==================== design 1
### Floorplan with the power grid, design 1

Pins as bars on the die edge. Tap cells in gray.
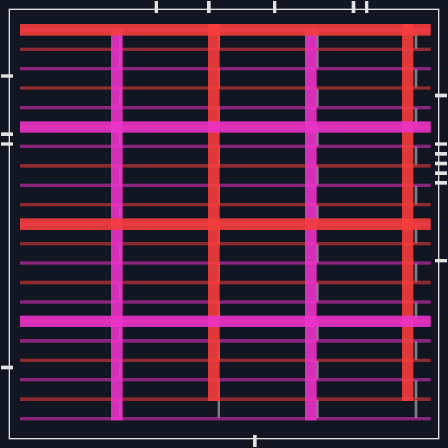

[config.mk]
export PLATFORM = sky130hd
export DESIGN_NAME = uart_rx_cfg_flat
export DESIGN_NICKNAME = d
export VERILOG_FILES = /design/src/rtl/uart_pkg.sv /design/src/rtl/uart_rx_cfg_if.sv /design/src/rtl/uart_rx_sampler.sv /design/src/rtl/uart_rx_cfg.sv /design/src/flat_wrapper.sv
export SDC_FILE = /design/constraint.sdc
export NUM_CORES = 1
export LEC_CHECK = 0
export ABC_AREA = 0
export ABC_CLOCK_PERIOD_IN_PS = 4100
export CAP_MARGIN = 10
export CORE_MARGIN = 1
export CORE_UTILIZATION = 60
export DETAILED_ROUTE_END_ITERATION = 8
export PLACE_DENSITY = 0.82
export SLEW_MARGIN = 20
export SYNTH_ARGS = -nofsm -noshare
export SYNTH_HDL_FRONTEND = slang
export SYNTH_SLANG_ARGS = --single-unit
[constraint.sdc]
create_clock -name clk -period 4.1 [get_ports clk]
set_clock_uncertainty 0.05 [all_clocks]
set_input_delay 0.82 -clock clk [delete_from_list [all_inputs] [get_ports clk]]
set_output_delay 0.82 -clock clk [all_outputs]
set_load 0.05 [all_outputs]
[src/rtl/uart_pkg.sv]
// Shared types and helpers for the configurable UART receive path.
package uart_pkg;

  typedef enum logic [2:0] {
    S_IDLE,
    S_START,
    S_DATA,
    S_PARITY,
    S_STOP,
    S_WAIT_HIGH
  } rx_cfg_state_e;

  localparam int PAR_NONE = 0;
  localparam int PAR_EVEN = 1;
  localparam int PAR_ODD  = 2;

  // Centre of a bit period in clock cycles.
  function automatic int mid_of(input int clks);
    return clks / 2;
  endfunction

endpackage

[src/rtl/uart_rx_cfg_if.sv]
// Output word handshake and per-frame status between the receiver and its consumer.
interface uart_rx_cfg_if #(
  parameter int DATA_BITS = 8
);
  logic [DATA_BITS-1:0] data_out;
  logic                 data_valid;
  logic                 data_ready;
  logic                 frame_err;
  logic                 parity_err;
  logic                 overrun_err;
  logic                 busy;

  modport master (
    output data_out, data_valid, frame_err, parity_err, overrun_err, busy,
    input  data_ready
  );

  modport slave (
    input  data_out, data_valid, frame_err, parity_err, overrun_err, busy,
    output data_ready
  );
endinterface

[src/rtl/uart_rx_sampler.sv]
// RX synchroniser, bit-period counter and 2-of-3 mid-bit majority vote.
module uart_rx_sampler
  import uart_pkg::*;
#(
  parameter int CLKS_PER_BIT = 868
) (
  input  logic clk,
  input  logic rst,
  input  logic rx_i,
  input  logic clr_i,
  output logic rx_s_o,
  output logic bit_tick_o,
  output logic voted_bit_o
);
  localparam int MID = mid_of(CLKS_PER_BIT);
  localparam int CW  = $clog2(CLKS_PER_BIT);

  logic          rx_meta_q, rx_s_q;
  logic          s0_q, s1_q;
  logic [CW-1:0] cnt_q, cnt_d;

  always_comb begin
    cnt_d = cnt_q + CW'(1);
    if (clr_i || cnt_q == CW'(CLKS_PER_BIT-1)) cnt_d = '0;
  end

  always_ff @(posedge clk or posedge rst) begin
    if (rst) begin
      rx_meta_q <= 1'b1;
      rx_s_q    <= 1'b1;
      s0_q      <= 1'b1;
      s1_q      <= 1'b1;
      cnt_q     <= '0;
    end else begin
      rx_meta_q <= rx_i;
      rx_s_q    <= rx_meta_q;
      cnt_q     <= cnt_d;
      if (cnt_q == CW'(MID-1)) s0_q <= rx_s_q;
      if (cnt_q == CW'(MID))   s1_q <= rx_s_q;
    end
  end

  // Third sample is the live synchronised line, so the vote resolves at MID+1.
  assign rx_s_o      = rx_s_q;
  assign bit_tick_o  = !clr_i && (cnt_q == CW'(MID+1));
  assign voted_bit_o = (s0_q & s1_q) | (s0_q & rx_s_q) | (s1_q & rx_s_q);
endmodule

[src/rtl/uart_rx_cfg.sv]
// Configurable UART receiver: data width, parity and stop bits, with valid/ready output.
module uart_rx_cfg
  import uart_pkg::*;
#(
  parameter int CLKS_PER_BIT = 868,
  parameter int DATA_BITS    = 8,
  parameter int PARITY_MODE  = 0,
  parameter int STOP_BITS    = 1
) (
  input  logic          clk,
  input  logic          rst,
  input  logic          rx,
  uart_rx_cfg_if.master rx_if
);
  rx_cfg_state_e        state_q, state_d;
  logic [3:0]           bit_idx_q, bit_idx_d;
  logic                 stop_idx_q, stop_idx_d;
  logic [DATA_BITS-1:0] shreg_q, shreg_d;
  logic [DATA_BITS-1:0] data_q, data_d;
  logic                 par_bad_q, par_bad_d;
  logic                 valid_q, valid_d;
  logic                 fe_q, fe_d, pe_q, pe_d, ov_q, ov_d;
  logic                 commit;
  logic                 rx_s, bit_tick, voted;

  uart_rx_sampler #(.CLKS_PER_BIT(CLKS_PER_BIT)) u_sampler (
    .clk        (clk),
    .rst        (rst),
    .rx_i       (rx),
    .clr_i      (state_q == S_IDLE),
    .rx_s_o     (rx_s),
    .bit_tick_o (bit_tick),
    .voted_bit_o(voted)
  );

  always_comb begin
    state_d    = state_q;
    bit_idx_d  = bit_idx_q;
    stop_idx_d = stop_idx_q;
    shreg_d    = shreg_q;
    par_bad_d  = par_bad_q;
    data_d     = data_q;
    valid_d    = valid_q;
    fe_d       = 1'b0;
    pe_d       = 1'b0;
    ov_d       = 1'b0;
    commit     = 1'b0;
    case (state_q)
      S_IDLE: if (!rx_s) state_d = S_START;
      S_START: if (bit_tick) begin
        if (voted) state_d = S_IDLE;
        else begin
          state_d    = S_DATA;
          bit_idx_d  = '0;
          stop_idx_d = 1'b0;
          par_bad_d  = 1'b0;
        end
      end
      S_DATA: if (bit_tick) begin
        shreg_d   = {voted, shreg_q[DATA_BITS-1:1]};
        bit_idx_d = bit_idx_q + 4'd1;
        if (bit_idx_q == 4'(DATA_BITS-1))
          state_d = (PARITY_MODE != PAR_NONE) ? S_PARITY : S_STOP;
      end
      S_PARITY: if (bit_tick) begin
        par_bad_d = ((^shreg_q) ^ voted) != (PARITY_MODE == PAR_ODD);
        state_d   = S_STOP;
      end
      // Leave at mid-stop so the next start edge is caught without slip.
      S_STOP: if (bit_tick) begin
        if (!voted) begin
          fe_d    = 1'b1;
          state_d = S_WAIT_HIGH;
        end else if (stop_idx_q == 1'(STOP_BITS-1)) begin
          state_d = S_IDLE;
          if (par_bad_q) pe_d = 1'b1;
          else           commit = 1'b1;
        end else begin
          stop_idx_d = stop_idx_q + 1'b1;
        end
      end
      S_WAIT_HIGH: if (rx_s) state_d = S_IDLE;
      default: state_d = S_IDLE;
    endcase

    if (commit) begin
      if (!valid_q || rx_if.data_ready) begin
        data_d  = shreg_q;
        valid_d = 1'b1;
      end else begin
        ov_d = 1'b1;
      end
    end else if (valid_q && rx_if.data_ready) begin
      valid_d = 1'b0;
    end
  end

  always_ff @(posedge clk or posedge rst) begin
    if (rst) begin
      state_q    <= S_IDLE;
      bit_idx_q  <= '0;
      stop_idx_q <= 1'b0;
      shreg_q    <= '0;
      par_bad_q  <= 1'b0;
      data_q     <= '0;
      valid_q    <= 1'b0;
      fe_q       <= 1'b0;
      pe_q       <= 1'b0;
      ov_q       <= 1'b0;
    end else begin
      state_q    <= state_d;
      bit_idx_q  <= bit_idx_d;
      stop_idx_q <= stop_idx_d;
      shreg_q    <= shreg_d;
      par_bad_q  <= par_bad_d;
      data_q     <= data_d;
      valid_q    <= valid_d;
      fe_q       <= fe_d;
      pe_q       <= pe_d;
      ov_q       <= ov_d;
    end
  end

  assign rx_if.data_out    = data_q;
  assign rx_if.data_valid  = valid_q;
  assign rx_if.frame_err   = fe_q;
  assign rx_if.parity_err  = pe_q;
  assign rx_if.overrun_err = ov_q;
  assign rx_if.busy        = (state_q != S_IDLE);
endmodule

[src/flat_wrapper.sv]
// flat-port wrapper written by rule: the top's interface ports become plain ports
module uart_rx_cfg_flat import uart_pkg::*;
#(
  parameter int CLKS_PER_BIT = 868,
  parameter int DATA_BITS    = 8,
  parameter int PARITY_MODE  = 0,
  parameter int STOP_BITS    = 1
)
  (clk, rst, rx, rx_if_data_out, rx_if_data_valid, rx_if_frame_err, rx_if_parity_err, rx_if_overrun_err, rx_if_busy, rx_if_data_ready);
  uart_rx_cfg_if #(.DATA_BITS(DATA_BITS)) rx_if_i ();
  input  logic clk;
  input  logic rst;
  input  logic rx;
  output wire logic [$bits(rx_if_i.data_out)-1:0] rx_if_data_out;
  output wire logic [$bits(rx_if_i.data_valid)-1:0] rx_if_data_valid;
  output wire logic [$bits(rx_if_i.frame_err)-1:0] rx_if_frame_err;
  output wire logic [$bits(rx_if_i.parity_err)-1:0] rx_if_parity_err;
  output wire logic [$bits(rx_if_i.overrun_err)-1:0] rx_if_overrun_err;
  output wire logic [$bits(rx_if_i.busy)-1:0] rx_if_busy;
  input wire logic [$bits(rx_if_i.data_ready)-1:0] rx_if_data_ready;
  assign rx_if_data_out = rx_if_i.data_out;
  assign rx_if_data_valid = rx_if_i.data_valid;
  assign rx_if_frame_err = rx_if_i.frame_err;
  assign rx_if_parity_err = rx_if_i.parity_err;
  assign rx_if_overrun_err = rx_if_i.overrun_err;
  assign rx_if_busy = rx_if_i.busy;
  assign rx_if_i.data_ready = rx_if_data_ready;
  uart_rx_cfg #(.CLKS_PER_BIT(CLKS_PER_BIT), .DATA_BITS(DATA_BITS), .PARITY_MODE(PARITY_MODE), .STOP_BITS(STOP_BITS)) u_core (.clk(clk), .rst(rst), .rx(rx), .rx_if(rx_if_i));
endmodule
==================== design 2
==> config.mk <==
export PLATFORM = sky130hd
export DESIGN_NAME = lighthouse_pulse_decoder
export DESIGN_NICKNAME = d
export VERILOG_FILES = /design/src/rtl/lighthouse_pkg.sv /design/src/rtl/lighthouse_pulse_meter.sv /design/src/rtl/lighthouse_pulse_decoder.sv
export SDC_FILE = /design/constraint.sdc
export NUM_CORES = 1
export LEC_CHECK = 0
export CORE_MARGIN = 5
export CORE_UTILIZATION = 50
export CTS_BUF_LIST = sky130_fd_sc_hd__clkbuf_4
export DETAILED_ROUTE_END_ITERATION = 12
export GPL_TIMING_DRIVEN = 0
export PLACE_DENSITY = 0.78
export RECOVER_POWER = 100
export SLEW_MARGIN = 20
export SYNTH_ARGS = -nofsm -noshare
export SYNTH_HDL_FRONTEND = slang
export SYNTH_SLANG_ARGS = --single-unit
==> constraint.sdc <==
create_clock -name clk -period 9.7 [get_ports clk]
set_clock_uncertainty 0.05 [all_clocks]
set_input_delay 2.425 -clock clk [delete_from_list [all_inputs] [get_ports clk]]
set_output_delay 2.425 -clock clk [all_outputs]
set_load 0.02 [all_outputs]
==> src/rtl/lighthouse_pkg.sv <==
// Shared thresholds, FSM state, sync-code and sweep-result types for the
// lighthouse pulse decoder.
package lighthouse_pkg;

  function automatic int b_ticks(input int clk_hz);
    return clk_hz / 96000;
  endfunction

  function automatic int s0_ticks(input int clk_hz);
    return (11 * b_ticks(clk_hz)) / 2;
  endfunction

  function automatic int sweep_max_ticks(input int clk_hz);
    return clk_hz / 20000;
  endfunction

  function automatic int pair_win_ticks(input int clk_hz);
    return clk_hz / 2000;
  endfunction

  function automatic int armed_timeout_ticks(input int clk_hz);
    return clk_hz / 120;
  endfunction

  function automatic int glitch_min_ticks(input int clk_hz);
    return clk_hz / 1_000_000;
  endfunction

  typedef enum logic [1:0] {
    ST_WAIT_SYNC = 2'd0,
    ST_GROUP     = 2'd1,
    ST_ARMED     = 2'd2
  } state_t;

  typedef struct packed {
    logic skip;
    logic data;
    logic axis;
  } sync_code_t;

  // Slot and axis of a sweep; timestamp and width travel alongside at
  // their parameterised widths.
  typedef struct packed {
    logic lh;
    logic axis;
  } sweep_result_t;

endpackage

==> src/rtl/lighthouse_pulse_meter.sv <==
// Envelope synchronizer, edge detect and pulse-width measurement.
// LIGHTHOUSE_DECODER_GLITCH_FILTER_EN drops pulses shorter than 1 us.
module lighthouse_pulse_meter
  import lighthouse_pkg::*;
#(
  parameter int CLK_HZ  = 48_000_000,
  parameter int TS_W    = 20,
  parameter int WIDTH_W = 16
) (
  input  logic               clk,
  input  logic               rst,
  input  logic               env,
  input  logic [TS_W-1:0]    tick,
  output logic               pulse_stb,
  output logic [TS_W-1:0]    rise_time,
  output logic [WIDTH_W-1:0] width,
  output logic               busy
);

`ifdef LIGHTHOUSE_DECODER_GLITCH_FILTER_EN
  localparam bit GLITCH_EN = 1'b1;
`else
  localparam bit GLITCH_EN = 1'b0;
`endif
  localparam logic [WIDTH_W-1:0] GLITCH_MIN_W = WIDTH_W'(glitch_min_ticks(CLK_HZ));

  logic               sync_q1, sync_q2, env_prev;
  logic [1:0]         primed;
  logic               seen_low, in_pulse;
  logic [WIDTH_W-1:0] width_cnt;
  logic [TS_W-1:0]    rise_lat;
  logic               rise, fall, keep;

  // A rise only counts once a genuine low has been seen after reset, so a
  // pulse already in progress at reset release is never measured.
  assign rise = sync_q2 & ~env_prev & seen_low;
  assign fall = ~sync_q2 & env_prev & in_pulse;
  assign keep = !GLITCH_EN || (width_cnt >= GLITCH_MIN_W);
  assign busy = in_pulse;

  always_ff @(posedge clk or posedge rst) begin
    if (rst) begin
      sync_q1   <= 1'b0;
      sync_q2   <= 1'b0;
      env_prev  <= 1'b0;
      primed    <= 2'b00;
      seen_low  <= 1'b0;
      in_pulse  <= 1'b0;
      width_cnt <= '0;
      rise_lat  <= '0;
      pulse_stb <= 1'b0;
      rise_time <= '0;
      width     <= '0;
    end else begin
      sync_q1   <= env;
      sync_q2   <= sync_q1;
      env_prev  <= sync_q2;
      primed    <= {primed[0], 1'b1};
      pulse_stb <= 1'b0;
      if (primed[1] && !sync_q2) seen_low <= 1'b1;
      if (rise) begin
        width_cnt <= WIDTH_W'(1);
        rise_lat  <= tick;
        in_pulse  <= 1'b1;
      end else if (in_pulse && sync_q2 && width_cnt != '1) begin
        width_cnt <= width_cnt + WIDTH_W'(1);
      end
      if (fall) begin
        in_pulse  <= 1'b0;
        pulse_stb <= keep;
        width     <= width_cnt;
        rise_time <= rise_lat;
      end
    end
  end

endmodule

==> src/rtl/lighthouse_pulse_decoder.sv <==
// Classifies TS4231 envelope pulses into syncs and sweeps, tracks sync groups
// and emits timestamped sweep results. Glitch filter: LIGHTHOUSE_DECODER_GLITCH_FILTER_EN.
//
// state        | meaning
// WAIT_SYNC    | idle, waiting for a slot-0 sync
// GROUP        | inside pair window, collecting slot 0/1 syncs
// ARMED        | sweeper known, waiting for its sweep pulse
module lighthouse_pulse_decoder
  import lighthouse_pkg::*;
#(
  parameter int CLK_HZ  = 48_000_000,
  parameter int TS_W    = 20,
  parameter int WIDTH_W = 16
) (
  input  logic               clk,
  input  logic               rst,
  input  logic               env_i,
  input  logic               watch_i,
  output logic               res_valid_o,
  input  logic               res_ready_i,
  output logic               res_lh_o,
  output logic               res_axis_o,
  output logic [TS_W-1:0]    res_ts_o,
  output logic [WIDTH_W-1:0] res_width_o,
  output logic               sync_stb_o,
  output logic               sync_lh_o,
  output logic               sync_data_o,
  output logic               overrun_o
);

  localparam int B_T  = b_ticks(CLK_HZ);
  localparam int S0_T = s0_ticks(CLK_HZ);
  localparam logic [WIDTH_W-1:0] SWEEP_MAX_W = WIDTH_W'(sweep_max_ticks(CLK_HZ));
  localparam logic [WIDTH_W-1:0] S0_W        = WIDTH_W'(S0_T);
  localparam logic [WIDTH_W-1:0] SYNC_END_W  = WIDTH_W'(S0_T + 8 * B_T);
  localparam logic [TS_W-1:0]    PAIR_WIN_T  = TS_W'(pair_win_ticks(CLK_HZ));
  localparam logic [TS_W-1:0]    TIMEOUT_T   = TS_W'(armed_timeout_ticks(CLK_HZ));

  logic [TS_W-1:0]    tick;
  logic               pulse_stb, busy;
  logic [TS_W-1:0]    rise_time;
  logic [WIDTH_W-1:0] width;

  lighthouse_pulse_meter #(
    .CLK_HZ (CLK_HZ),
    .TS_W   (TS_W),
    .WIDTH_W(WIDTH_W)
  ) u_meter (
    .clk      (clk),
    .rst      (rst),
    .env      (env_i),
    .tick     (tick),
    .pulse_stb(pulse_stb),
    .rise_time(rise_time),
    .width    (width),
    .busy     (busy)
  );

  state_t        state, state_n;
  logic [TS_W-1:0] t0, grp_cnt, sync_rel;
  logic          slot1_seen, sw_valid;
  sweep_result_t sweeper;
  sync_code_t    code;
  logic [2:0]    code_n;
  logic          is_sweep, is_sync, slot1_ok;
  logic          sync_acc, slot0, slot1, res_load;

  // Code n = (width - S0) / B without a divider: count the bin edges passed.
  always_comb begin
    code_n = 3'd0;
    for (int k = 1; k < 8; k++) begin
      if (width >= WIDTH_W'(S0_T + k * B_T)) code_n = 3'(k);
    end
  end

  assign code     = sync_code_t'(code_n);
  assign is_sweep = pulse_stb && (width < SWEEP_MAX_W);
  assign is_sync  = pulse_stb && (width >= S0_W) && (width < SYNC_END_W);
  assign sync_rel = rise_time - t0;
  assign slot1_ok = !slot1_seen && (sync_rel < PAIR_WIN_T);

  always_comb begin
    state_n  = state;
    sync_acc = 1'b0;
    slot0    = 1'b0;
    slot1    = 1'b0;
    res_load = 1'b0;
    if (!watch_i) begin
      state_n = ST_WAIT_SYNC;
    end else begin
      case (state)
        ST_WAIT_SYNC: begin
          if (is_sync) begin
            sync_acc = 1'b1;
            slot0    = 1'b1;
            state_n  = ST_GROUP;
          end
        end
        ST_GROUP: begin
          if (is_sync) begin
            sync_acc = 1'b1;
            if (slot1_ok) slot1 = 1'b1;
            else          slot0 = 1'b1;
          end else if (grp_cnt >= PAIR_WIN_T && !busy) begin
            // A slot-1 sync still in flight is allowed to finish first.
            state_n = sw_valid ? ST_ARMED : ST_WAIT_SYNC;
          end
        end
        ST_ARMED: begin
          if (is_sync) begin
            sync_acc = 1'b1;
            slot0    = 1'b1;
            state_n  = ST_GROUP;
          end else if (is_sweep) begin
            res_load = 1'b1;
            state_n  = ST_WAIT_SYNC;
          end else if (grp_cnt >= TIMEOUT_T) begin
            state_n = ST_WAIT_SYNC;
          end
        end
        default: state_n = ST_WAIT_SYNC;
      endcase
    end
  end

  always_ff @(posedge clk or posedge rst) begin
    if (rst) begin
      state       <= ST_WAIT_SYNC;
      tick        <= '0;
      t0          <= '0;
      grp_cnt     <= '0;
      slot1_seen  <= 1'b0;
      sw_valid    <= 1'b0;
      sweeper     <= '0;
      sync_stb_o  <= 1'b0;
      sync_lh_o   <= 1'b0;
      sync_data_o <= 1'b0;
      res_valid_o <= 1'b0;
      res_lh_o    <= 1'b0;
      res_axis_o  <= 1'b0;
      res_ts_o    <= '0;
      res_width_o <= '0;
      overrun_o   <= 1'b0;
    end else begin
      state      <= state_n;
      tick       <= tick + TS_W'(1);
      sync_stb_o <= sync_acc;
      overrun_o  <= 1'b0;
      if (sync_acc) begin
        sync_lh_o   <= slot1;
        sync_data_o <= code.data;
      end
      // The group counter is rebased so that it reads ticks since slot-0 rise.
      if (slot0) begin
        t0           <= rise_time;
        grp_cnt      <= tick - rise_time + TS_W'(1);
        slot1_seen   <= 1'b0;
        sw_valid     <= !code.skip;
        sweeper.lh   <= 1'b0;
        sweeper.axis <= code.axis;
      end else begin
        if (grp_cnt != '1) grp_cnt <= grp_cnt + TS_W'(1);
        if (slot1) begin
          slot1_seen <= 1'b1;
          if (!sw_valid && !code.skip) begin
            sw_valid     <= 1'b1;
            sweeper.lh   <= 1'b1;
            sweeper.axis <= code.axis;
          end
        end
      end
      if (res_load) begin
        if (!res_valid_o || res_ready_i) begin
          res_valid_o <= 1'b1;
          res_lh_o    <= sweeper.lh;
          res_axis_o  <= sweeper.axis;
          res_ts_o    <= sync_rel + TS_W'(width >> 1);
          res_width_o <= width;
        end else begin
          overrun_o <= 1'b1;
        end
      end else if (res_ready_i) begin
        res_valid_o <= 1'b0;
      end
    end
  end

endmodule
==================== design 3
==> config.mk <==
export PLATFORM = sky130hd
export DESIGN_NAME = piso_seq_feeder
export DESIGN_NICKNAME = d
export VERILOG_FILES = /design/src/rtl/piso_seq_feeder.sv
export SDC_FILE = /design/constraint.sdc
export NUM_CORES = 1
export LEC_CHECK = 0
export CAP_MARGIN = 0
export CORE_MARGIN = 2
export CORE_UTILIZATION = 47
export CTS_CLUSTER_SIZE = 10
export DETAILED_ROUTE_END_ITERATION = 12
export GPL_TIMING_DRIVEN = 0
export PLACE_DENSITY = 0.73
export SLEW_MARGIN = 20
export SYNTH_ARGS = -nofsm -noshare
export SYNTH_HDL_FRONTEND = slang
export SYNTH_SLANG_ARGS = --single-unit
==> constraint.sdc <==
create_clock -name clk -period 1.7 [get_ports clk]
set_input_delay 0.51 -clock clk [delete_from_list [all_inputs] [get_ports clk]]
set_output_delay 0.51 -clock clk [all_outputs]
set_load 0.03 [all_outputs]
==> src/rtl/piso_seq_feeder.sv <==
// -----------------------------------------------------------------------------
// piso_seq_feeder
//   Parallel-in / serial-out feeder for a bit-serial sequence detector.
//   Accepts WIDTH-bit words over a valid/ready handshake and emits exactly one
//   bit per clock on `a`. A one-word pending buffer lets a second word wait
//   while the current one shifts, so back-to-back words leave with no gap.
//   While nothing is shifting, `a` carries IDLE_BIT.
//
// Parameters
//   WIDTH     word width in bits (>= 2)
//   MSB_FIRST 1: bit WIDTH-1 leaves first, 0: bit 0 leaves first
//   IDLE_BIT  value on `a` when no word is in flight
//
// Ports
//   clk        rising-edge clock
//   res        asynchronous active-low reset
//   din        parallel word
//   din_valid  din is valid this cycle
//   din_ready  block accepts din this cycle (combinational: res & !pvalid)
//   a          serial output bit
//   busy       a word is being shifted
//   last_bit   a carries the final bit of the current word
// -----------------------------------------------------------------------------
module piso_seq_feeder #(
  parameter int WIDTH     = 8,
  parameter bit MSB_FIRST = 1'b1,
  parameter bit IDLE_BIT  = 1'b0
) (
  input  logic             clk,
  input  logic             res,
  input  logic [WIDTH-1:0] din,
  input  logic             din_valid,
  output logic             din_ready,
  output logic             a,
  output logic             busy,
  output logic             last_bit
);

  localparam int             CW       = (WIDTH > 2) ? $clog2(WIDTH) : 1;
  localparam logic [CW-1:0]  LAST_CNT = CW'(WIDTH - 1);

  typedef enum logic {
    S_IDLE  = 1'b0,
    S_SHIFT = 1'b1
  } state_t;

  state_t           r_state;
  logic [WIDTH-1:0] r_sreg;
  logic [WIDTH-1:0] r_pbuf;
  logic [CW-1:0]    r_cnt;
  logic             r_pvalid;

  logic w_accept;
  logic w_last;
  logic w_out_bit;

  // Move the register one place toward whichever end drives `a`.
  function automatic logic [WIDTH-1:0] shift_toward_out(input logic [WIDTH-1:0] v);
    if (MSB_FIRST)
      return {v[WIDTH-2:0], 1'b0};
    else
      return {1'b0, v[WIDTH-1:1]};
  endfunction

  // res is folded in so ready is low for the whole reset and rises the
  // moment reset is released.
  assign din_ready = res & ~r_pvalid;
  assign w_accept  = din_valid & din_ready;
  assign w_last    = (r_state == S_SHIFT) && (r_cnt == LAST_CNT);
  assign w_out_bit = MSB_FIRST ? r_sreg[WIDTH-1] : r_sreg[0];

  // Outputs decode registered state only; nothing here looks at din/din_valid.
  assign busy     = (r_state == S_SHIFT);
  assign last_bit = w_last;
  assign a        = busy ? w_out_bit : IDLE_BIT;

  always_ff @(posedge clk or negedge res) begin
    if (!res) begin
      r_state  <= S_IDLE;
      r_sreg   <= '0;
      r_cnt    <= '0;
      r_pbuf   <= '0;
      r_pvalid <= 1'b0;
    end else begin
      case (r_state)
        S_IDLE: begin
          if (w_accept) begin
            r_sreg  <= din;
            r_cnt   <= '0;
            r_state <= S_SHIFT;
          end
        end

        S_SHIFT: begin
          if (!w_last) begin
            r_sreg <= shift_toward_out(r_sreg);
            r_cnt  <= r_cnt + CW'(1);
            if (w_accept) begin
              r_pbuf   <= din;
              r_pvalid <= 1'b1;
            end
          end else if (r_pvalid) begin
            // Pending word goes first; din_ready is low so no accept collides.
            r_sreg   <= r_pbuf;
            r_pvalid <= 1'b0;
            r_cnt    <= '0;
          end else if (w_accept) begin
            // Word offered on the last bit loads straight in, keeping a gapless.
            r_sreg <= din;
            r_cnt  <= '0;
          end else begin
            r_state <= S_IDLE;
          end
        end

        default: r_state <= S_IDLE;
      endcase
    end
  end

endmodule

==================== design 4
--- config.mk ---
export PLATFORM = sky130hd
export DESIGN_NAME = spi_mem_ctrl
export DESIGN_NICKNAME = d
export VERILOG_FILES = /design/src/rtl/spi_mem_ctrl_pkg.sv /design/src/rtl/spi_mem_ctrl_shifter.sv /design/src/rtl/spi_mem_ctrl.sv
export SDC_FILE = /design/constraint.sdc
export NUM_CORES = 1
export LEC_CHECK = 0
export ABC_AREA = 1
export CAP_MARGIN = 5
export CORE_AREA = 4 4 101 103
export CTS_CLUSTER_DIAMETER = 100
export CTS_CLUSTER_SIZE = 28
export DETAILED_ROUTE_END_ITERATION = 8
export DIE_AREA = 0 0 105 107
export RECOVER_POWER = 50
export SLEW_MARGIN = 5
export SYNTH_ARGS = -nofsm -noshare
export SYNTH_HDL_FRONTEND = slang
export SYNTH_SLANG_ARGS = --single-unit
--- constraint.sdc ---
create_clock -name clock -period 3.37 [get_ports clock]
set_clock_uncertainty 0.2 [all_clocks]
set_input_delay 0.5055 -clock clock [delete_from_list [all_inputs] [get_ports clock]]
set_output_delay 0.5055 -clock clock [all_outputs]
set_load 0.1 [all_outputs]
--- src/rtl/spi_mem_ctrl_pkg.sv ---
// Shared types and constants for the SPI memory controller.
package spi_mem_ctrl_pkg;

    typedef enum logic [1:0] {
        MEM_NOP   = 2'd0,
        MEM_READ  = 2'd1,
        MEM_WRITE = 2'd2
    } mem_ctrl_op_e;

    typedef enum logic {
        PC  = 1'b0,
        MAR = 1'b1
    } addr_sel_e;

    // Controller FSM encoding, kept as plain constants for older tools.
    typedef logic [2:0] spi_mem_state_e;
    localparam spi_mem_state_e IDLE = 3'd0;
    localparam spi_mem_state_e CMD  = 3'd1;
    localparam spi_mem_state_e ADDR = 3'd2;
    localparam spi_mem_state_e DATA = 3'd3;
    localparam spi_mem_state_e DONE = 3'd4;

    localparam logic [7:0] SPI_CMD_READ  = 8'h03;
    localparam logic [7:0] SPI_CMD_WRITE = 8'h02;

endpackage

--- src/rtl/spi_mem_ctrl_shifter.sv ---
// One SPI byte at a time: parallel load, MSB-first shift out, mode-0 capture.
module spi_byte_shifter #(
    parameter int W = 8
) (
    input  logic         clock,
    input  logic         reset,
    input  logic         en,
    input  logic         load,
    input  logic [W-1:0] load_byte,
    input  logic         miso,
    output logic         sck,
    output logic         mosi,
    output logic         byte_done,
    output logic [W-1:0] rx_byte
);

    logic [W-1:0] sh;
    logic         phase;
    logic [2:0]   bit_cnt;

    // Phase 0 -> 1 raises sck and samples miso; phase 1 -> 0 moves to the next bit.
    always_ff @(posedge clock) begin
        if (!reset) begin
            sh      <= '0;
            phase   <= 1'b0;
            bit_cnt <= '0;
            rx_byte <= '0;
        end else if (load) begin
            sh      <= load_byte;
            phase   <= 1'b0;
            bit_cnt <= '0;
        end else if (en) begin
            if (!phase) begin
                phase   <= 1'b1;
                rx_byte <= {rx_byte[W-2:0], miso};
            end else begin
                phase   <= 1'b0;
                sh      <= {sh[W-2:0], 1'b0};
                bit_cnt <= bit_cnt + 3'd1;
            end
        end
    end

    assign sck       = en & phase;
    assign mosi      = en & sh[W-1];
    assign byte_done = en & phase & (bit_cnt == 3'd7);

endmodule

--- src/rtl/spi_mem_ctrl.sv ---
// Serves CPU memory requests over a shared SPI bus: PC -> flash, MAR -> serial SRAM.
module spi_mem_ctrl
    import spi_mem_ctrl_pkg::*;
#(
    parameter int DATA_BUS_WIDTH   = 8,
    parameter int ADDR_WIDTH       = 16,
    parameter int FLASH_ADDR_BYTES = 3,
    parameter int RAM_ADDR_BYTES   = 2
) (
    input  logic                      clock,
    input  logic                      reset,
    input  mem_ctrl_op_e              mem_ctrl_op,
    input  addr_sel_e                 mem_addr_sel,
    input  logic [ADDR_WIDTH-1:0]     address,
    input  logic [DATA_BUS_WIDTH-1:0] data_in,
    output logic [DATA_BUS_WIDTH-1:0] data_out,
    output logic                      mem_op_done,
    output logic                      spi_sck,
    output logic                      spi_mosi,
    input  logic                      spi_miso,
    output logic                      spi_cs_flash_n,
    output logic                      spi_cs_ram_n
);

    localparam int FAW = 8 * FLASH_ADDR_BYTES;

    spi_mem_state_e            state;
    logic                      armed;
    logic                      is_write;
    logic                      is_flash;
    logic [ADDR_WIDTH-1:0]     addr_q;
    logic [DATA_BUS_WIDTH-1:0] data_q;
    logic [2:0]                byte_idx;

    logic                      busy, accept, illegal, load, byte_done;
    logic [2:0]                n_addr, next_idx, last_idx;
    logic [FAW-1:0]            addr_ext;
    logic [DATA_BUS_WIDTH-1:0] cmd_byte, next_byte, load_byte, rx_byte;

    assign busy     = (state == CMD) || (state == ADDR) || (state == DATA);
    assign accept   = (state == IDLE) && armed && (mem_ctrl_op != MEM_NOP);
    assign illegal  = (mem_ctrl_op == MEM_WRITE) && (mem_addr_sel == PC);
    assign cmd_byte = (mem_ctrl_op == MEM_WRITE) ? SPI_CMD_WRITE : SPI_CMD_READ;

    // Byte 0 is the command, then the address bytes MSB first, then the data byte.
    assign addr_ext = FAW'(addr_q);
    assign n_addr   = is_flash ? 3'(FLASH_ADDR_BYTES) : 3'(RAM_ADDR_BYTES);
    assign next_idx = byte_idx + 3'd1;
    assign last_idx = n_addr + 3'd1;

    // Pick the byte that follows the one currently on the wire.
    always_comb begin
        next_byte = '0;
        if (next_idx <= n_addr)
            next_byte = addr_ext[{n_addr - next_idx, 3'b000} +: 8];
        else if (is_write)
            next_byte = data_q;
    end

    assign load      = (accept && !illegal) || (byte_done && state != DATA);
    assign load_byte = (state == IDLE) ? cmd_byte : next_byte;

    spi_byte_shifter #(.W(DATA_BUS_WIDTH)) u_shifter (
        .clock     (clock),
        .reset     (reset),
        .en        (busy),
        .load      (load),
        .load_byte (load_byte),
        .miso      (spi_miso),
        .sck       (spi_sck),
        .mosi      (spi_mosi),
        .byte_done (byte_done),
        .rx_byte   (rx_byte)
    );

    // Request acceptance, byte sequencing and read-data capture.
    always_ff @(posedge clock) begin
        if (!reset) begin
            state    <= IDLE;
            armed    <= 1'b0;
            is_write <= 1'b0;
            is_flash <= 1'b0;
            addr_q   <= '0;
            data_q   <= '0;
            byte_idx <= '0;
            data_out <= '0;
        end else begin
            case (state)
                IDLE: begin
                    if (mem_ctrl_op == MEM_NOP) begin
                        armed <= 1'b1;
                    end else if (armed) begin
                        armed    <= 1'b0;
                        is_write <= (mem_ctrl_op == MEM_WRITE);
                        is_flash <= (mem_addr_sel == PC);
                        addr_q   <= address;
                        data_q   <= data_in;
                        byte_idx <= '0;
                        state    <= illegal ? DONE : CMD;
                    end
                end
                CMD, ADDR, DATA: begin
                    if (byte_done) begin
                        byte_idx <= next_idx;
                        if (state == DATA) begin
                            state <= DONE;
                            if (!is_write)
                                data_out <= rx_byte;
                        end else if (next_idx == last_idx) begin
                            state <= DATA;
                        end else begin
                            state <= ADDR;
                        end
                    end
                end
                DONE:    state <= IDLE;
                default: state <= IDLE;
            endcase
        end
    end

    assign mem_op_done    = (state == DONE);
    assign spi_cs_flash_n = !(busy && is_flash);
    assign spi_cs_ram_n   = !(busy && !is_flash);

endmodule

### Routed clock nets over the placement, design 4

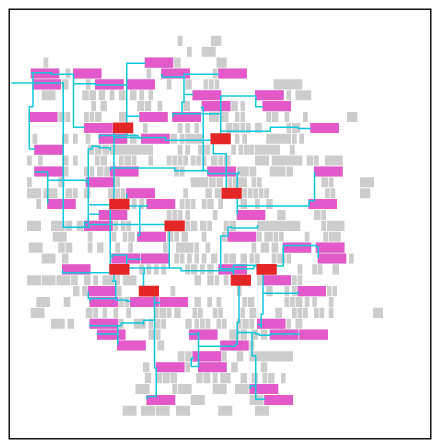
Key: red = clock drivers [count 9]; cyan = clock wires [length 848 microns]; magenta = flip-flops [count 61]
There are 10 routed clock nets.

==> out/results.ini, design 4 <==
[grt]
use_met3_pct=2.47
antenna_found_initial=0
grt_pass1_wl_microns=11300
top_usage_layer=met2

[status]
status=complete, no violations

[drt]
dr_wl_met2_microns=3140
top_layer_used=met4
route.vias.total=2594
ant_nets=0

[logic_synthesis]
synth-edff-count=0
most_common_cell=nand2_1
ys_seq_share_pct=43.0
xor_area_share_pct=0.308
ys_sh_aoi_pct=14.9
async_flop_share_pct=0
ys.flops=61
adder_share_pct=2.20
yosys_most_used_dff=dfxtp_1
ys_types=31
mux_area_share_pct=0.352
yosysChipArea_sq_mm=0.00284

[floorplan]
dieHeight_microns=107
rows=35
initial_utilization_pct=30.9
fp.coreArea_sq_mm=0.00920

[placement]
placed_cells=544
port_buffers=42

[critical_path]
cp_common_cell=nor2_1
r2r_slack_ns=0.78
startpoint=state[0]$_SDFFE_PN0P_
crit_end=data_out[6]$_SDFFE_PN0P_
reg2reg_from=state[0]$_SDFFE_PN0P_
path_class=reg -> reg
worst_path_largest_cell_delay_ns=0.74

[layout]
area_growth_pct=23.3
nFillCells=1001
n_antenna_cell=0
stdcell_count=560
lay_top_count=nand2_1

[sta]
finalSetupViolCount=0
rsz0062_at_grt=no
fmax_ghz=0.386
layout_setup_ws_ns=0.778
maxSlewViolCount=0

[hold_path]
holdPathEnd=data_q[4]$_SDFFE_PN0P_
hp-class=reg -> reg

[clocking]
ctsHoldBuffers=0
clk_pin_slew_ns=0.08
root_buffer=clkbuf_8
cts_resized=0

[power]
p_leak_nw=1.39

==> design 4: worst max-delay path: cells and delay by family, from the launching register on <==
kind / cells / cell delay (ns)
simple gates: 6 / 1.50
flops: 1 / 0.43
buf+inv: 1 / 0.35
==> design 4: power by group <==
group / internal [mW] / switching, mW
sequential: 0.756 / 0.0264
combinational: 0.0964 / 0.187
clock: 0.495 / 0.310
==> design 4: layout make-up <==
cell class,count,area [sq um],share of cell area (%)
multi-input cells,290,1380,39.4
flip-flops and latches,61,1220,34.8
repair buffers,44,373,10.6
inverters,38,143,4.07
well taps,111,139,3.96
clock buffers,9,124,3.53
clock inverters,7,124,3.53
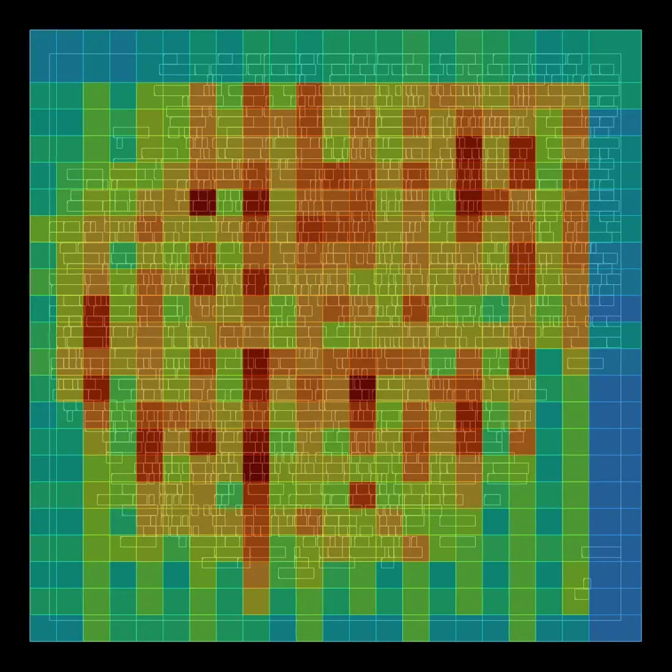
*Routing congestion map, design 2*
met1 global-route usage: 29.4%
wire per inst: 17.0 microns
met2 GRT Util: 33.1%
GR peak layer: met2

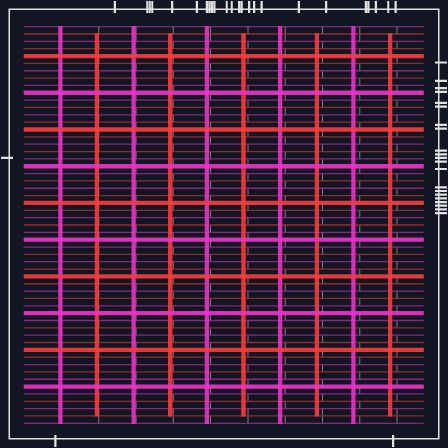
*Floorplan with the power grid, design 2*
Pins as bars on the die edge. Tap cells in gray.
Key: magenta = VSS; red = VDD
55 met1 rails follow the rows. 10 straps on met5. 48 signal pins sit on the boundary. 280 tap cells. The core has 54 rows.
Worst VDD drop: 0.0876 mV
core area: 0.0218 sq mm
Die Ht: 158 microns
die width: 158 microns

==> out/results.ini, design 2 <==
[clocking]
root_buffer=clkbuf_4
cts_sinks=189
htree_levels=4
tritoncts=yes
insertion_delay_ns=0.61

[job]
warning_count=30

[sta]
maxSlewViolCount=0
finalSetupViolCount=0
rsz0062_at_grt=no
hold_viol=0
post-route-period-util_pct=59.7
tns_ns=0

[hold_path]
holdPathEnd=u_meter.sync_q2$_DFF_PP0_
hp-class=reg -> reg
min-delay-start=u_meter.sync_q1$_DFF_PP0_

[logic_synthesis]
syn_area_sq_mm=0.0110
yosys_most_used_dff=dfrtp_1
mux_area_share_pct=7.34
common_cells=189 x dfrtp_1, 126 x nand2_1, 83 x o21ai_0
ys_types=67
most_common_cell=dfrtp_1
async_flop_share_pct=100
synth_top_cell_by_area=dfrtp_1
yosysChipArea_sq_mm=0.0110
synthesis.nets=1215
synth_top_area_share_pct=42.9

[placement]
place_congestion=0.888
dp_hpwl_microns=19000

[grt]
use_met3_pct=4.13
grt_max_degree=108
grt_pass1_wl_microns=42100
track_usage_pct=21.0

[drt]
dr_wl_met2_microns=11800
drt_iter0_markers=629
via_per_inst=5.74
top_layer_used=met4
routed_wl_microns=25400
ant_nets=0

[critical_path]
cp-end-kind=flop
required_ns=10.15
cp_max_fo=10
r2r-end=grp_cnt[18]$_DFFE_PP0P_

[layout]
nFillCells=1905
area_growth_pct=10.3

[floorplan]
ioPinCount=48
rows=54

[status]
status=complete, no violations

## design 2: layout make-up
class                           instances  area, sq um  share of cell area (%)
Multi-Input combinational cell        843         5860                    48.2
Clock buffer                           17          128                    1.05
Timing Repair Buffer                   49          526                    4.32
Tap cell                              280          350                    2.88
Antenna cell                            1         2.50                  0.0206
Inverter                               64          241                    1.99
Buffer                                 36          140                    1.15
Sequential cell                       189         4730                    38.9
Clock inverter                         15          178                    1.46
## design 2: power breakdown
group	internal (mW)	switching [mW]	total (mW)
sequential	0.810	0.0314	0.841
combinational	0.107	0.147	0.254
clock	0.163	0.299	0.462
total	1.08	0.477	1.56
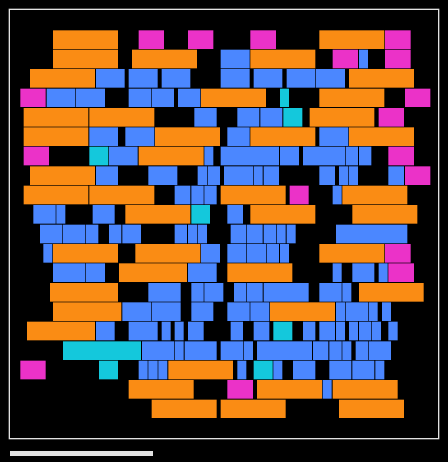
*Placed cells, one color a class, design 1*
Scale bar: 20 microns.
Key: orange = flops [cells 42, share of their area 47%]; cyan = clock drivers and dummy loads [cells 8, share of their area 3.5%]; blue = combinational and other logic [cells 125, share of their area 42%]; magenta = other buffers and delay cells [cells 17, share of their area 7.5%]
Design Area, Final: 0.00229 sq mm
flop share of the area: 46.0%
row count: 20
post-layout util: 73.3%
core area: 0.00313 sq mm

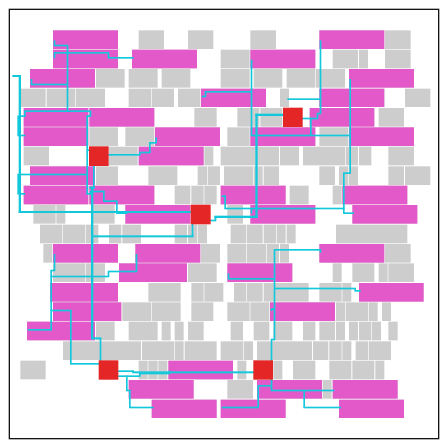
*Routed clock nets over the placement, design 1*
Key: cyan = clock wires [length 465 microns]; magenta = flip-flops [count 42]; red = clock drivers [count 5]
There are 6 routed clock nets. Position of the flops: widely spread.

About 'Floorplan with the power grid' of design 1:
Key: magenta = VSS; red = VDD
44 tap cells. 17 signal pins sit on the boundary.

==> out/results.ini, design 1 <==
[grt]
antenna_found_initial=0
gr-total-overflow=0
grt_max_degree=23
grt_pass1_vias=1263

[floorplan]
dieHeight_microns=59.9
tap_cells=44
die_area_sq_mm=0.00359
fp.dieW_microns=59.9
ioPinCount=17

[logic_synthesis]
ys_sh_aoi_pct=6.60
common_cells=38 x dfrtp_1, 17 x mux2_2, 17 x nor2_1
ys_seq_share_pct=52.5
ys_sh_simple_pct=17.9
yosys-top-cells-area=dfrtp_1 47%, mux2_2 9.5%, xnor2_1 5.7%
synth_top_cell_by_area=dfrtp_1
ys.flops=42
yosys_warnings=0
yosys_most_used_dff=dfrtp_1
syn_area_sq_mm=0.00201
synth-edff-count=0
synth_cells=171
ys_types=41
mux_area_share_pct=9.52

[sta]
maxSlewHeadroom_pct=48.3
post-route-period-util_pct=68.9
fin_crit_ns=2.82
layout_setup_ws_ns=1.28

[placement]
port_buffers=16
place_congestion=0.867

[layout]
logic_gates=115
signal_buffers=17
logic_area_sq_um=898
flop_area_sq_mm=0.00106
area_growth_pct=14.1
stdcell_count=236
flops=42
nNonClkInverters=10
clk_share_pct=3.44
n_antenna_cell=0
comb_share_pct=39.2
final.clkbuf_count=6
mostFrequentLayoutCells=38 x dfrtp_1, 17 x mux2_2, 17 x nor2_1, 16 x clkdlybuf4s50_1, 13 x xnor2_1
nFillCells=214

[power]
pg_comb_uw=11.6
powerSeq_uw=417
pwr-share-comb_pct=1.7
pwr-share-clk_pct=37.9
switching_share_pct=20.5

[drt]
routed_wl_microns=3320
ant_nets=0
dr.pass1.iters=4
route.vias.total=1320
via_per_inst=5.59
wl_per_cell_microns=14.1

[critical_path]
r2r_slack_ns=1.80
cpMaxStageDelayCell=clkdlybuf4s50_1
required_ns=3.23
cp-end-kind=output port
path_delay_family=buffers and inverters

[clocking]
post_cts_buffers=0
insertion_delay_ns=0.36
cts_sinks=42
ctsHoldBuffers=0

[job]
max-cap-violations=0

[hold_path]
min_path_cells=0

[status]
status=complete, no violations

[design 1: layer usage]
| layer | part of all wire, % | up-vias | wire [microns] | GRT usage [%] |
|---|---|---|---|---|
| met1 | 47 | 660 | 1580 | 28.7 |
| met3 | 3.8 | 7 | 125 | 4.55 |
| met2 | 47 | 24 | 1570 | 34.1 |
| met5 | 0 | - | 0 | 0 |
| li1 | - | 629 | - | - |
| met4 | 1.6 | 0 | 54 | 12.0 |
[design 1: worst register-to-register path: stages (launching register included)]
cell and delay [ns]:
dfrtp_1 0.49, nor3b_1 0.45, nand4_1 0.61, o31ai_1 0.51
a21o_2 0.13
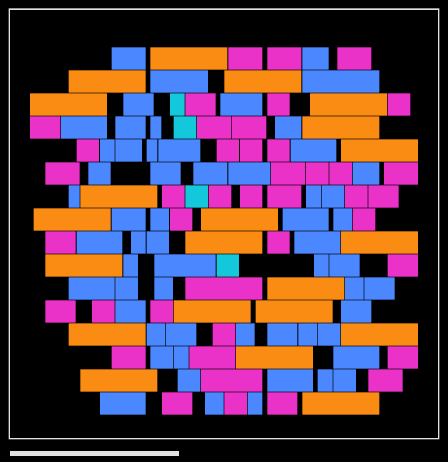
*Placed cells, one color a class, design 3*
Scale bar: 20 microns.
Key: magenta = other buffers and delay cells [cells 42, share of their area 27%]; blue = combinational and other logic [cells 58, share of their area 37%]; orange = flops [cells 21, share of their area 34%]; cyan = clock drivers and dummy loads [cells 4, share of their area 1.8%]
Design Area, Final: 0.00156 sq mm
core area: 0.00200 sq mm
post-layout util: 78.1%

==> out/results.ini, design 3 <==
[sta]
maxSlewViolCount=0
finalSetupViolCount=21
timing.hold.ws_ns=0.0219
layout_setup_ws_ns=-0.216
maxSlewHeadroom_pct=84.7
tns_ns=-2.82

[placement]
pre_cts_ws_ns=-1.47
port_buffers=14
place_congestion=0.755

[power]
pg_comb_mw=1.64
power.density_mw_per_mm2=1770
p_total_mw=2.76
powerSeq_uw=878

[drt]
route.vias.total=859
via_per_inst=5.65
drt_iter0_markers=23

[status]
status=finished with violations
failed_checks=setup timing

[logic_synthesis]
ys_sh_aoi_pct=16.1
synth_top_cell_by_area=dfrtp_1
yosys_warnings=0
adder_share_pct=2.45
yosys_most_used_dff=dfrtp_1
xor_area_share_pct=0
yosys-top-cells-area=dfrtp_1 51%, mux2_1 8.8%, a221o_1 6.9%
ys_sh_simple_pct=14.6
ys_seq_share_pct=51.5

[critical_path]
cp_max_fo=2
path_cells=ha_2 > ha_4 > buf_6 > nand2_4 > inv_2 > buf_6
cp_common_cell=buf_6
r2r_slack_ns=-0.21
r2r-end=r_pbuf[1]$_DFFE_PN0P_
startpoint=r_cnt[1]$_DFF_PN0_
worst-path-stages=6
cp.arrival_ns=1.41
ff2ff_path_depth=8

[floorplan]
initial_utilization_pct=51.0
rows=16
die_area_sq_mm=0.00256
dieHeight_microns=50.6

[clocking]
post_cts_buffers=9
clk_pin_slew_ns=0.13
cts_resized=53
htree_levels=1
ctsHoldBuffers=0
tritoncts=yes
root_buffer=clkbuf_4

[grt]
gr-total-overflow=0
track_usage_pct=20.0
antenna_found_initial=0

[layout]
reg_top3=r_pbuf (8), r_sreg (8), r_cnt (3)
nets=139

[design 3: layout make-up]
class / count / area [sq um]
Buffer: 5 / 73.8
Clock buffer: 3 / 22.5
Clock inverter: 1 / 5.00
Fill cell: 108 / 438
Inverter: 2 / 7.51
Multi-Input combinational cell: 56 / 553
Sequential cell: 21 / 526
Tap cell: 27 / 33.8
Timing Repair Buffer: 37 / 343
[design 3: routing by layer]
metal / wire length, microns / GRT usage [%]
met5: 0 / 0
met1: 1230 / 25.9
met4: 6 / 7.21
met2: 1410 / 32.9
met3: 90 / 4.17

==================== design 5
$ cat src/rtl/ps2_key_rx_fifo.sv
// ps2_key_rx_fifo
// Receives PS/2 keyboard frames, strips the E0/F0 prefix bytes into flags, and
// queues {ext, brk, code} key events in a show-ahead FIFO.
//
// Ports:
//   clk, rst          system clock, asynchronous active-low reset
//   ps2_clk, ps2_data raw PS/2 lines (asynchronous to clk)
//   rd_en             pop request for the head event
//   ovf_clr           clears the sticky overflow flag
//   evt_valid         FIFO non-empty; evt_code/evt_ext/evt_brk show the head
//   fifo_count        number of stored events (0..2^FIFO_AW)
//   parity_err        one-cycle pulse on a frame with bad odd parity
//   frame_err         one-cycle pulse on a bad stop bit or an inter-edge timeout
//   overflow          sticky: an event was dropped because the FIFO was full
//   rx_state          receiver FSM state (0 IDLE, 1 DATA, 2 PARITY, 3 STOP)
//
// Handshake: evt_valid/rd_en form a valid/ready pair on the output side. An event
// transfers on a rising edge where evt_valid=1 and rd_en=1; rd_en while
// evt_valid=0 has no effect. The producer side has no backpressure: a write that
// finds the FIFO full (and no simultaneous pop) is dropped and sets overflow.
module ps2_key_rx_fifo #(
  parameter int FILT_LEN    = 4,
  parameter int TIMEOUT_CYC = 5000,
  parameter int FIFO_AW     = 3
) (
  input  logic             clk,
  input  logic             rst,
  input  logic             ps2_clk,
  input  logic             ps2_data,
  input  logic             rd_en,
  input  logic             ovf_clr,
  output logic             evt_valid,
  output logic [7:0]       evt_code,
  output logic             evt_ext,
  output logic             evt_brk,
  output logic [FIFO_AW:0] fifo_count,
  output logic             parity_err,
  output logic             frame_err,
  output logic             overflow,
  output logic [1:0]       rx_state
);

  localparam int DEPTH = 1 << FIFO_AW;
  localparam int TW    = $clog2(TIMEOUT_CYC + 1);
  localparam logic [3:0]    FL      = 4'(FILT_LEN - 1);
  localparam logic [TW-1:0] TO_LAST = TW'(TIMEOUT_CYC - 1);
  localparam logic [7:0]    B_EXT   = 8'hE0;
  localparam logic [7:0]    B_BRK   = 8'hF0;

  typedef enum logic [1:0] {S_IDLE, S_DATA, S_PARITY, S_STOP} rx_state_t;

  // ---------------- synchronizer + glitch filter (bit 0 clock, bit 1 data)
  logic [1:0] raw, s1, s2, filt;
  logic [3:0] fcnt [2];
  logic       strobe;

  assign raw = {ps2_data, ps2_clk};

  always_ff @(posedge clk or negedge rst) begin
    if (!rst) begin
      s1      <= 2'b11;
      s2      <= 2'b11;
      filt    <= 2'b11;
      fcnt[0] <= '0;
      fcnt[1] <= '0;
      strobe  <= 1'b0;
    end else begin
      s1 <= raw;
      s2 <= s1;
      // Strobe fires in the same edge that the filtered clock drops to 0.
      strobe <= filt[0] && !s2[0] && (fcnt[0] == FL);
      for (int i = 0; i < 2; i++) begin
        if (s2[i] == filt[i]) begin
          fcnt[i] <= '0;
        end else if (fcnt[i] == FL) begin
          filt[i] <= s2[i];
          fcnt[i] <= '0;
        end else begin
          fcnt[i] <= fcnt[i] + 4'd1;
        end
      end
    end
  end

  // ---------------- frame receiver
  rx_state_t     state;
  logic [2:0]    bit_cnt;
  logic [7:0]    shreg;
  logic          par_bit;
  logic          rx_done;
  logic [TW-1:0] to_cnt;

  assign rx_state = state;

  always_ff @(posedge clk or negedge rst) begin
    if (!rst) begin
      state      <= S_IDLE;
      bit_cnt    <= '0;
      shreg      <= '0;
      par_bit    <= 1'b0;
      rx_done    <= 1'b0;
      parity_err <= 1'b0;
      frame_err  <= 1'b0;
      to_cnt     <= '0;
    end else begin
      rx_done    <= 1'b0;
      parity_err <= 1'b0;
      frame_err  <= 1'b0;
      if (strobe) begin
        to_cnt <= '0;
        case (state)
          S_IDLE: begin
            if (!filt[1]) begin
              state   <= S_DATA;
              bit_cnt <= '0;
            end
          end
          S_DATA: begin
            shreg   <= {filt[1], shreg[7:1]};
            bit_cnt <= bit_cnt + 3'd1;
            if (bit_cnt == 3'd7) state <= S_PARITY;
          end
          S_PARITY: begin
            par_bit <= filt[1];
            state   <= S_STOP;
          end
          default: begin
            state <= S_IDLE;
            if (!filt[1])                 frame_err  <= 1'b1;
            else if (!(^shreg ^ par_bit)) parity_err <= 1'b1;
            else                          rx_done    <= 1'b1;
          end
        endcase
      end else if (state != S_IDLE) begin
        if (to_cnt == TO_LAST) begin
          frame_err <= 1'b1;
          state     <= S_IDLE;
          to_cnt    <= '0;
        end else begin
          to_cnt <= to_cnt + TW'(1);
        end
      end
    end
  end

  // ---------------- prefix decoder
  // shreg still holds the received byte during the cycle rx_done is high.
  logic       ext_pend, brk_pend;
  logic       wr_req;
  logic [9:0] wr_data;

  assign wr_req  = rx_done && (shreg != B_EXT) && (shreg != B_BRK);
  assign wr_data = {ext_pend, brk_pend, shreg};

  always_ff @(posedge clk or negedge rst) begin
    if (!rst) begin
      ext_pend <= 1'b0;
      brk_pend <= 1'b0;
    end else if (parity_err || frame_err) begin
      ext_pend <= 1'b0;
      brk_pend <= 1'b0;
    end else if (rx_done) begin
      if (shreg == B_EXT) begin
        ext_pend <= 1'b1;
      end else if (shreg == B_BRK) begin
        brk_pend <= 1'b1;
      end else begin
        ext_pend <= 1'b0;
        brk_pend <= 1'b0;
      end
    end
  end

  // ---------------- event FIFO (show-ahead)
  logic [9:0]         mem [DEPTH];
  logic [FIFO_AW-1:0] wr_ptr, rd_ptr;
  logic               full, do_pop, do_push;
  logic [9:0]         head;

  assign full      = (fifo_count == (FIFO_AW+1)'(DEPTH));
  assign evt_valid = (fifo_count != '0);
  assign do_pop    = rd_en && evt_valid;
  // When full, a simultaneous pop frees the slot the write lands in.
  assign do_push   = wr_req && (!full || do_pop);

  always_ff @(posedge clk or negedge rst) begin
    if (!rst) begin
      wr_ptr     <= '0;
      rd_ptr     <= '0;
      fifo_count <= '0;
      overflow   <= 1'b0;
    end else begin
      if (do_push) wr_ptr <= wr_ptr + FIFO_AW'(1);
      if (do_pop)  rd_ptr <= rd_ptr + FIFO_AW'(1);
      fifo_count <= fifo_count + (FIFO_AW+1)'(do_push) - (FIFO_AW+1)'(do_pop);
      // A new overflow wins over a clear in the same cycle.
      if (wr_req && !do_push) overflow <= 1'b1;
      else if (ovf_clr)       overflow <= 1'b0;
    end
  end

  always_ff @(posedge clk) begin
    if (do_push) mem[wr_ptr] <= wr_data;
  end

  // Storage is not reset, so the head is masked to zero while the FIFO is empty.
  assign head     = evt_valid ? mem[rd_ptr] : 10'd0;
  assign evt_ext  = head[9];
  assign evt_brk  = head[8];
  assign evt_code = head[7:0];

endmodule

$ cat config.mk
export PLATFORM = sky130hd
export DESIGN_NAME = ps2_key_rx_fifo
export DESIGN_NICKNAME = d
export VERILOG_FILES = /design/src/rtl/ps2_key_rx_fifo.sv
export SDC_FILE = /design/constraint.sdc
export NUM_CORES = 1
export LEC_CHECK = 0
export CAP_MARGIN = 20
export CORE_MARGIN = 8
export CORE_UTILIZATION = 45
export CTS_CLUSTER_SIZE = 24
export DETAILED_ROUTE_END_ITERATION = 12
export SLEW_MARGIN = 20
export SYNTH_ARGS = -nofsm -noshare
export SYNTH_HDL_FRONTEND = slang
export SYNTH_SLANG_ARGS = --single-unit
$ cat constraint.sdc
create_clock -name clk -period 3.6 [get_ports clk]
set_input_delay 0.36 -clock clk [delete_from_list [all_inputs] [get_ports clk]]
set_output_delay 0.36 -clock clk [all_outputs]
set_load 0.02 [all_outputs]
==================== design 6
## src/rtl/add_pe_pipe.sv

```systemverilog
// ---------------------------------------------------------------------------
// add_pe_pipe
//   Arithmetic processing element of a CGRA tile. Operand pairs arrive over a
//   valid/ready handshake, pass through a two-stage elastic pipeline and come
//   out as {c, carry_out}. Four operations are supported:
//     ADD   : a + b + (carry_in & carry_listen)
//     SUB   : a + ~b + 1, carry_out = no-borrow (a >= b)
//     CHAIN : a + b + chain carry left by the previous ADD/SUB/CHAIN
//     ACC   : running sum acc + a (b ignored), result becomes the new acc
//
// Optional build macro:
//   ADD_PE_SAT_EN - saturate c (all-ones on carry for ADD/CHAIN/ACC, zero on
//                   borrow for SUB). Without it results wrap modulo 2^WIDTH.
//
// Ports:
//   clk, rst_n        clock, asynchronous active-low reset
//   on_off            tile enable, 0 freezes the whole block
//   clr               synchronous clear of acc and chain carry (on_off=1)
//   in_valid/in_ready operand beat handshake
//   a, b, mode        operands and op select, sampled on accept
//   carry_in          external carry, used by ADD when carry_listen=1
//   carry_listen      ADD carry enable, sampled on accept
//   out_valid/out_ready result beat handshake
//   c, carry_out      registered result and carry / no-borrow
// ---------------------------------------------------------------------------
module add_pe_pipe #(
   parameter int unsigned      WIDTH    = 8,
   parameter logic [WIDTH-1:0] ACC_INIT = {WIDTH{1'b0}}
) (
   input  logic             clk,
   input  logic             rst_n,
   input  logic             on_off,
   input  logic             clr,
   input  logic             in_valid,
   output logic             in_ready,
   input  logic [WIDTH-1:0] a,
   input  logic [WIDTH-1:0] b,
   input  logic [1:0]       mode,
   input  logic             carry_in,
   input  logic             carry_listen,
   output logic             out_valid,
   input  logic             out_ready,
   output logic [WIDTH-1:0] c,
   output logic             carry_out
);

   localparam logic [1:0] MODE_ADD   = 2'b00;
   localparam logic [1:0] MODE_SUB   = 2'b01;
   localparam logic [1:0] MODE_CHAIN = 2'b10;
   localparam logic [1:0] MODE_ACC   = 2'b11;

   // Stage 1: captured operands
   logic             s1_valid_r;
   logic [WIDTH-1:0] s1_a_r;
   logic [WIDTH-1:0] s1_b_r;
   logic [1:0]       s1_mode_r;
   logic             s1_cin_r;

   // Stage 2: result register
   logic             s2_valid_r;
   logic [WIDTH-1:0] c_r;
   logic             carry_r;

   // Persistent arithmetic state
   logic [WIDTH-1:0] acc_r;
   logic             chain_r;

   logic             clr_s;
   logic             accept_s;
   logic             s2_load_s;
   logic             s2_consume_s;
   logic [WIDTH-1:0] acc_eff_s;
   logic             chain_eff_s;
   logic [WIDTH:0]   sum_s;
   logic [WIDTH-1:0] res_s;

   // clr is only honoured while the tile is enabled
   assign clr_s        = on_off & clr;
   assign s2_consume_s = on_off & s2_valid_r & out_ready;
   assign s2_load_s    = on_off & s1_valid_r & (~s2_valid_r | s2_consume_s);
   // rst_n is folded in so in_ready reads 0 during reset even though S1 is empty
   assign in_ready     = rst_n & on_off & (~s1_valid_r | s2_load_s);
   assign accept_s     = in_valid & in_ready;
   assign out_valid    = on_off & s2_valid_r;
   assign c            = c_r;
   assign carry_out    = carry_r;

   // State as seen by a beat loading S2: a same-cycle clr takes effect first
   always_comb begin
      acc_eff_s   = acc_r;
      chain_eff_s = chain_r;
      if (clr_s) begin
         acc_eff_s   = ACC_INIT;
         chain_eff_s = 1'b0;
      end else begin
         acc_eff_s   = acc_r;
         chain_eff_s = chain_r;
      end
   end

   // WIDTH+1 bit arithmetic for the op held in S1
   always_comb begin
      sum_s = {(WIDTH+1){1'b0}};
      case (s1_mode_r)
         MODE_ADD:   sum_s = {1'b0, s1_a_r} + {1'b0, s1_b_r} + {{WIDTH{1'b0}}, s1_cin_r};
         MODE_SUB:   sum_s = {1'b0, s1_a_r} + {1'b0, ~s1_b_r} + {{WIDTH{1'b0}}, 1'b1};
         MODE_CHAIN: sum_s = {1'b0, s1_a_r} + {1'b0, s1_b_r} + {{WIDTH{1'b0}}, chain_eff_s};
         MODE_ACC:   sum_s = {1'b0, acc_eff_s} + {1'b0, s1_a_r};
         default:    sum_s = {(WIDTH+1){1'b0}};
      endcase
   end

   // Result formatting: wrap, or clamp when saturation is compiled in
   always_comb begin
      res_s = sum_s[WIDTH-1:0];
`ifdef ADD_PE_SAT_EN
      if (s1_mode_r == MODE_SUB) begin
         // carry bit low on SUB means a borrow occurred
         if (sum_s[WIDTH]) begin
            res_s = sum_s[WIDTH-1:0];
         end else begin
            res_s = {WIDTH{1'b0}};
         end
      end else begin
         if (sum_s[WIDTH]) begin
            res_s = {WIDTH{1'b1}};
         end else begin
            res_s = sum_s[WIDTH-1:0];
         end
      end
`else
      res_s = sum_s[WIDTH-1:0];
`endif
   end

   // Stage 1 register: take a new beat or empty when it moves on
   always_ff @(posedge clk or negedge rst_n) begin
      if (!rst_n) begin
         s1_valid_r <= 1'b0;
         s1_a_r     <= {WIDTH{1'b0}};
         s1_b_r     <= {WIDTH{1'b0}};
         s1_mode_r  <= 2'b00;
         s1_cin_r   <= 1'b0;
      end else if (accept_s) begin
         s1_valid_r <= 1'b1;
         s1_a_r     <= a;
         s1_b_r     <= b;
         s1_mode_r  <= mode;
         s1_cin_r   <= carry_in & carry_listen;
      end else if (s2_load_s) begin
         s1_valid_r <= 1'b0;
      end
   end

   // Stage 2 register: results hold steady until consumed
   always_ff @(posedge clk or negedge rst_n) begin
      if (!rst_n) begin
         s2_valid_r <= 1'b0;
         c_r        <= {WIDTH{1'b0}};
         carry_r    <= 1'b0;
      end else if (s2_load_s) begin
         s2_valid_r <= 1'b1;
         c_r        <= res_s;
         carry_r    <= sum_s[WIDTH];
      end else if (s2_consume_s) begin
         s2_valid_r <= 1'b0;
      end
   end

   // Accumulator and chain carry; a loading beat updates its own field and
   // the other field picks up any same-cycle clr through the *_eff values
   always_ff @(posedge clk or negedge rst_n) begin
      if (!rst_n) begin
         acc_r   <= ACC_INIT;
         chain_r <= 1'b0;
      end else if (s2_load_s) begin
         if (s1_mode_r == MODE_ACC) begin
            acc_r   <= res_s;
            chain_r <= chain_eff_s;
         end else begin
            acc_r   <= acc_eff_s;
            chain_r <= sum_s[WIDTH];
         end
      end else if (clr_s) begin
         acc_r   <= ACC_INIT;
         chain_r <= 1'b0;
      end
   end

endmodule

```

## config.mk

```make
export PLATFORM = sky130hd
export DESIGN_NAME = add_pe_pipe
export DESIGN_NICKNAME = d
export VERILOG_FILES = /design/src/rtl/add_pe_pipe.sv
export SDC_FILE = /design/constraint.sdc
export NUM_CORES = 1
export LEC_CHECK = 0
export CORE_ASPECT_RATIO = 0.8
export CORE_UTILIZATION = 50
export CTS_BUF_LIST = sky130_fd_sc_hd__clkbuf_16
export CTS_CLUSTER_DIAMETER = 100
export CTS_CLUSTER_SIZE = 40
export DETAILED_ROUTE_END_ITERATION = 10
export PLACE_DENSITY = 0.74
export SLEW_MARGIN = 5
export SYNTH_ARGS = -nofsm -noshare
export SYNTH_HDL_FRONTEND = slang
export SYNTH_SLANG_ARGS = --single-unit
```

## constraint.sdc

```tcl
create_clock -name clk -period 3.6 [get_ports clk]
set_clock_uncertainty 0.1 [all_clocks]
set_input_delay 0.36 -clock clk [delete_from_list [all_inputs] [get_ports clk]]
set_output_delay 0.36 -clock clk [all_outputs]
set_load 0.005 [all_outputs]
```


## Gallery

Sequential cells grouped by signal name.
image #1
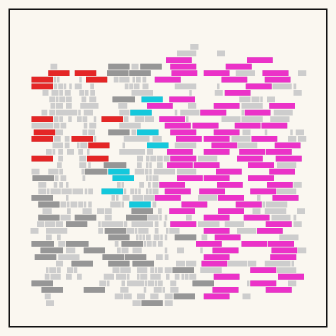
image #2
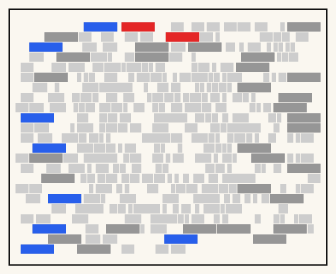
design 6: image #2
design 5: image #1
The one with the most sequential cells is image #1.
The one with the most cells is image #1.

Key to image #2:
Key: blue = s1_a_r [placed flops 8]; red = s1_mode_r [placed flops 2]
Another 29 sequential cells are not colored.

### Routing congestion map, design 5

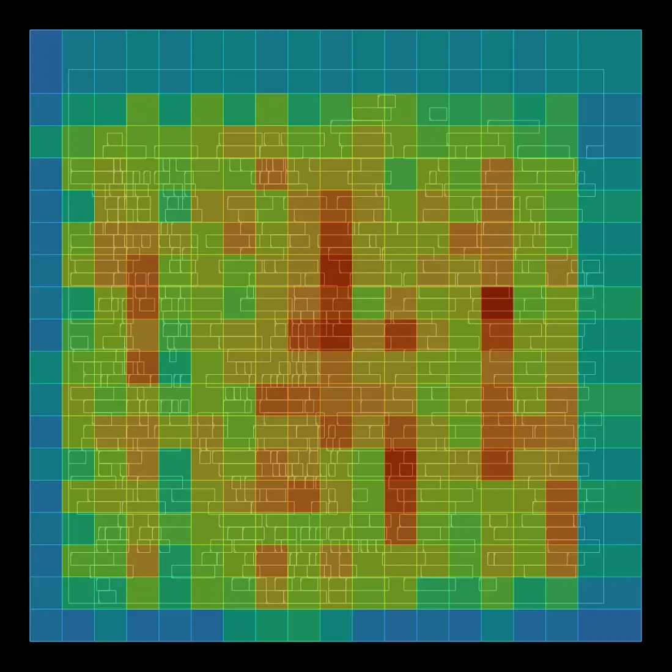
wire per inst: 17.6 microns
met3 usage: 4.14%
post-layout util: 53.9%
GR peak layer: met2

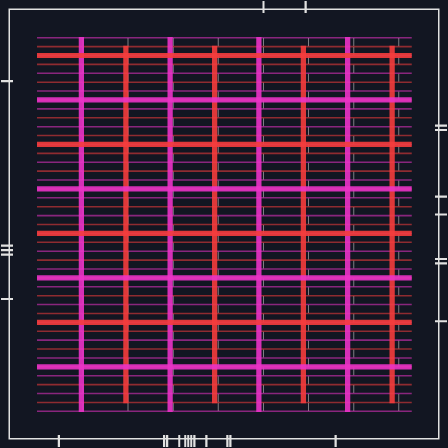
*Floorplan with the power grid, design 5*
Pins as bars on the die edge. Tap cells in gray.
Key: magenta = VSS; red = VDD
43 met1 rails follow the rows. The core has 42 rows. 176 tap cells. 8 straps on met4.
die width: 131 microns
Die Ht: 131 microns
core area: 0.0131 sq mm
Worst VDD drop: 0.415 mV

==> out/results.ini, design 5 <==
[status]
status=complete, no violations

[clocking]
cts_buffers=17
insertion_delay_ns=0.41
tritoncts=yes
root_buffer=clkbuf_16

[grt]
grt_use_met1_pct=17.1
grt_max_degree=46
gr-total-overflow=0
track_usage_pct=14.6
grt_pass1_vias=3532
grt_pass1_wl_microns=18600
use_met2_pct=25.3

[critical_path]
cp_max_fo=22
required_ns=3.24
cp.arrival_ns=2.49
ff2ff_path_depth=9
path_cells=buf_4 > mux4_2 > mux2i_1 > nor2_1 > clkdlybuf4s50_1
r2r-end=fifo_count[2]$_DFF_PN0_
path_class=reg -> out

[layout]
final_cell_area_sq_mm=0.00706
reg_top3=mem (80), to_cnt (13)
mostFrequentLayoutCells=80 x edfxtp_1, 52 x dfrtp_1, 31 x nor2_1, 24 x clkdlybuf4s50_1, 23 x inv_1
stdcell_count=635
nets=475
largest_reg_flops=80
logic_area_sq_mm=0.00195
lay_top_count=edfxtp_1

[logic_synthesis]
synth_stat.cells=400
synthesis.nets=429
yosys_most_used_dff=edfxtp_1
most_common_cell=edfxtp_1
synth-edff-count=80
syn_area_sq_mm=0.00594
yosys-top-cells-area=edfxtp_1 40%, dfrtp_1 22%, mux4_2 7.6%

[drt]
ant_nets=0
drt_iter0_markers=192
dr.pass1.iters=4
drc_errors=0
via_per_inst=5.18
wirelength_met1_microns=4860
dr_wl_met3_microns=337

[floorplan]
die_area_sq_mm=0.0171
rows=42

[power]
p_total_mw=4.25
powerSeq_mw=1.86
p_clk_mw=1.74
largestPowerGroup=registers
pg_comb_uw=646
p_leak_nw=2.86
switching_share_pct=25.3
power.density_mw_per_mm2=602

[placement]
placed_cells=602
place_area_sq_mm=0.00645
port_buffers=25

[sta]
rsz0062_at_grt=no
timing.hold.ws_ns=0.356
finalSetupViolCount=0
fmax_ghz=0.351
layout_setup_ws_ns=0.748
hold_viol=0

[hold_path]
min-delay-start=s1[1]$_DFF_PN1_
min_path_cells=0
holdPathEnd=s2[1]$_DFF_PN1_

## design 5: area by class of cell
class	count	share of cell area, %
clock buffer	20	6.33
clock inverter	12	2.11
inverter	23	1.22
multi-input combinational	228	27.6
sequential	138	54.7
tap	176	3.12
timing repair buffer	38	4.93
## design 5: logic make-up after synthesis
kind of cell,share of synthesized area [%]
simple gates,9.59
mux,11.2
xor+xnor,2.80
fa+ha+maj,4.97
flops,65.0
compound gates,4.24
buf+inv,2.21
## design 5: timing repair
action	CTS	global route
endpoints found under the hold margin	0	40
setup endpoints to repair	0	0
setup buffers	0	0
hold buffers	0	1
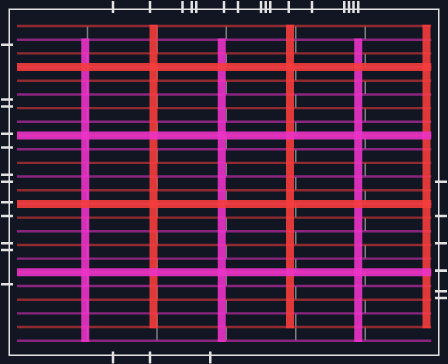
*Floorplan with the power grid, design 6*
Pins as bars on the die edge. Tap cells in gray.
Key: red = VDD; magenta = VSS
The core has 23 rows. 24 met1 rails follow the rows. 6 straps on met4.
core area: 0.00515 sq mm
Die Ht: 68.5 microns
die width: 85.1 microns
Worst VDD drop: 0.502 mV

==> out/results.ini, design 6 <==
[status]
status=complete, no violations

[grt]
track_usage_pct=21.4
grt_pass1_wl_microns=9540
grt_pass1_vias=1971

[logic_synthesis]
synth_top_cell_by_area=dfrtp_1
ys.flops=39
syn_area_sq_mm=0.00276
async_flop_share_pct=100
topCombFamilyByArea=AND-OR/OR-AND gates
yosys_warnings=0
xor_area_share_pct=7.29
synth_stat.cells=290

[floorplan]
initial_utilization_pct=53.6
ioPinCount=37
die_area_sq_mm=0.00583

[critical_path]
crit_end=carry_out$_DFFE_PN0P_
path_delay_family=simple AND/OR/NAND/NOR gates
cp.arrival_ns=3.17
worst-path-stages=12
ff2ff_path_depth=8
cp_max_fo=9
critPathBufInv=1
start_kind=input pin
cp-end-kind=flop

[layout]
mostFrequentLayoutCells=39 x dfrtp_1, 37 x nand2_1, 35 x clkdlybuf4s50_1, 26 x ha_1, 18 x mux2_1
post-route-util_pct=64.5
final_cell_area_sq_mm=0.00332
area_growth_pct=20.4
lay_top_count=dfrtp_1

[power]
pg_comb_mw=2.32
pwr-share-comb_pct=64.8
largestPowerGroup=combinational cells
p_leak_nw=1.50
internal_power_mw=1.93
pwr-share-clk_pct=11.8

[sta]
fmax_ghz=0.323
maxSlewViolCount=0

[drt]
dr.pass1.iters=5
route.vias.total=2135

[clocking]
cts_buffers=5
clk_pin_slew_ns=0.06
clockBufferDepth=2
ctsHoldBuffers=0
cts_sinks=39

[placement]
port_buffers=36
placed_cells=383
place_area_sq_mm=0.00318

## design 6: final cells by class
| cell class | count | area, sq um |
|---|---|---|
| Fill cell | 438 | 1830 |
| Multi-Input combinational cell | 222 | 1670 |
| Sequential cell | 39 | 976 |
| Timing Repair Buffer | 41 | 393 |
| Clock buffer | 5 | 125 |
| Tap cell | 62 | 77.6 |
| Inverter | 19 | 71.3 |
| Clock inverter | 3 | 15.0 |
## design 6: routing by layer
metal  GRT usage (%)  up-vias  share of wire, %
met3            4.10       11               4.5
met4            5.93        0               1.4
li1                -     1081                 -
met1            31.5      984                53
met2            32.0       59                41
met5               0        -                 0

==================== design 7
### Placed cells, one color a class, design 7

Scale bar: 10 microns.
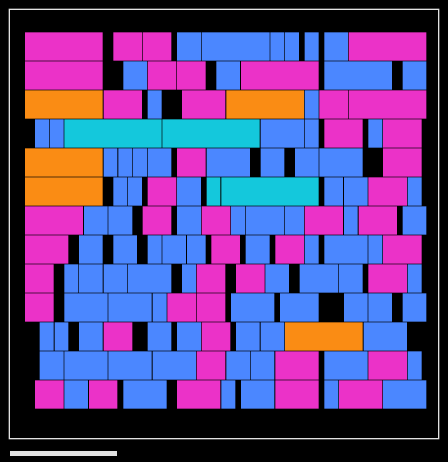

<file path="config.mk">
export PLATFORM = sky130hd
export DESIGN_NAME = scan_codes
export DESIGN_NICKNAME = d
export VERILOG_FILES = /design/src/rtl/scan_codes_pkg.sv /design/src/rtl/scan_digit_lut.sv /design/src/rtl/scan_codes.sv
export SDC_FILE = /design/constraint.sdc
export NUM_CORES = 1
export LEC_CHECK = 0
export ABC_AREA = 1
export CORE_UTILIZATION = 35
export CTS_BUF_LIST = sky130_fd_sc_hd__clkbuf_16
export CTS_CLUSTER_SIZE = 40
export DETAILED_ROUTE_END_ITERATION = 7
export PLACE_DENSITY = 0.73
export SLEW_MARGIN = 20
export SYNTH_ARGS = -nofsm -noshare
export SYNTH_HDL_FRONTEND = slang
export SYNTH_HIERARCHICAL = 1
export SYNTH_SLANG_ARGS = --single-unit
</file>
<file path="constraint.sdc">
create_clock -name clk -period 1.3 [get_ports clk]
set_input_delay 0.195 -clock clk [delete_from_list [all_inputs] [get_ports clk]]
set_output_delay 0.195 -clock clk [all_outputs]
set_load 0.1 [all_outputs]
</file>
<file path="src/rtl/scan_codes_pkg.sv">
// Scan-code constants for the PS/2 Set-2 digit keys and the default break prefix.
// Keypad constants are always defined; only scan_digit_lut decides whether they
// decode (controlled by SCAN_CODES_KEYPAD_EN).
package scan_codes_pkg;

    localparam logic [7:0] BREAK_PREFIX_DEFAULT = 8'hF0;

    // Top-row digit keys
    localparam logic [7:0] SC_KEY_0 = 8'h45;
    localparam logic [7:0] SC_KEY_1 = 8'h16;
    localparam logic [7:0] SC_KEY_2 = 8'h1E;
    localparam logic [7:0] SC_KEY_3 = 8'h26;
    localparam logic [7:0] SC_KEY_4 = 8'h25;
    localparam logic [7:0] SC_KEY_5 = 8'h2E;
    localparam logic [7:0] SC_KEY_6 = 8'h36;
    localparam logic [7:0] SC_KEY_7 = 8'h3D;
    localparam logic [7:0] SC_KEY_8 = 8'h3E;
    localparam logic [7:0] SC_KEY_9 = 8'h46;

    // Numeric keypad digit keys
    localparam logic [7:0] SC_KP_0 = 8'h70;
    localparam logic [7:0] SC_KP_1 = 8'h69;
    localparam logic [7:0] SC_KP_2 = 8'h72;
    localparam logic [7:0] SC_KP_3 = 8'h7A;
    localparam logic [7:0] SC_KP_4 = 8'h6B;
    localparam logic [7:0] SC_KP_5 = 8'h73;
    localparam logic [7:0] SC_KP_6 = 8'h74;
    localparam logic [7:0] SC_KP_7 = 8'h6C;
    localparam logic [7:0] SC_KP_8 = 8'h75;
    localparam logic [7:0] SC_KP_9 = 8'h7D;

endpackage

</file>
<file path="src/rtl/scan_digit_lut.sv">
// Combinational scan-code to digit lookup.
// Optional macro SCAN_CODES_KEYPAD_EN adds the numeric-keypad entries.
module scan_digit_lut
    import scan_codes_pkg::*;
(
    input  logic [7:0] scan,
    output logic       hit,
    output logic [3:0] digit
);

    // Map a scan code to its digit; hit=0 for anything not in the table.
    always_comb begin
        hit   = 1'b1;
        digit = 4'd0;
        case (scan)
            SC_KEY_0: digit = 4'd0;
            SC_KEY_1: digit = 4'd1;
            SC_KEY_2: digit = 4'd2;
            SC_KEY_3: digit = 4'd3;
            SC_KEY_4: digit = 4'd4;
            SC_KEY_5: digit = 4'd5;
            SC_KEY_6: digit = 4'd6;
            SC_KEY_7: digit = 4'd7;
            SC_KEY_8: digit = 4'd8;
            SC_KEY_9: digit = 4'd9;
`ifdef SCAN_CODES_KEYPAD_EN
            SC_KP_0:  digit = 4'd0;
            SC_KP_1:  digit = 4'd1;
            SC_KP_2:  digit = 4'd2;
            SC_KP_3:  digit = 4'd3;
            SC_KP_4:  digit = 4'd4;
            SC_KP_5:  digit = 4'd5;
            SC_KP_6:  digit = 4'd6;
            SC_KP_7:  digit = 4'd7;
            SC_KP_8:  digit = 4'd8;
            SC_KP_9:  digit = 4'd9;
`endif
            default:  hit = 1'b0;
        endcase
    end

endmodule

</file>
<file path="src/rtl/scan_codes.sv">
// PS/2 Set-2 digit-key release decoder.
// Optional macro SCAN_CODES_KEYPAD_EN (in scan_digit_lut) enables keypad digits.
//
// Input qualification: status is a valid strobe for code, with no ready/back-
// pressure. Every rising edge with status=1 evaluates code on its own; a held
// status therefore yields one evaluation per cycle.
module scan_codes
    import scan_codes_pkg::*;
#(
    parameter logic [7:0] BREAK_PREFIX = BREAK_PREFIX_DEFAULT
) (
    input  logic        clk,
    input  logic        rst,
    input  logic [15:0] code,
    input  logic        status,
    output logic        control,
    output logic [3:0]  num
);

    logic       lut_hit;
    logic [3:0] lut_digit;
    logic       control_d, control_q;
    logic [3:0] num_d, num_q;

    scan_digit_lut u_lut (
        .scan  (code[7:0]),
        .hit   (lut_hit),
        .digit (lut_digit)
    );

    // Accept only a qualified break sequence of a known digit; otherwise num holds.
    always_comb begin
        control_d = 1'b0;
        num_d     = num_q;
        if (status && (code[15:8] == BREAK_PREFIX) && lut_hit) begin
            control_d = 1'b1;
            num_d     = lut_digit;
        end
    end

    // Output registers with synchronous reset taking priority.
    always_ff @(posedge clk) begin
        if (rst) begin
            control_q <= 1'b0;
            num_q     <= 4'd0;
        end else begin
            control_q <= control_d;
            num_q     <= num_d;
        end
    end

    assign control = control_q;
    assign num     = num_q;

endmodule

</file>
==================== design 8
===== src/rtl/win_banner_bitmap.sv =====
`default_nettype none
// ============================================================================
//  Module      : win_banner_bitmap
//  Description : Animated 1-bit banner bitmap (reveal wipe, optional blink,
//                done flag). Optional blink stage: WIN_BANNER_BLINK_EN.
//  Revision    : 1.0 - initial release
// ============================================================================
module win_banner_bitmap #(
   parameter int OBJECT_WIDTH_X  = 35,
   parameter int OBJECT_HEIGHT_Y = 6,
   parameter int SCALE_SHIFT     = 1,
   parameter logic [OBJECT_WIDTH_X*OBJECT_HEIGHT_Y-1:0] BITMAP = '1,
   parameter logic [7:0] FG_COLOR             = 8'hFF,
   parameter logic [7:0] TRANSPARENT_ENCODING = 8'h00,
   parameter int REVEAL_STEP  = 5,
   parameter int BLINK_FRAMES = 8,
   parameter int BLINK_COUNT  = 3
) (
   input  logic        clk,
   input  logic        resetN,
   input  logic [10:0] offsetX,
   input  logic [10:0] offsetY,
   input  logic        InsideRectangle,
   input  logic        startOfFrame,
   input  logic        show,
   output logic        drawingRequest,
   output logic [7:0]  RGBout,
   output logic        done
);

   localparam int C_MASK_BITS = OBJECT_WIDTH_X * OBJECT_HEIGHT_Y;
   localparam int C_IDX_W     = (C_MASK_BITS > 1) ? $clog2(C_MASK_BITS) : 1;
   localparam int C_REV_W     = $clog2(OBJECT_WIDTH_X + REVEAL_STEP + 1);
   localparam logic [10:0] C_W11 = 11'(OBJECT_WIDTH_X);
   localparam logic [10:0] C_H11 = 11'(OBJECT_HEIGHT_Y);
   localparam logic [C_REV_W-1:0] C_REV_MAX  = C_REV_W'(OBJECT_WIDTH_X);
   localparam logic [C_REV_W-1:0] C_REV_STEP = C_REV_W'(REVEAL_STEP);

   typedef enum logic [1:0] {
      ST_IDLE   = 2'd0,
      ST_REVEAL = 2'd1,
      ST_BLINK  = 2'd2,
      ST_HOLD   = 2'd3
   } state_t;

`ifdef WIN_BANNER_BLINK_EN
   localparam int C_FRM_W = (BLINK_FRAMES > 1) ? $clog2(BLINK_FRAMES) : 1;
   localparam int C_PH_W  = (BLINK_COUNT > 0) ? $clog2(2 * BLINK_COUNT + 1) : 1;
   localparam logic [C_FRM_W-1:0] C_FRM_LAST = C_FRM_W'(BLINK_FRAMES - 1);
   localparam logic [C_PH_W-1:0]  C_PH_LAST  = C_PH_W'(2 * BLINK_COUNT);
   localparam state_t C_AFTER_REVEAL = (BLINK_COUNT > 0) ? ST_BLINK : ST_HOLD;

   logic [C_FRM_W-1:0] frmcnt_q, frmcnt_d;
   logic [C_PH_W-1:0]  phase_q, phase_d;
   logic               visible_q, visible_d;
`else
   localparam state_t C_AFTER_REVEAL = ST_HOLD;
`endif

   state_t             state_q, state_d;
   logic [C_REV_W-1:0] revcol_q, revcol_d;
   logic [7:0]         rgb_q, rgb_d;
   logic               done_q;

   logic [10:0]        w_mx, w_my;
   logic               w_in_range;
   logic [C_IDX_W-1:0] w_idx;
   logic               w_candidate;
   logic               w_draw;
   logic [C_REV_W-1:0] w_rev_sum;

   // ---------------------------------------------------------------- pixel path
   assign w_mx       = offsetX >> SCALE_SHIFT;
   assign w_my       = offsetY >> SCALE_SHIFT;
   assign w_in_range = (w_mx < C_W11) && (w_my < C_H11);

   // Index stays at 0 when out of range so the mask is never read past its end.
   always_comb begin
      w_idx = '0;
      if (w_in_range) begin
         w_idx = C_IDX_W'(C_H11 - 11'd1 - w_my) * C_IDX_W'(OBJECT_WIDTH_X)
               + C_IDX_W'(C_W11 - 11'd1 - w_mx);
      end
   end

   assign w_candidate = InsideRectangle && w_in_range && !BITMAP[w_idx];

   always_comb begin
      w_draw = 1'b0;
      case (state_q)
         ST_REVEAL: w_draw = w_candidate && (w_mx < 11'(revcol_q));
`ifdef WIN_BANNER_BLINK_EN
         ST_BLINK:  w_draw = w_candidate && visible_q;
`endif
         ST_HOLD:   w_draw = w_candidate;
         default:   w_draw = 1'b0;
      endcase
      rgb_d = w_draw ? FG_COLOR : TRANSPARENT_ENCODING;
   end

   // ---------------------------------------------------------- animation FSM
   assign w_rev_sum = revcol_q + C_REV_STEP;

   always_comb begin
      state_d  = state_q;
      revcol_d = revcol_q;
`ifdef WIN_BANNER_BLINK_EN
      frmcnt_d  = frmcnt_q;
      phase_d   = phase_q;
      visible_d = visible_q;
`endif
      if (!show) begin
         state_d  = ST_IDLE;
         revcol_d = '0;
`ifdef WIN_BANNER_BLINK_EN
         frmcnt_d  = '0;
         phase_d   = '0;
         visible_d = 1'b0;
`endif
      end else begin
         case (state_q)
            // A frame pulse coinciding with the start is deliberately dropped.
            ST_IDLE: begin
               state_d  = ST_REVEAL;
               revcol_d = '0;
            end
            ST_REVEAL: begin
               if (startOfFrame) begin
                  if (w_rev_sum >= C_REV_MAX) begin
                     revcol_d = C_REV_MAX;
                     state_d  = C_AFTER_REVEAL;
                  end else begin
                     revcol_d = w_rev_sum;
                  end
               end
            end
`ifdef WIN_BANNER_BLINK_EN
            ST_BLINK: begin
               if (startOfFrame) begin
                  if (frmcnt_q == C_FRM_LAST) begin
                     frmcnt_d  = '0;
                     visible_d = !visible_q;
                     phase_d   = phase_q + C_PH_W'(1);
                     if (phase_d == C_PH_LAST) begin
                        state_d = ST_HOLD;
                     end
                  end else begin
                     frmcnt_d = frmcnt_q + C_FRM_W'(1);
                  end
               end
            end
`endif
            ST_HOLD: state_d = ST_HOLD;
            default: state_d = ST_HOLD;
         endcase
      end
   end

   always_ff @(posedge clk or negedge resetN) begin
      if (!resetN) begin
         state_q  <= ST_IDLE;
         revcol_q <= '0;
         rgb_q    <= TRANSPARENT_ENCODING;
         done_q   <= 1'b0;
`ifdef WIN_BANNER_BLINK_EN
         frmcnt_q  <= '0;
         phase_q   <= '0;
         visible_q <= 1'b0;
`endif
      end else begin
         state_q  <= state_d;
         revcol_q <= revcol_d;
         rgb_q    <= rgb_d;
         done_q   <= (state_d == ST_HOLD);
`ifdef WIN_BANNER_BLINK_EN
         frmcnt_q  <= frmcnt_d;
         phase_q   <= phase_d;
         visible_q <= visible_d;
`endif
      end
   end

   assign RGBout         = rgb_q;
   assign drawingRequest = (rgb_q != TRANSPARENT_ENCODING);
   assign done           = done_q;

endmodule
`default_nettype wire


===== config.mk =====
export PLATFORM = sky130hd
export DESIGN_NAME = win_banner_bitmap
export DESIGN_NICKNAME = d
export VERILOG_FILES = /design/src/rtl/win_banner_bitmap.sv
export SDC_FILE = /design/constraint.sdc
export NUM_CORES = 1
export LEC_CHECK = 0
export CORE_ASPECT_RATIO = 0.9
export CORE_MARGIN = 2
export CORE_UTILIZATION = 32
export DETAILED_ROUTE_END_ITERATION = 8
export HOLD_SLACK_MARGIN = 0.03
export PLACE_DENSITY = 0.73
export SYNTH_ARGS = -nofsm -noshare
export SYNTH_HDL_FRONTEND = slang
export SYNTH_SLANG_ARGS = --single-unit
export TNS_END_PERCENT = 1

===== constraint.sdc =====
create_clock -name clk -period 1.39 [get_ports clk]
set_clock_uncertainty 0.05 [all_clocks]
set_input_delay 0.2085 -clock clk [delete_from_list [all_inputs] [get_ports clk]]
set_output_delay 0.2085 -clock clk [all_outputs]
set_load 0.02 [all_outputs]

==================== design 9
<file path="src/rtl/i2c_pkg.sv">
// Shared definitions for the I2C APB sequencer.
// Holds the register map of the I2C master block, the cmd enable and status
// bit positions, and the state encodings of the sequencer and the APB engine.
package i2c_pkg;

    localparam logic [7:0] REG_PRESCALER = 8'h00;
    localparam logic [7:0] REG_CMD       = 8'h01;
    localparam logic [7:0] REG_TRANSMIT  = 8'h02;
    localparam logic [7:0] REG_RECEIVE   = 8'h03;
    localparam logic [7:0] REG_ADDR_RW   = 8'h04;
    localparam logic [7:0] REG_STATUS    = 8'h05;

    localparam int unsigned CMD_EN_BIT   = 6;
    localparam int unsigned STAT_TXFULL  = 0;
    localparam int unsigned STAT_RXEMPTY = 1;

    typedef enum logic [3:0] {
        StIdle,
        StWPre,
        StWAddr,
        StWCmd,
        StPollTx,
        StWaitWd,
        StPush,
        StPollRx,
        StPop,
        StPollDone,
        StAbort,
        StDone
    } seq_state_e;

    typedef enum logic [1:0] {
        XfIdle,
        XfSetup,
        XfAccess
    } xfer_state_e;

endpackage

</file>
<file path="src/rtl/i2c_apb_xfer.sv">
// Single-transfer APB master engine.
// i_start (while idle) latches write/addr/wdata and runs one SETUP + ACCESS
// transfer, holding ACCESS until i_pready. o_done pulses the cycle after the
// completing ACCESS, with o_rdata holding the sampled read data. psel/penable
// are low in the o_done cycle, which guarantees an idle gap between transfers.
// Ports: i_clk, i_rst (sync, active-high), i_start, i_write, i_addr, i_wdata,
//        o_busy, o_done, o_rdata, APB o_psel/o_penable/o_pwrite/o_paddr/
//        o_pwdata, i_prdata, i_pready.
module i2c_apb_xfer
    import i2c_pkg::*;
(
    input  logic       i_clk,
    input  logic       i_rst,
    input  logic       i_start,
    input  logic       i_write,
    input  logic [7:0] i_addr,
    input  logic [7:0] i_wdata,
    output logic       o_busy,
    output logic       o_done,
    output logic [7:0] o_rdata,
    output logic       o_psel,
    output logic       o_penable,
    output logic       o_pwrite,
    output logic [7:0] o_paddr,
    output logic [7:0] o_pwdata,
    input  logic [7:0] i_prdata,
    input  logic       i_pready
);

    xfer_state_e r_state;
    logic        r_done;
    logic [7:0]  r_rdata;
    logic        r_psel;
    logic        r_penable;
    logic        r_pwrite;
    logic [7:0]  r_paddr;
    logic [7:0]  r_pwdata;

    always_ff @(posedge i_clk) begin
        if (i_rst) begin
            r_state   <= XfIdle;
            r_done    <= 1'b0;
            r_rdata   <= 8'h00;
            r_psel    <= 1'b0;
            r_penable <= 1'b0;
            r_pwrite  <= 1'b0;
            r_paddr   <= 8'h00;
            r_pwdata  <= 8'h00;
        end else begin
            r_done <= 1'b0;
            case (r_state)
                XfIdle: begin
                    if (i_start) begin
                        r_psel   <= 1'b1;
                        r_pwrite <= i_write;
                        r_paddr  <= i_addr;
                        r_pwdata <= i_wdata;
                        r_state  <= XfSetup;
                    end
                end
                XfSetup: begin
                    r_penable <= 1'b1;
                    r_state   <= XfAccess;
                end
                XfAccess: begin
                    if (i_pready) begin
                        r_psel    <= 1'b0;
                        r_penable <= 1'b0;
                        r_rdata   <= i_prdata;
                        r_done    <= 1'b1;
                        r_state   <= XfIdle;
                    end
                end
                default: r_state <= XfIdle;
            endcase
        end
    end

    assign o_busy    = (r_state != XfIdle);
    assign o_done    = r_done;
    assign o_rdata   = r_rdata;
    assign o_psel    = r_psel;
    assign o_penable = r_penable;
    assign o_pwrite  = r_pwrite;
    assign o_paddr   = r_paddr;
    assign o_pwdata  = r_pwdata;

endmodule

</file>
<file path="src/rtl/i2c_apb_seq_ctrl.sv">
// APB master sequencer for the I2C master register block.
// Each accepted host request runs one full I2C transaction: program prescaler,
// address/rw and cmd, stream bytes through transmit/receive by polling status,
// then poll cmd until the enable bit clears. A poll that stays "not yet" for
// TIMEOUT consecutive reads aborts by clearing cmd and reporting err_o.
// Ports: pclk_i, preset_i (sync, active-high); host request req_*; write data
//        wr_data_i/wr_valid_i/wr_ready_o; read data rd_data_o/rd_valid_o;
//        done_o/err_o; APB master psel/penable/pwrite/paddr/pwdata/prdata/pready.
module i2c_apb_seq_ctrl
    import i2c_pkg::*;
#(
    parameter logic [7:0]  PRESCALE         = 8'h04,
    parameter logic [7:0]  CMD_GO           = 8'h44,
    parameter int unsigned STAT_TXFULL_BIT  = STAT_TXFULL,
    parameter int unsigned STAT_RXEMPTY_BIT = STAT_RXEMPTY,
    parameter logic [15:0] TIMEOUT          = 16'd1000
) (
    input  logic       pclk_i,
    input  logic       preset_i,
    input  logic       req_valid_i,
    output logic       req_ready_o,
    input  logic       req_rw_i,
    input  logic [6:0] req_addr_i,
    input  logic [7:0] req_len_i,
    input  logic [7:0] wr_data_i,
    input  logic       wr_valid_i,
    output logic       wr_ready_o,
    output logic [7:0] rd_data_o,
    output logic       rd_valid_o,
    output logic       done_o,
    output logic       err_o,
    output logic       psel_o,
    output logic       penable_o,
    output logic       pwrite_o,
    output logic [7:0] paddr_o,
    output logic [7:0] pwdata_o,
    input  logic [7:0] prdata_i,
    input  logic       pready_i
);

    seq_state_e  r_state;
    logic        r_rw;
    logic [6:0]  r_addr;
    logic [7:0]  r_len;
    logic [7:0]  r_cnt;
    logic [15:0] r_poll;
    logic [7:0]  r_wbyte;
    logic        r_start;
    logic        r_wr_ready;
    logic        r_err;

    logic        w_xbusy;
    logic        w_xdone;
    logic [7:0]  w_xrdata;
    logic        w_xwrite;
    logic [7:0]  w_xaddr;
    logic [7:0]  w_xwdata;
    logic [15:0] w_poll_inc;
    logic        w_timeout;
    logic [7:0]  w_cnt_inc;

    assign w_poll_inc = (r_poll == 16'hFFFF) ? r_poll : r_poll + 16'd1;
    assign w_timeout  = (w_poll_inc >= TIMEOUT);
    assign w_cnt_inc  = r_cnt + 8'd1;

    // The APB command is a pure function of the state that issued the start.
    always_comb begin
        w_xwrite = 1'b0;
        w_xaddr  = REG_STATUS;
        w_xwdata = 8'h00;
        case (r_state)
            StWPre:     begin w_xwrite = 1'b1; w_xaddr = REG_PRESCALER; w_xwdata = PRESCALE; end
            StWAddr:    begin w_xwrite = 1'b1; w_xaddr = REG_ADDR_RW; w_xwdata = {r_addr, r_rw}; end
            StWCmd:     begin w_xwrite = 1'b1; w_xaddr = REG_CMD; w_xwdata = CMD_GO; end
            StPush:     begin w_xwrite = 1'b1; w_xaddr = REG_TRANSMIT; w_xwdata = r_wbyte; end
            StPop:      w_xaddr = REG_RECEIVE;
            StPollDone: w_xaddr = REG_CMD;
            StAbort:    begin w_xwrite = 1'b1; w_xaddr = REG_CMD; w_xwdata = 8'h00; end
            default:    w_xaddr = REG_STATUS;
        endcase
    end

    i2c_apb_xfer u_xfer (
        .i_clk     (pclk_i),
        .i_rst     (preset_i),
        .i_start   (r_start & ~w_xbusy),
        .i_write   (w_xwrite),
        .i_addr    (w_xaddr),
        .i_wdata   (w_xwdata),
        .o_busy    (w_xbusy),
        .o_done    (w_xdone),
        .o_rdata   (w_xrdata),
        .o_psel    (psel_o),
        .o_penable (penable_o),
        .o_pwrite  (pwrite_o),
        .o_paddr   (paddr_o),
        .o_pwdata  (pwdata_o),
        .i_prdata  (prdata_i),
        .i_pready  (pready_i)
    );

    // Every transition into an APB state raises r_start for one cycle.
    always_ff @(posedge pclk_i) begin
        if (preset_i) begin
            r_state    <= StIdle;
            r_rw       <= 1'b0;
            r_addr     <= 7'h00;
            r_len      <= 8'h00;
            r_cnt      <= 8'h00;
            r_poll     <= 16'h0000;
            r_wbyte    <= 8'h00;
            r_start    <= 1'b0;
            r_wr_ready <= 1'b0;
            r_err      <= 1'b0;
        end else begin
            r_start    <= 1'b0;
            r_wr_ready <= 1'b0;
            case (r_state)
                StIdle: begin
                    if (req_valid_i) begin
                        r_rw    <= req_rw_i;
                        r_addr  <= req_addr_i;
                        r_len   <= req_len_i;
                        r_cnt   <= 8'h00;
                        r_poll  <= 16'h0000;
                        r_err   <= 1'b0;
                        r_start <= 1'b1;
                        r_state <= StWPre;
                    end
                end
                StWPre: if (w_xdone) begin r_start <= 1'b1; r_state <= StWAddr; end
                StWAddr: if (w_xdone) begin r_start <= 1'b1; r_state <= StWCmd; end
                StWCmd: begin
                    if (w_xdone) begin
                        r_start <= 1'b1;
                        if (r_len == 8'h00) r_state <= StPollDone;
                        else if (r_rw)      r_state <= StPollRx;
                        else                r_state <= StPollTx;
                    end
                end
                StPollTx: begin
                    if (w_xdone) begin
                        if (w_xrdata[STAT_TXFULL_BIT]) begin
                            r_poll  <= w_poll_inc;
                            r_start <= 1'b1;
                            if (w_timeout) r_state <= StAbort;
                        end else begin
                            r_poll  <= 16'h0000;
                            r_state <= StWaitWd;
                        end
                    end
                end
                StWaitWd: begin
                    if (wr_valid_i) begin
                        r_wbyte    <= wr_data_i;
                        r_wr_ready <= 1'b1;
                        r_start    <= 1'b1;
                        r_state    <= StPush;
                    end
                end
                StPush: begin
                    if (w_xdone) begin
                        r_cnt   <= w_cnt_inc;
                        r_start <= 1'b1;
                        r_state <= (w_cnt_inc == r_len) ? StPollDone : StPollTx;
                    end
                end
                StPollRx: begin
                    if (w_xdone) begin
                        r_start <= 1'b1;
                        if (w_xrdata[STAT_RXEMPTY_BIT]) begin
                            r_poll <= w_poll_inc;
                            if (w_timeout) r_state <= StAbort;
                        end else begin
                            r_poll  <= 16'h0000;
                            r_state <= StPop;
                        end
                    end
                end
                StPop: begin
                    if (w_xdone) begin
                        r_cnt   <= w_cnt_inc;
                        r_start <= 1'b1;
                        r_state <= (w_cnt_inc == r_len) ? StPollDone : StPollRx;
                    end
                end
                StPollDone: begin
                    if (w_xdone) begin
                        if (w_xrdata[CMD_EN_BIT]) begin
                            r_poll  <= w_poll_inc;
                            r_start <= 1'b1;
                            if (w_timeout) r_state <= StAbort;
                        end else begin
                            r_poll  <= 16'h0000;
                            r_state <= StDone;
                        end
                    end
                end
                StAbort: if (w_xdone) begin r_err <= 1'b1; r_state <= StDone; end
                StDone: r_state <= StIdle;
                default: r_state <= StIdle;
            endcase
        end
    end

    assign req_ready_o = (r_state == StIdle);
    assign done_o      = (r_state == StDone);
    assign err_o       = (r_state == StDone) & r_err;
    assign wr_ready_o  = r_wr_ready;
    // The engine's done pulse lands on the cycle after ACCESS, with data held.
    assign rd_valid_o  = (r_state == StPop) & w_xdone;
    assign rd_data_o   = w_xrdata;

endmodule

</file>
<file path="config.mk">
export PLATFORM = sky130hd
export DESIGN_NAME = i2c_apb_seq_ctrl
export DESIGN_NICKNAME = d
export VERILOG_FILES = /design/src/rtl/i2c_pkg.sv /design/src/rtl/i2c_apb_xfer.sv /design/src/rtl/i2c_apb_seq_ctrl.sv
export SDC_FILE = /design/constraint.sdc
export NUM_CORES = 1
export LEC_CHECK = 0
export CAP_MARGIN = 10
export CORE_MARGIN = 2
export CORE_UTILIZATION = 50
export DETAILED_ROUTE_END_ITERATION = 10
export GPL_TIMING_DRIVEN = 0
export PLACE_DENSITY = 0.74
export SLEW_MARGIN = 20
export SYNTH_ARGS = -nofsm -noshare
export SYNTH_HDL_FRONTEND = slang
export SYNTH_SLANG_ARGS = --single-unit
</file>
<file path="constraint.sdc">
create_clock -name pclk_i -period 2.7 [get_ports pclk_i]
set_input_delay 0.27 -clock pclk_i [delete_from_list [all_inputs] [get_ports pclk_i]]
set_output_delay 0.27 -clock pclk_i [all_outputs]
set_load 0.03 [all_outputs]
</file>
### Routed clock nets over the placement, design 8

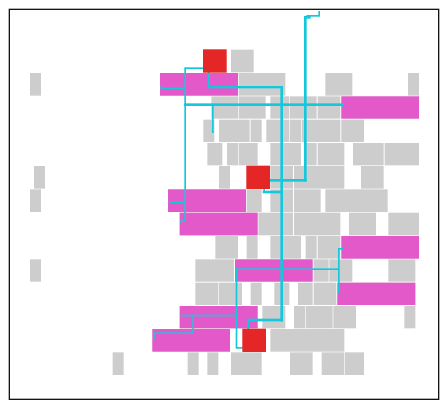
Key: cyan = clock wires [length 167 microns]; magenta = flip-flops [count 9]; red = clock drivers [count 3]
There are 4 routed clock nets.

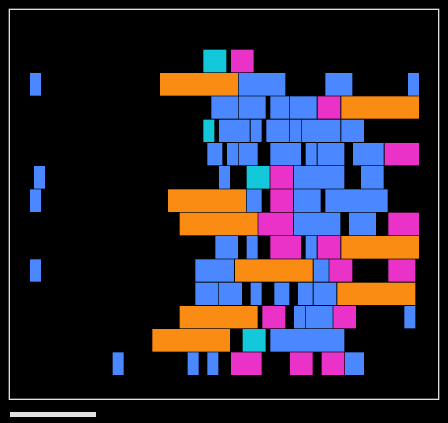
*Placed cells, one color a class, design 8*
Scale bar: 10 microns.
Key: orange = flops [cells 9, share of their area 29%]; cyan = clock drivers and dummy loads [cells 4, share of their area 3.4%]; blue = combinational and other logic [cells 51, share of their area 49%]; magenta = other buffers and delay cells [cells 16, share of their area 18%]

==> out/results.ini, design 8 <==
[logic_synthesis]
common_cells=9 x buf_4, 9 x dfrtp_1, 4 x nand2_1, 4 x o31ai_1
ys_sh_simple_pct=20.9
yosys_warnings=0
yosys_most_used_dff=dfrtp_1
avgSynthCellArea_sq_um=9.83
synth_cells=62
synth_top_area_share_pct=37.0
synth_top_cell_by_area=dfrtp_1

[critical_path]
path_cells=ha_2 > o21ai_2 > xnor2_2 > a211oi_4 > o31ai_1
reg2reg_from=revcol_q[1]$_DFFE_PN0P_
r2r-end=done$_DFF_PN0_
critPathBufInv=0
worst-path-stages=5
crit_end=done$_DFF_PN0_
startpoint=revcol_q[1]$_DFFE_PN0P_
cp-end-kind=flop
path_class=reg -> reg

[status]
status=finished with violations
failed_checks=setup timing

[sta]
tns_ns=-0.540
rsz0062_at_grt=yes
fmax_ghz=0.659
layout_setup_ws_ns=-0.129
hold_viol=0
finalSetupViolCount=6

[placement]
place_congestion=0.833
pre_cts_ws_ns=-0.253
dp_hpwl_microns=957

[grt]
antenna_found_initial=0
grt_pass1_wl_microns=2100
grt_max_degree=10
grt_pass1_vias=461
top_usage_layer=met2
use_met3_pct=1.97

[power]
vdd_drop_max_mv=0.298
p_leak_nw=0.375
power.density_mw_per_mm2=870
pwr-share-clk_pct=31.3
p_total_uw=694
powerSeq_uw=313
p_clk_uw=217
switching_share_pct=32.2

[layout]
final_cell_area_sq_um=797
mostFrequentLayoutCells=10 x buf_4, 9 x conb_1, 9 x dfrtp_1, 4 x nand2_1
area_growth_pct=30.8
flop_area_sq_um=225
logic_area_sq_um=372
top_register=revcol_q

[clocking]
insertion_delay_ns=0.27
tritoncts=yes
post_cts_buffers=1

[floorplan]
initial_utilization_pct=35.1
rows=14
dieHeight_microns=45.4
fp.coreArea_sq_mm=0.00173

[drt]
wl_per_cell_microns=12.7
via_per_inst=5.04

design 8: final cells by class:
cell class                 count  area share [%]
tap                           24            3.77
clock buffer                   4            3.30
multi-input combinational     49            46.6
sequential                     9            28.3
timing repair buffer          16            17.1
inverter                       2           0.942
design 8: metal layers:
metal	routed length [microns]	share of wire (%)	vias to the layer above
met2	670	51	30
li1	-	-	241
met1	510	39	248
met5	0	0	-
met3	91	6.9	5
met4	46	3.5	0
design 8: cells by family after synthesis:
group,Yosys count
fa+ha+maj,2
xor+xnor,1
compound gates,18
flops,9
simple gates,19
buf+inv,12
other cells,1
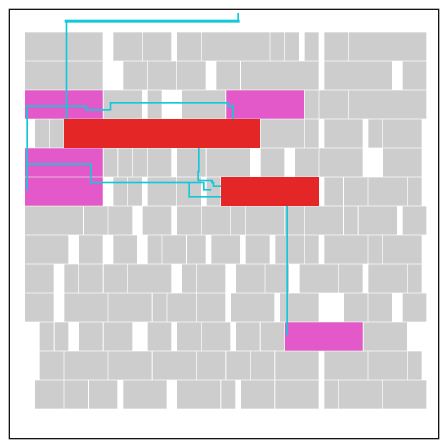
*Routed clock nets over the placement, design 7*
Key: cyan = clock wires [length 112 microns]; red = clock drivers [count 3]; magenta = flip-flops [count 5]
There are 4 routed clock nets.
clk_skew: 0 ns
clock latency on the worst-skew pair: 0.23 ns
Clk. pwr: 504 uW

## Picture notes: 'Placed cells, one color a class' of design 7
Key: magenta = other buffers and delay cells [cells 44, share of their area 37%]; cyan = clock drivers and dummy loads [cells 4, share of their area 6.5%]; orange = flops [cells 5, share of their area 8.3%]; blue = combinational and other logic [cells 87, share of their area 48%]

==> out/results.ini, design 7 <==
[logic_synthesis]
ys_seq_share_pct=19.7
synth_top_cell_by_area=nand2_1
ys_types=13
ys.flops=5
yosys_warnings=6

[layout]
seq_area_share_pct=8.17
lay_top_count=buf_4
final_cell_area_sq_mm=0.00122

[status]
failed_checks=setup timing
status=finished with violations

[critical_path]
cpMaxStageDelayCell=nor2_1

[sta]
finalSetupViolCount=5
layout_setup_ws_ns=-0.190
timing.hold.ws_ns=0.590

[placement]
port_buffers=23

[job]
max-cap-violations=0

[floorplan]
tap_cells=15

[design 7: registers in the layout, summed over array words and instances, names as in the netlist]
register,cells
num,4
control,1
[design 7: what timing repair did]
item | 4_1_cts | 5_1_grt
setup buffers | 10 | 3
pin swaps | 24 | 27
endpoints found under the setup margin | 5 | 5
hold buffers | 0 | 0
resized | 52 | 47
gates cloned | 1 | 0
[design 7: logic make-up (layout without fill, tap and decap cells)]
kind of cell	after synthesis	count (layout)	synth area share [%]
AND-OR/OR-AND	1	1	0.982
AND/OR/NAND/NOR	69	70	67.6
buffers and inverters	16	64	11.8
flip-flops	5	5	19.7
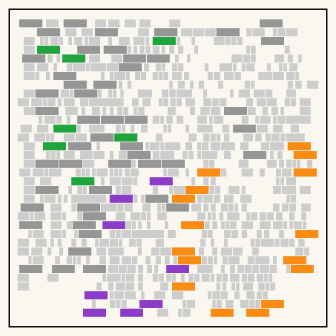
*Sequential cells grouped by signal name, design 9*
Key: purple = r_cnt [placed flops 8]; green = r_addr [placed flops 7]; orange = r_poll [placed flops 16]
Another 49 sequential cells are not colored.

==> out/results.ini, design 9 <==
[layout]
clk_share_pct=4.18
post-route-util_pct=62.7
logic_gates=434
comb_share_pct=47.8
nNonClkInverters=7
n_antenna_cell=0
signal_buffers=103

[status]
status=complete, no violations

[sta]
finClkSkew_ns=0.00683
maxSlewViolCount=0
tns_ns=0
finalSetupViolCount=0
worst_slew_pin_slew_ns=0.887
maxSlewHeadroom_pct=40.3
timing.hold.ws_ns=0.459
hold_viol=0

[critical_path]
start_kind=flop
crit_end=done_o
path_class=reg -> out
cpMaxStageDelayCell=clkdlybuf4s50_1
critPathBufInv=3
startpoint=r_state[1]$_SDFFE_PP0P_
required_ns=2.43
cp.arrival_ns=2.28
path_cells=clkbuf_4 > buf_2 > nand2_1 > nor2_1 > clkdlybuf4s50_1

[logic_synthesis]
avgSynthCellArea_sq_um=7.86
ys_types=72
syn_area_sq_mm=0.00442

[drt]
ant_nets=0
dr_wl_met3_microns=934
dr_wl_met2_microns=5860
dr.pass1.iters=5
wirelength_met1_microns=5720
routed_wl_microns=12700
wl_per_cell_microns=17.0

[power]
p_total_mw=3.95

[clocking]
post_cts_buffers=0
cts_resized=2
tritoncts=yes
root_buffer=clkbuf_8
insertion_delay_ns=0.36

[hold_path]
holdPathEnd=r_addr[3]$_SDFFE_PP0P_

[grt]
grt_max_degree=29
grt_use_met1_pct=35.8

[floorplan]
fp.coreArea_sq_mm=0.00864

[placement]
place_congestion=0.938
port_buffers=63
placed_cells=737

[job]
warning_count=26

design 9: kinds of logic after synthesis:
family,after synthesis,share of synthesized area (%)
XOR/XNOR,16,3.17
AND-OR/OR-AND,152,22.2
adder cells (fa/ha/maj),2,0.566
flip-flops,80,36.3
multiplexers,26,6.09
AND/OR/NAND/NOR,233,26.1
other,1,0.0849
buffers and inverters,52,5.47
design 9: report_power, final:
part / switching, mW / total, mW / internal, mW
Clock: 0.486 / 1.02 / 0.532
Combinational: 0.972 / 1.53 / 0.554
Sequential: 0.102 / 1.40 / 1.30

==================== design 10
### Routed clock nets over the placement, design 10

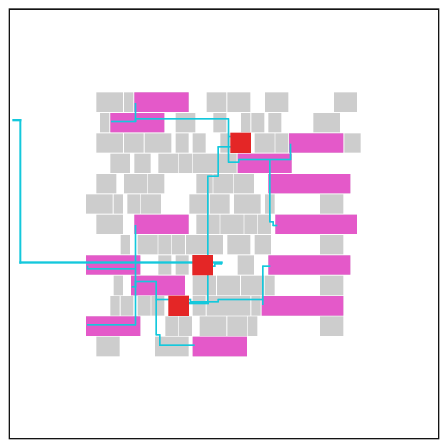

==> src/rtl/gray_codec_pipe.sv <==
// gray_codec_pipe: pipelined Gray<->binary converter with a per-beat direction
// select, valid/ready handshake and an optional Gray single-step checker.
// Sits between pointer synchronisers and FIFO full/empty/level logic. The
// checker flags Gray pointers that moved by more than one bit between
// consecutive G2B beats, which points to a corrupted crossing.
//
// Handshake: a beat moves on an edge where valid & ready are both high.
// in_ready = advance = ~out_valid | out_ready, combinational from the output
// side. When advance is low every stage holds. When advance is high every
// stage shifts by one, bubbles included, so latency is exactly STAGES cycles.
module gray_codec_pipe #(
  parameter int N        = 4,
  parameter int STAGES   = 1,
  parameter int CHECK_EN = 1
) (
  input  logic         clk,
  input  logic         rst,
  input  logic         in_valid,
  output logic         in_ready,
  input  logic         in_mode,
  input  logic [N-1:0] in_data,
  output logic         out_valid,
  input  logic         out_ready,
  output logic [N-1:0] out_data,
  output logic         out_mode,
  output logic         out_step_err,
  input  logic         clr_err,
  output logic         err_sticky
);

  // Number of binary bits each stage resolves, MSB first.
  localparam int C = (N + STAGES - 1) / STAGES;
  localparam logic [N-1:0] ONE = {{(N-1){1'b0}}, 1'b1};

  // Per-stage registers. For a G2B beat in flight, the data word holds
  // already-resolved binary bits at the top and still-Gray bits below them.
  // The lowest resolved bit is the running XOR for the next bit down.
  logic [STAGES-1:0] stg_valid;
  logic [STAGES-1:0] stg_mode;
  logic [STAGES-1:0] stg_err;
  logic [N-1:0]      stg_data [STAGES];
  logic [N-1:0]      nxt_data [STAGES];

  logic         advance;
  logic         accept;
  logic         step_err_in;
  logic [N-1:0] prev_g;
  logic         have_prev;
  logic [N-1:0] diff;

  // Resolve Gray bits hi..lo into binary. Bit i+1 must already be binary.
  function automatic logic [N-1:0] g2b_slice(input logic [N-1:0] w,
                                             input int hi, input int lo);
    logic [N-1:0] r;
    r = w;
    for (int i = N - 2; i >= 0; i--) begin
      if (i <= hi && i >= lo) r[i] = r[i+1] ^ r[i];
    end
    return r;
  endfunction

  assign out_valid    = stg_valid[STAGES-1];
  assign out_mode     = stg_mode[STAGES-1];
  assign out_step_err = stg_err[STAGES-1];
  assign out_data     = stg_data[STAGES-1];
  assign advance      = ~out_valid | out_ready;
  assign in_ready     = advance;
  assign accept       = in_valid & advance;

  // Step check: more than one changed bit means x & (x-1) is non-zero.
  assign diff        = in_data ^ prev_g;
  assign step_err_in = (CHECK_EN != 0) && in_valid && !in_mode && have_prev &&
                       ((diff & (diff - ONE)) != '0);

  // Next value of every stage's data word: B2G finishes in stage 0 and is
  // carried, G2B resolves one slice of the XOR prefix chain per stage.
  always_comb begin
    for (int s = 0; s < STAGES; s++) nxt_data[s] = '0;
    if (in_mode) nxt_data[0] = in_data ^ (in_data >> 1);
    else         nxt_data[0] = g2b_slice(in_data, N - 1, N - C);
    for (int s = 1; s < STAGES; s++) begin
      if (stg_mode[s-1]) nxt_data[s] = stg_data[s-1];
      else               nxt_data[s] = g2b_slice(stg_data[s-1], N - 1 - s * C,
                                                 N - (s + 1) * C);
    end
  end

  // Pipeline registers: shift all stages together on advance, else hold.
  always_ff @(posedge clk) begin
    if (rst) begin
      stg_valid <= '0;
      stg_mode  <= '0;
      stg_err   <= '0;
      for (int s = 0; s < STAGES; s++) stg_data[s] <= '0;
    end else if (advance) begin
      stg_valid[0] <= in_valid;
      stg_mode[0]  <= in_mode;
      stg_err[0]   <= step_err_in;
      stg_data[0]  <= nxt_data[0];
      for (int s = 1; s < STAGES; s++) begin
        stg_valid[s] <= stg_valid[s-1];
        stg_mode[s]  <= stg_mode[s-1];
        stg_err[s]   <= stg_err[s-1];
        stg_data[s]  <= nxt_data[s];
      end
    end
  end

  // Step-checker history: only accepted G2B beats update it.
  always_ff @(posedge clk) begin
    if (rst) begin
      prev_g    <= '0;
      have_prev <= 1'b0;
    end else if (accept && !in_mode) begin
      prev_g    <= in_data;
      have_prev <= 1'b1;
    end
  end

  // Sticky error: set when a flagged beat leaves, set beats a clear.
  always_ff @(posedge clk) begin
    if (rst) begin
      err_sticky <= 1'b0;
    end else if (out_valid && out_ready && out_step_err) begin
      err_sticky <= 1'b1;
    end else if (clr_err) begin
      err_sticky <= 1'b0;
    end
  end

endmodule
==> config.mk <==
export PLATFORM = sky130hd
export DESIGN_NAME = gray_codec_pipe
export DESIGN_NICKNAME = d
export VERILOG_FILES = /design/src/rtl/gray_codec_pipe.sv
export SDC_FILE = /design/constraint.sdc
export NUM_CORES = 1
export LEC_CHECK = 0
export CORE_MARGIN = 10
export CORE_UTILIZATION = 43
export CTS_CLUSTER_DIAMETER = 40
export DETAILED_ROUTE_END_ITERATION = 6
export MAX_ROUTING_LAYER = met4
export PLACE_DENSITY = 0.75
export SETUP_SLACK_MARGIN = 0.15
export SLEW_MARGIN = 40
export SYNTH_ARGS = -nofsm -noshare
export SYNTH_HDL_FRONTEND = slang
export SYNTH_SLANG_ARGS = --single-unit
==> constraint.sdc <==
create_clock -name clk -period 1.4 [get_ports clk]
set_input_delay 0.21 -clock clk [delete_from_list [all_inputs] [get_ports clk]]
set_output_delay 0.21 -clock clk [all_outputs]
set_load 0.02 [all_outputs]
==================== design 11
===== config.mk =====
export PLATFORM = sky130hd
export DESIGN_NAME = ram16_arbiter
export DESIGN_NICKNAME = d
export VERILOG_FILES = /design/src/rtl/ram16_pkg.sv /design/src/rtl/rr_arbiter.sv /design/src/rtl/ram16_arbiter.sv
export SDC_FILE = /design/constraint.sdc
export NUM_CORES = 1
export LEC_CHECK = 0
export CORE_UTILIZATION = 37
export CTS_CLUSTER_SIZE = 10
export DETAILED_ROUTE_END_ITERATION = 8
export GPL_TIMING_DRIVEN = 0
export PLACE_DENSITY = 0.77
export SLEW_MARGIN = 20
export SYNTH_ARGS = -nofsm -noshare
export SYNTH_HDL_FRONTEND = slang
export SYNTH_SLANG_ARGS = --single-unit

===== constraint.sdc =====
create_clock -name clk -period 2.1 [get_ports clk]
set_clock_uncertainty 0.15 [all_clocks]
set_input_delay 0.42 -clock clk [delete_from_list [all_inputs] [get_ports clk]]
set_output_delay 0.42 -clock clk [all_outputs]
set_load 0.05 [all_outputs]

===== src/rtl/ram16_pkg.sv =====
// Shared types and helpers for the ram16 bank and its arbiter.
package ram16_pkg;

  localparam int RAM16_AW    = 4;
  localparam int RAM16_DEPTH = 16;

  typedef enum logic {
    ST_INIT,
    ST_RUN
  } state_t;

  // Address pins of one ram16 cell; a0 carries the address MSB.
  typedef struct packed {
    logic a0;
    logic a1;
    logic a2;
    logic a3;
  } ram16_pins_t;

  function automatic ram16_pins_t split_addr(input logic [RAM16_AW-1:0] a);
    ram16_pins_t p;
    p.a0 = a[3];
    p.a1 = a[2];
    p.a2 = a[1];
    p.a3 = a[0];
    return p;
  endfunction

endpackage


===== src/rtl/rr_arbiter.sv =====
// Combinational round-robin arbiter: first requester at or above ptr wins.
module rr_arbiter #(
  parameter int NREQ = 2,
  parameter int IW   = 1
) (
  input  logic [NREQ-1:0] req,
  input  logic [IW-1:0]   ptr,
  output logic [NREQ-1:0] gnt,
  output logic [IW-1:0]   win
);

  logic        found;
  int unsigned idx;

  // Scan NREQ positions starting at ptr, wrapping modulo NREQ.
  always_comb begin
    gnt   = '0;
    win   = '0;
    found = 1'b0;
    idx   = 0;
    for (int unsigned off = 0; off < unsigned'(NREQ); off++) begin
      idx = 32'(ptr) + off;
      if (idx >= unsigned'(NREQ)) idx = idx - unsigned'(NREQ);
      if (!found && req[idx]) begin
        found    = 1'b1;
        gnt[idx] = 1'b1;
        win      = IW'(idx);
      end
    end
  end

endmodule


===== src/rtl/ram16_arbiter.sv =====
// Round-robin sharing of one ram16 bank, with a zero-fill sweep after reset.
module ram16_arbiter
  import ram16_pkg::*;
#(
  parameter int NREQ = 2,
  parameter int DW   = 1,
  localparam int IW  = (NREQ > 1) ? $clog2(NREQ) : 1
) (
  input  logic                     clk,
  input  logic                     rst,
  input  logic [NREQ-1:0]          req,
  input  logic [NREQ-1:0]          we,
  input  logic [NREQ*RAM16_AW-1:0] addr,
  input  logic [NREQ*DW-1:0]       wdata,
  output logic [NREQ-1:0]          gnt,
  output logic                     rvalid,
  output logic [IW-1:0]            rid,
  output logic [DW-1:0]            rdata,
  output logic                     busy,
  output logic                     ram_we,
  output logic [DW-1:0]            ram_set,
  output logic                     ram_a0,
  output logic                     ram_a1,
  output logic                     ram_a2,
  output logic                     ram_a3,
  input  logic [DW-1:0]            ram_result
);

  state_t              state;
  logic [RAM16_AW-1:0] cnt;
  logic [IW-1:0]       ptr;
  logic                rvalid_q;
  logic [IW-1:0]       rid_q;

  logic [NREQ-1:0]     arb_gnt;
  logic [IW-1:0]       win;
  logic                accept;
  logic [RAM16_AW-1:0] ram_addr;
  ram16_pins_t         pins;

  rr_arbiter #(
    .NREQ (NREQ),
    .IW   (IW)
  ) u_arb (
    .req  (req),
    .ptr  (ptr),
    .gnt  (arb_gnt),
    .win  (win)
  );

  // Outputs are forced to reset values combinationally while rst is high,
  // since the synchronous reset only reaches the registers at the next edge.
  assign gnt    = (state == ST_RUN && !rst) ? arb_gnt : '0;
  assign accept = |gnt;
  assign busy   = rst || (state == ST_INIT);
  assign rvalid = rvalid_q && !rst;
  assign rid    = rst ? '0 : rid_q;
  assign rdata  = ram_result;

  // RAM port drive: sweep address during INIT, winner's request on accept.
  always_comb begin
    ram_we   = 1'b0;
    ram_set  = '0;
    ram_addr = '0;
    if (!rst && state == ST_INIT) begin
      ram_we   = 1'b1;
      ram_addr = cnt;
    end else if (accept) begin
      ram_we   = we[win];
      ram_set  = wdata[int'(win)*DW +: DW];
      ram_addr = addr[int'(win)*RAM16_AW +: RAM16_AW];
    end
  end

  assign pins   = split_addr(ram_addr);
  assign ram_a0 = pins.a0;
  assign ram_a1 = pins.a1;
  assign ram_a2 = pins.a2;
  assign ram_a3 = pins.a3;

  // Sweep/run FSM, round-robin pointer and one-cycle response tracking.
  always_ff @(posedge clk) begin
    if (rst) begin
      state    <= ST_INIT;
      cnt      <= '0;
      ptr      <= '0;
      rvalid_q <= 1'b0;
      rid_q    <= '0;
    end else begin
      rvalid_q <= accept;
      if (accept) rid_q <= win;
      case (state)
        ST_INIT: begin
          if (cnt == RAM16_AW'(RAM16_DEPTH - 1)) state <= ST_RUN;
          else                                   cnt   <= cnt + 1'b1;
        end
        ST_RUN: begin
          if (accept) ptr <= (win == IW'(NREQ - 1)) ? '0 : win + 1'b1;
        end
        default: state <= ST_INIT;
      endcase
    end
  end

endmodule


### Routed clock nets over the placement, design 11

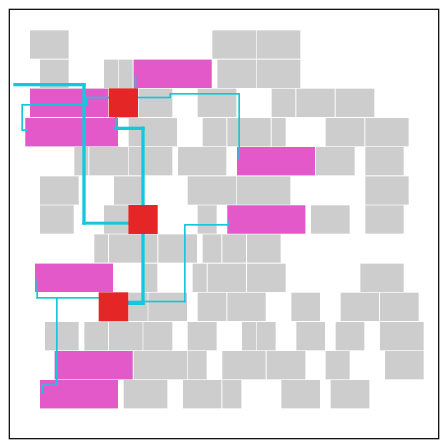
Key: cyan = clock wires [length 120 microns]; magenta = flip-flops [count 8]; red = clock drivers [count 3]
There are 4 routed clock nets.

==> out/results.ini, design 11 <==
[job]
max-cap-violations=0
warning_count=26

[layout]
largest_reg_flops=4
area_growth_pct=59.2
logic_gates=41
n_antenna_cell=0
logic_area_sq_um=330
flop_area_sq_um=164
stdcell_count=101
flops=8
post-route-util_pct=64.4
nets=106
nNonClkInverters=2
comb_share_pct=38.9

[drt]
wl_per_cell_microns=13.8
dr_wl_met2_microns=650
routed_wl_microns=1390
wirelength_met1_microns=638
route.vias.total=552
drt_iter0_markers=16

[logic_synthesis]
yosys-top-cells-area=dfxtp_1 30%, a221o_1 9.4%, and4_2 7.5%
mux_area_share_pct=3.99
synth_cells=56
most_common_cell=dfxtp_1
synth-edff-count=0
topCombFamilyByArea=simple AND/OR/NAND/NOR gates
syn_area_sq_um=533
xor_area_share_pct=1.64
async_flop_share_pct=0
ys_seq_share_pct=30.0
common_cells=8 x dfxtp_1, 6 x nor2_1, 5 x a221o_1

[grt]
track_usage_pct=20.5
use_met2_pct=33.5
top_usage_layer=met2

[power]
pwr-share-clk_pct=31.9
p_leak_nw=0.356
switching_share_pct=27.5
p_seq_share_pct=43.6
p_total_uw=371
internal_power_uw=269
largestPowerGroup=registers

[floorplan]
die_area_sq_mm=0.00160
ioPinCount=29
dieHeight_microns=40.0
tap_cells=15

[clocking]
insertion_delay_ns=0.25
clockBufferDepth=2
cts_buffers=3

[critical_path]
cpMaxStageDelayCell=clkdlybuf4s50_1
cp.arrival_ns=1.48
critPathBufInv=2
cp-end-kind=output port
worst-path-stages=4
ff2ff_path_depth=4
required_ns=1.53
r2r-end=cnt[3]$_SDFFE_PP0P_
crit_end=ram_a1
cp_max_fo=1

[placement]
placed_cells=98

[status]
status=complete, no violations

[sta]
rsz0062_at_grt=no
finalSetupViolCount=0
layout_setup_ws_ns=0.0521
hold_viol=0

## design 11: cells in the final DEF (no fill, tap or decap), types with 2 or more instances in the layout
| cell type | n |
|---|---|
| clkdlybuf4s50_1 | 13 |
| dfxtp_1 | 7 |
| buf_6 | 6 |
| a221o_1 | 5 |
| nor2_1 | 5 |
| and4_2 | 4 |
| buf_2 | 3 |
| nor2b_1 | 3 |
| buf_4 | 3 |
| clkbuf_4 | 3 |
| clkdlybuf4s15_2 | 3 |
| dlygate4sd2_1 | 3 |
| inv_1 | 2 |
| nand2_1 | 2 |
| and3_2 | 2 |
| o21a_1 | 2 |
| a21oi_1 | 2 |
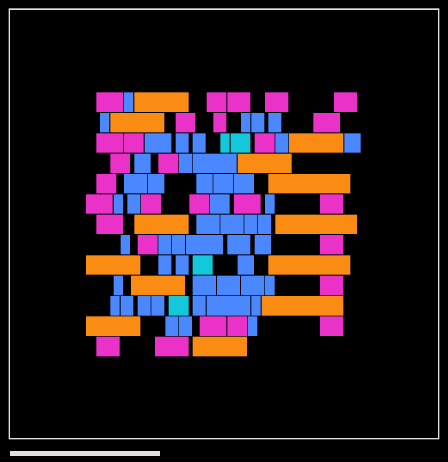
*Placed cells, one color a class, design 10*
Scale bar: 20 microns.
Key: magenta = other buffers and delay cells [cells 28, share of their area 27%]; blue = combinational and other logic [cells 50, share of their area 36%]; orange = flops [cells 13, share of their area 34%]; cyan = clock drivers and dummy loads [cells 4, share of their area 3.0%]

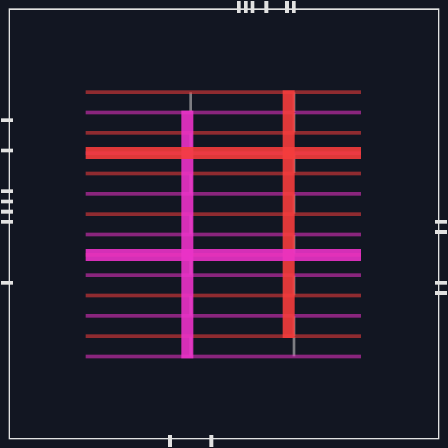
*Floorplan with the power grid, design 10*
Pins as bars on the die edge. Tap cells in gray.
Key: red = VDD; magenta = VSS
The core has 13 rows. 14 met1 rails follow the rows. 2 straps on met4. 2 straps on met5. 15 tap cells.
core area: 0.00130 sq mm
Worst VDD drop: 0.575 mV
Die Ht: 57.2 microns

About 'Routed clock nets over the placement' of design 10:
Key: cyan = clock wires [length 191 microns]; red = clock drivers [count 3]; magenta = flip-flops [count 13]
There are 4 routed clock nets.
clk_skew: 0.00483 ns
Clk. pwr: 230 uW
clock latency on the worst-skew pair: 0.27 ns

==> out/results.ini, design 10 <==
[logic_synthesis]
yosysChipArea_sq_um=596
ys_seq_share_pct=50.4
yosys_warnings=0
ys_types=19
synth_top_cell_by_area=dfxtp_1
synth_cells=64
synthesis.nets=74
ys.flops=13
synth_top_area_share_pct=30.3

[critical_path]
r2r-end=out_step_err$_SDFFE_PP0N_
required_ns=1.53
reg2reg_from=out_valid$_SDFFE_PP0N_

[drt]
drt_iter0_markers=7
via_per_inst=5.08
wl_per_cell_microns=13.5

[grt]
grt_max_degree=9

[sta]
finalSetupViolCount=0
layout_setup_ws_ns=0.202
maxSlewHeadroom_pct=85.1

[clocking]
cts_resized=16
tritoncts=yes
htree_levels=1

[layout]
n_antenna_cell=0
area_growth_pct=51.1
comb_share_pct=34.1
flops=13
final_cell_area_sq_um=900
lay_top_count=buf_4
largest_class=multi-input combinational cells

[floorplan]
die_area_sq_mm=0.00327
fp.dieW_microns=57.2

[placement]
place_area_sq_um=866
place_congestion=0.831

[job]
warning_count=27

[power]
p_sw_uw=220
p_total_uw=831

[status]
status=complete, no violations

-- design 10: worst max-delay path, stage by stage --
cell,delay (ns)
clkdlybuf4s50_1,0.46
xor2_1,0.18
or3_1,0.34
a21oi_1,0.14
-- design 10: flip-flops by register name (all words and copies together) (netlist names) --
register and flops:
prev_g 4, out_mode 1, have_prev 1, out_step_err 1, err_sticky 1, stg_data 4, out_valid 1
-- design 10: cell families after synthesis --
family | share of synthesized area [%]
compound gates | 14.7
simple gates | 21.2
xor+xnor | 11.8
buf+inv | 1.89
flops | 50.4


==> layout pictures side by side <==
Floorplan with the power grid.
Pins as bars on the die edge. Tap cells in gray.
Plate I
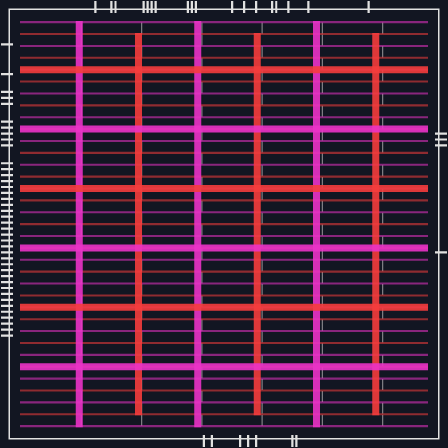
Plate II
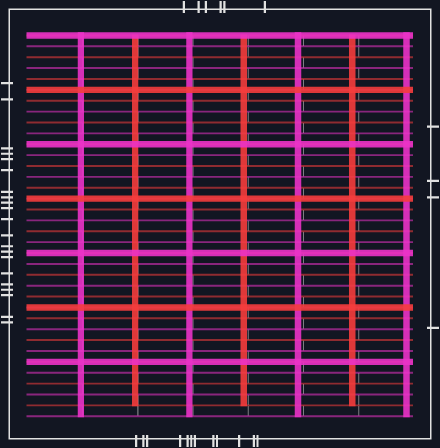
Plate III
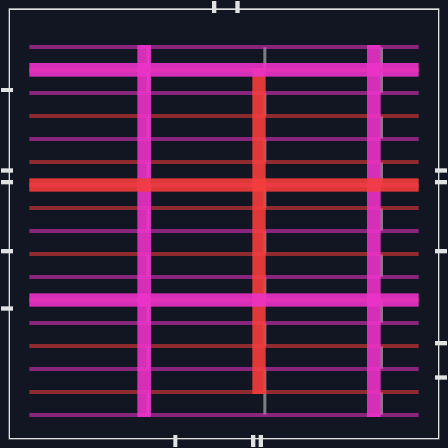
Plate IV
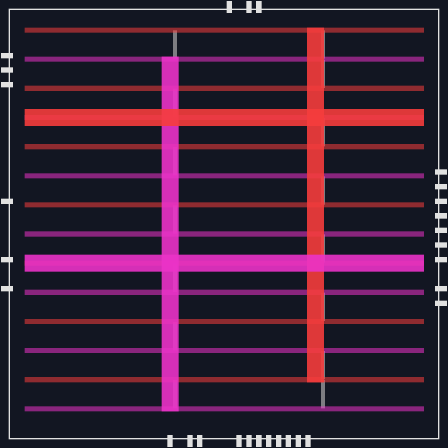
Plate V
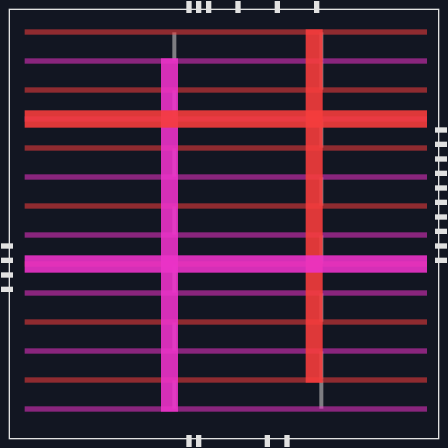
Plate VI
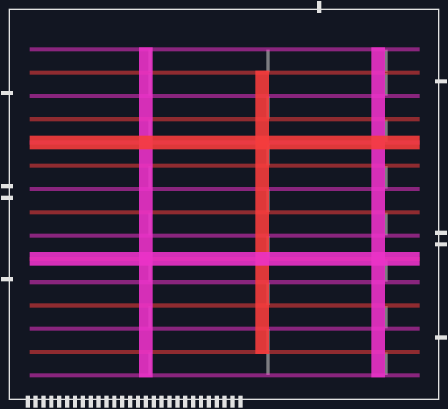
- Plate VI = design 8
- Plate IV = design 11
- Plate I = design 9
- Plate V = design 7
- Plate III = design 3
- Plate II = design 4

Key to Plate I:
Key: red = VDD; magenta = VSS
69 signal pins sit on the boundary. The core has 34 rows. 6 straps on met5. 35 met1 rails follow the rows.


==> layout pictures side by side <==
Routed clock nets over the placement.
picture 1
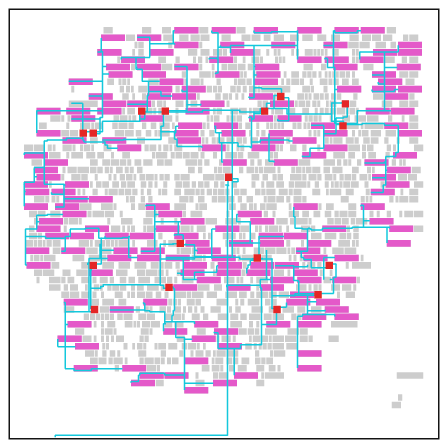
picture 2
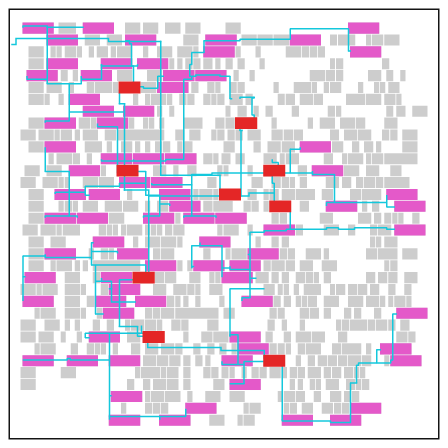
picture 3
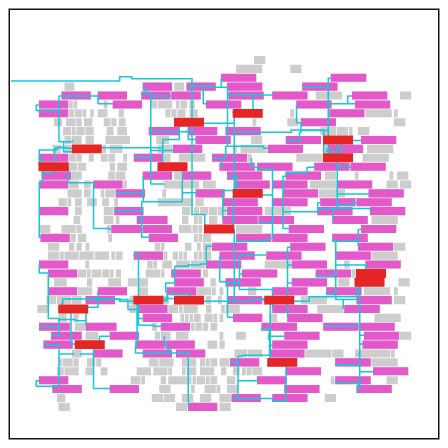
picture 4
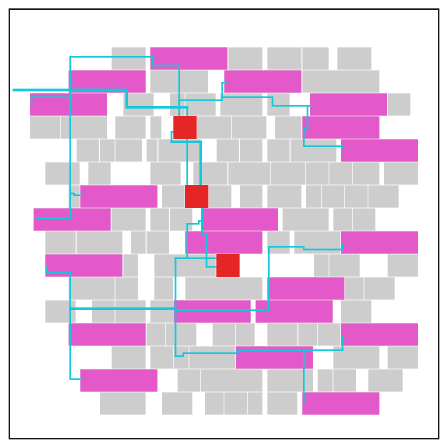
picture 5
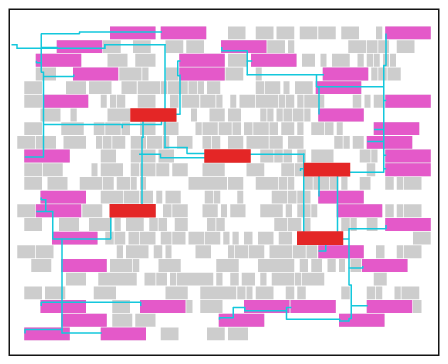
- design 2 = picture 1
- design 6 = picture 5
- design 9 = picture 2
- design 3 = picture 4
- design 5 = picture 3

Power and IR drop assume default switching activity.
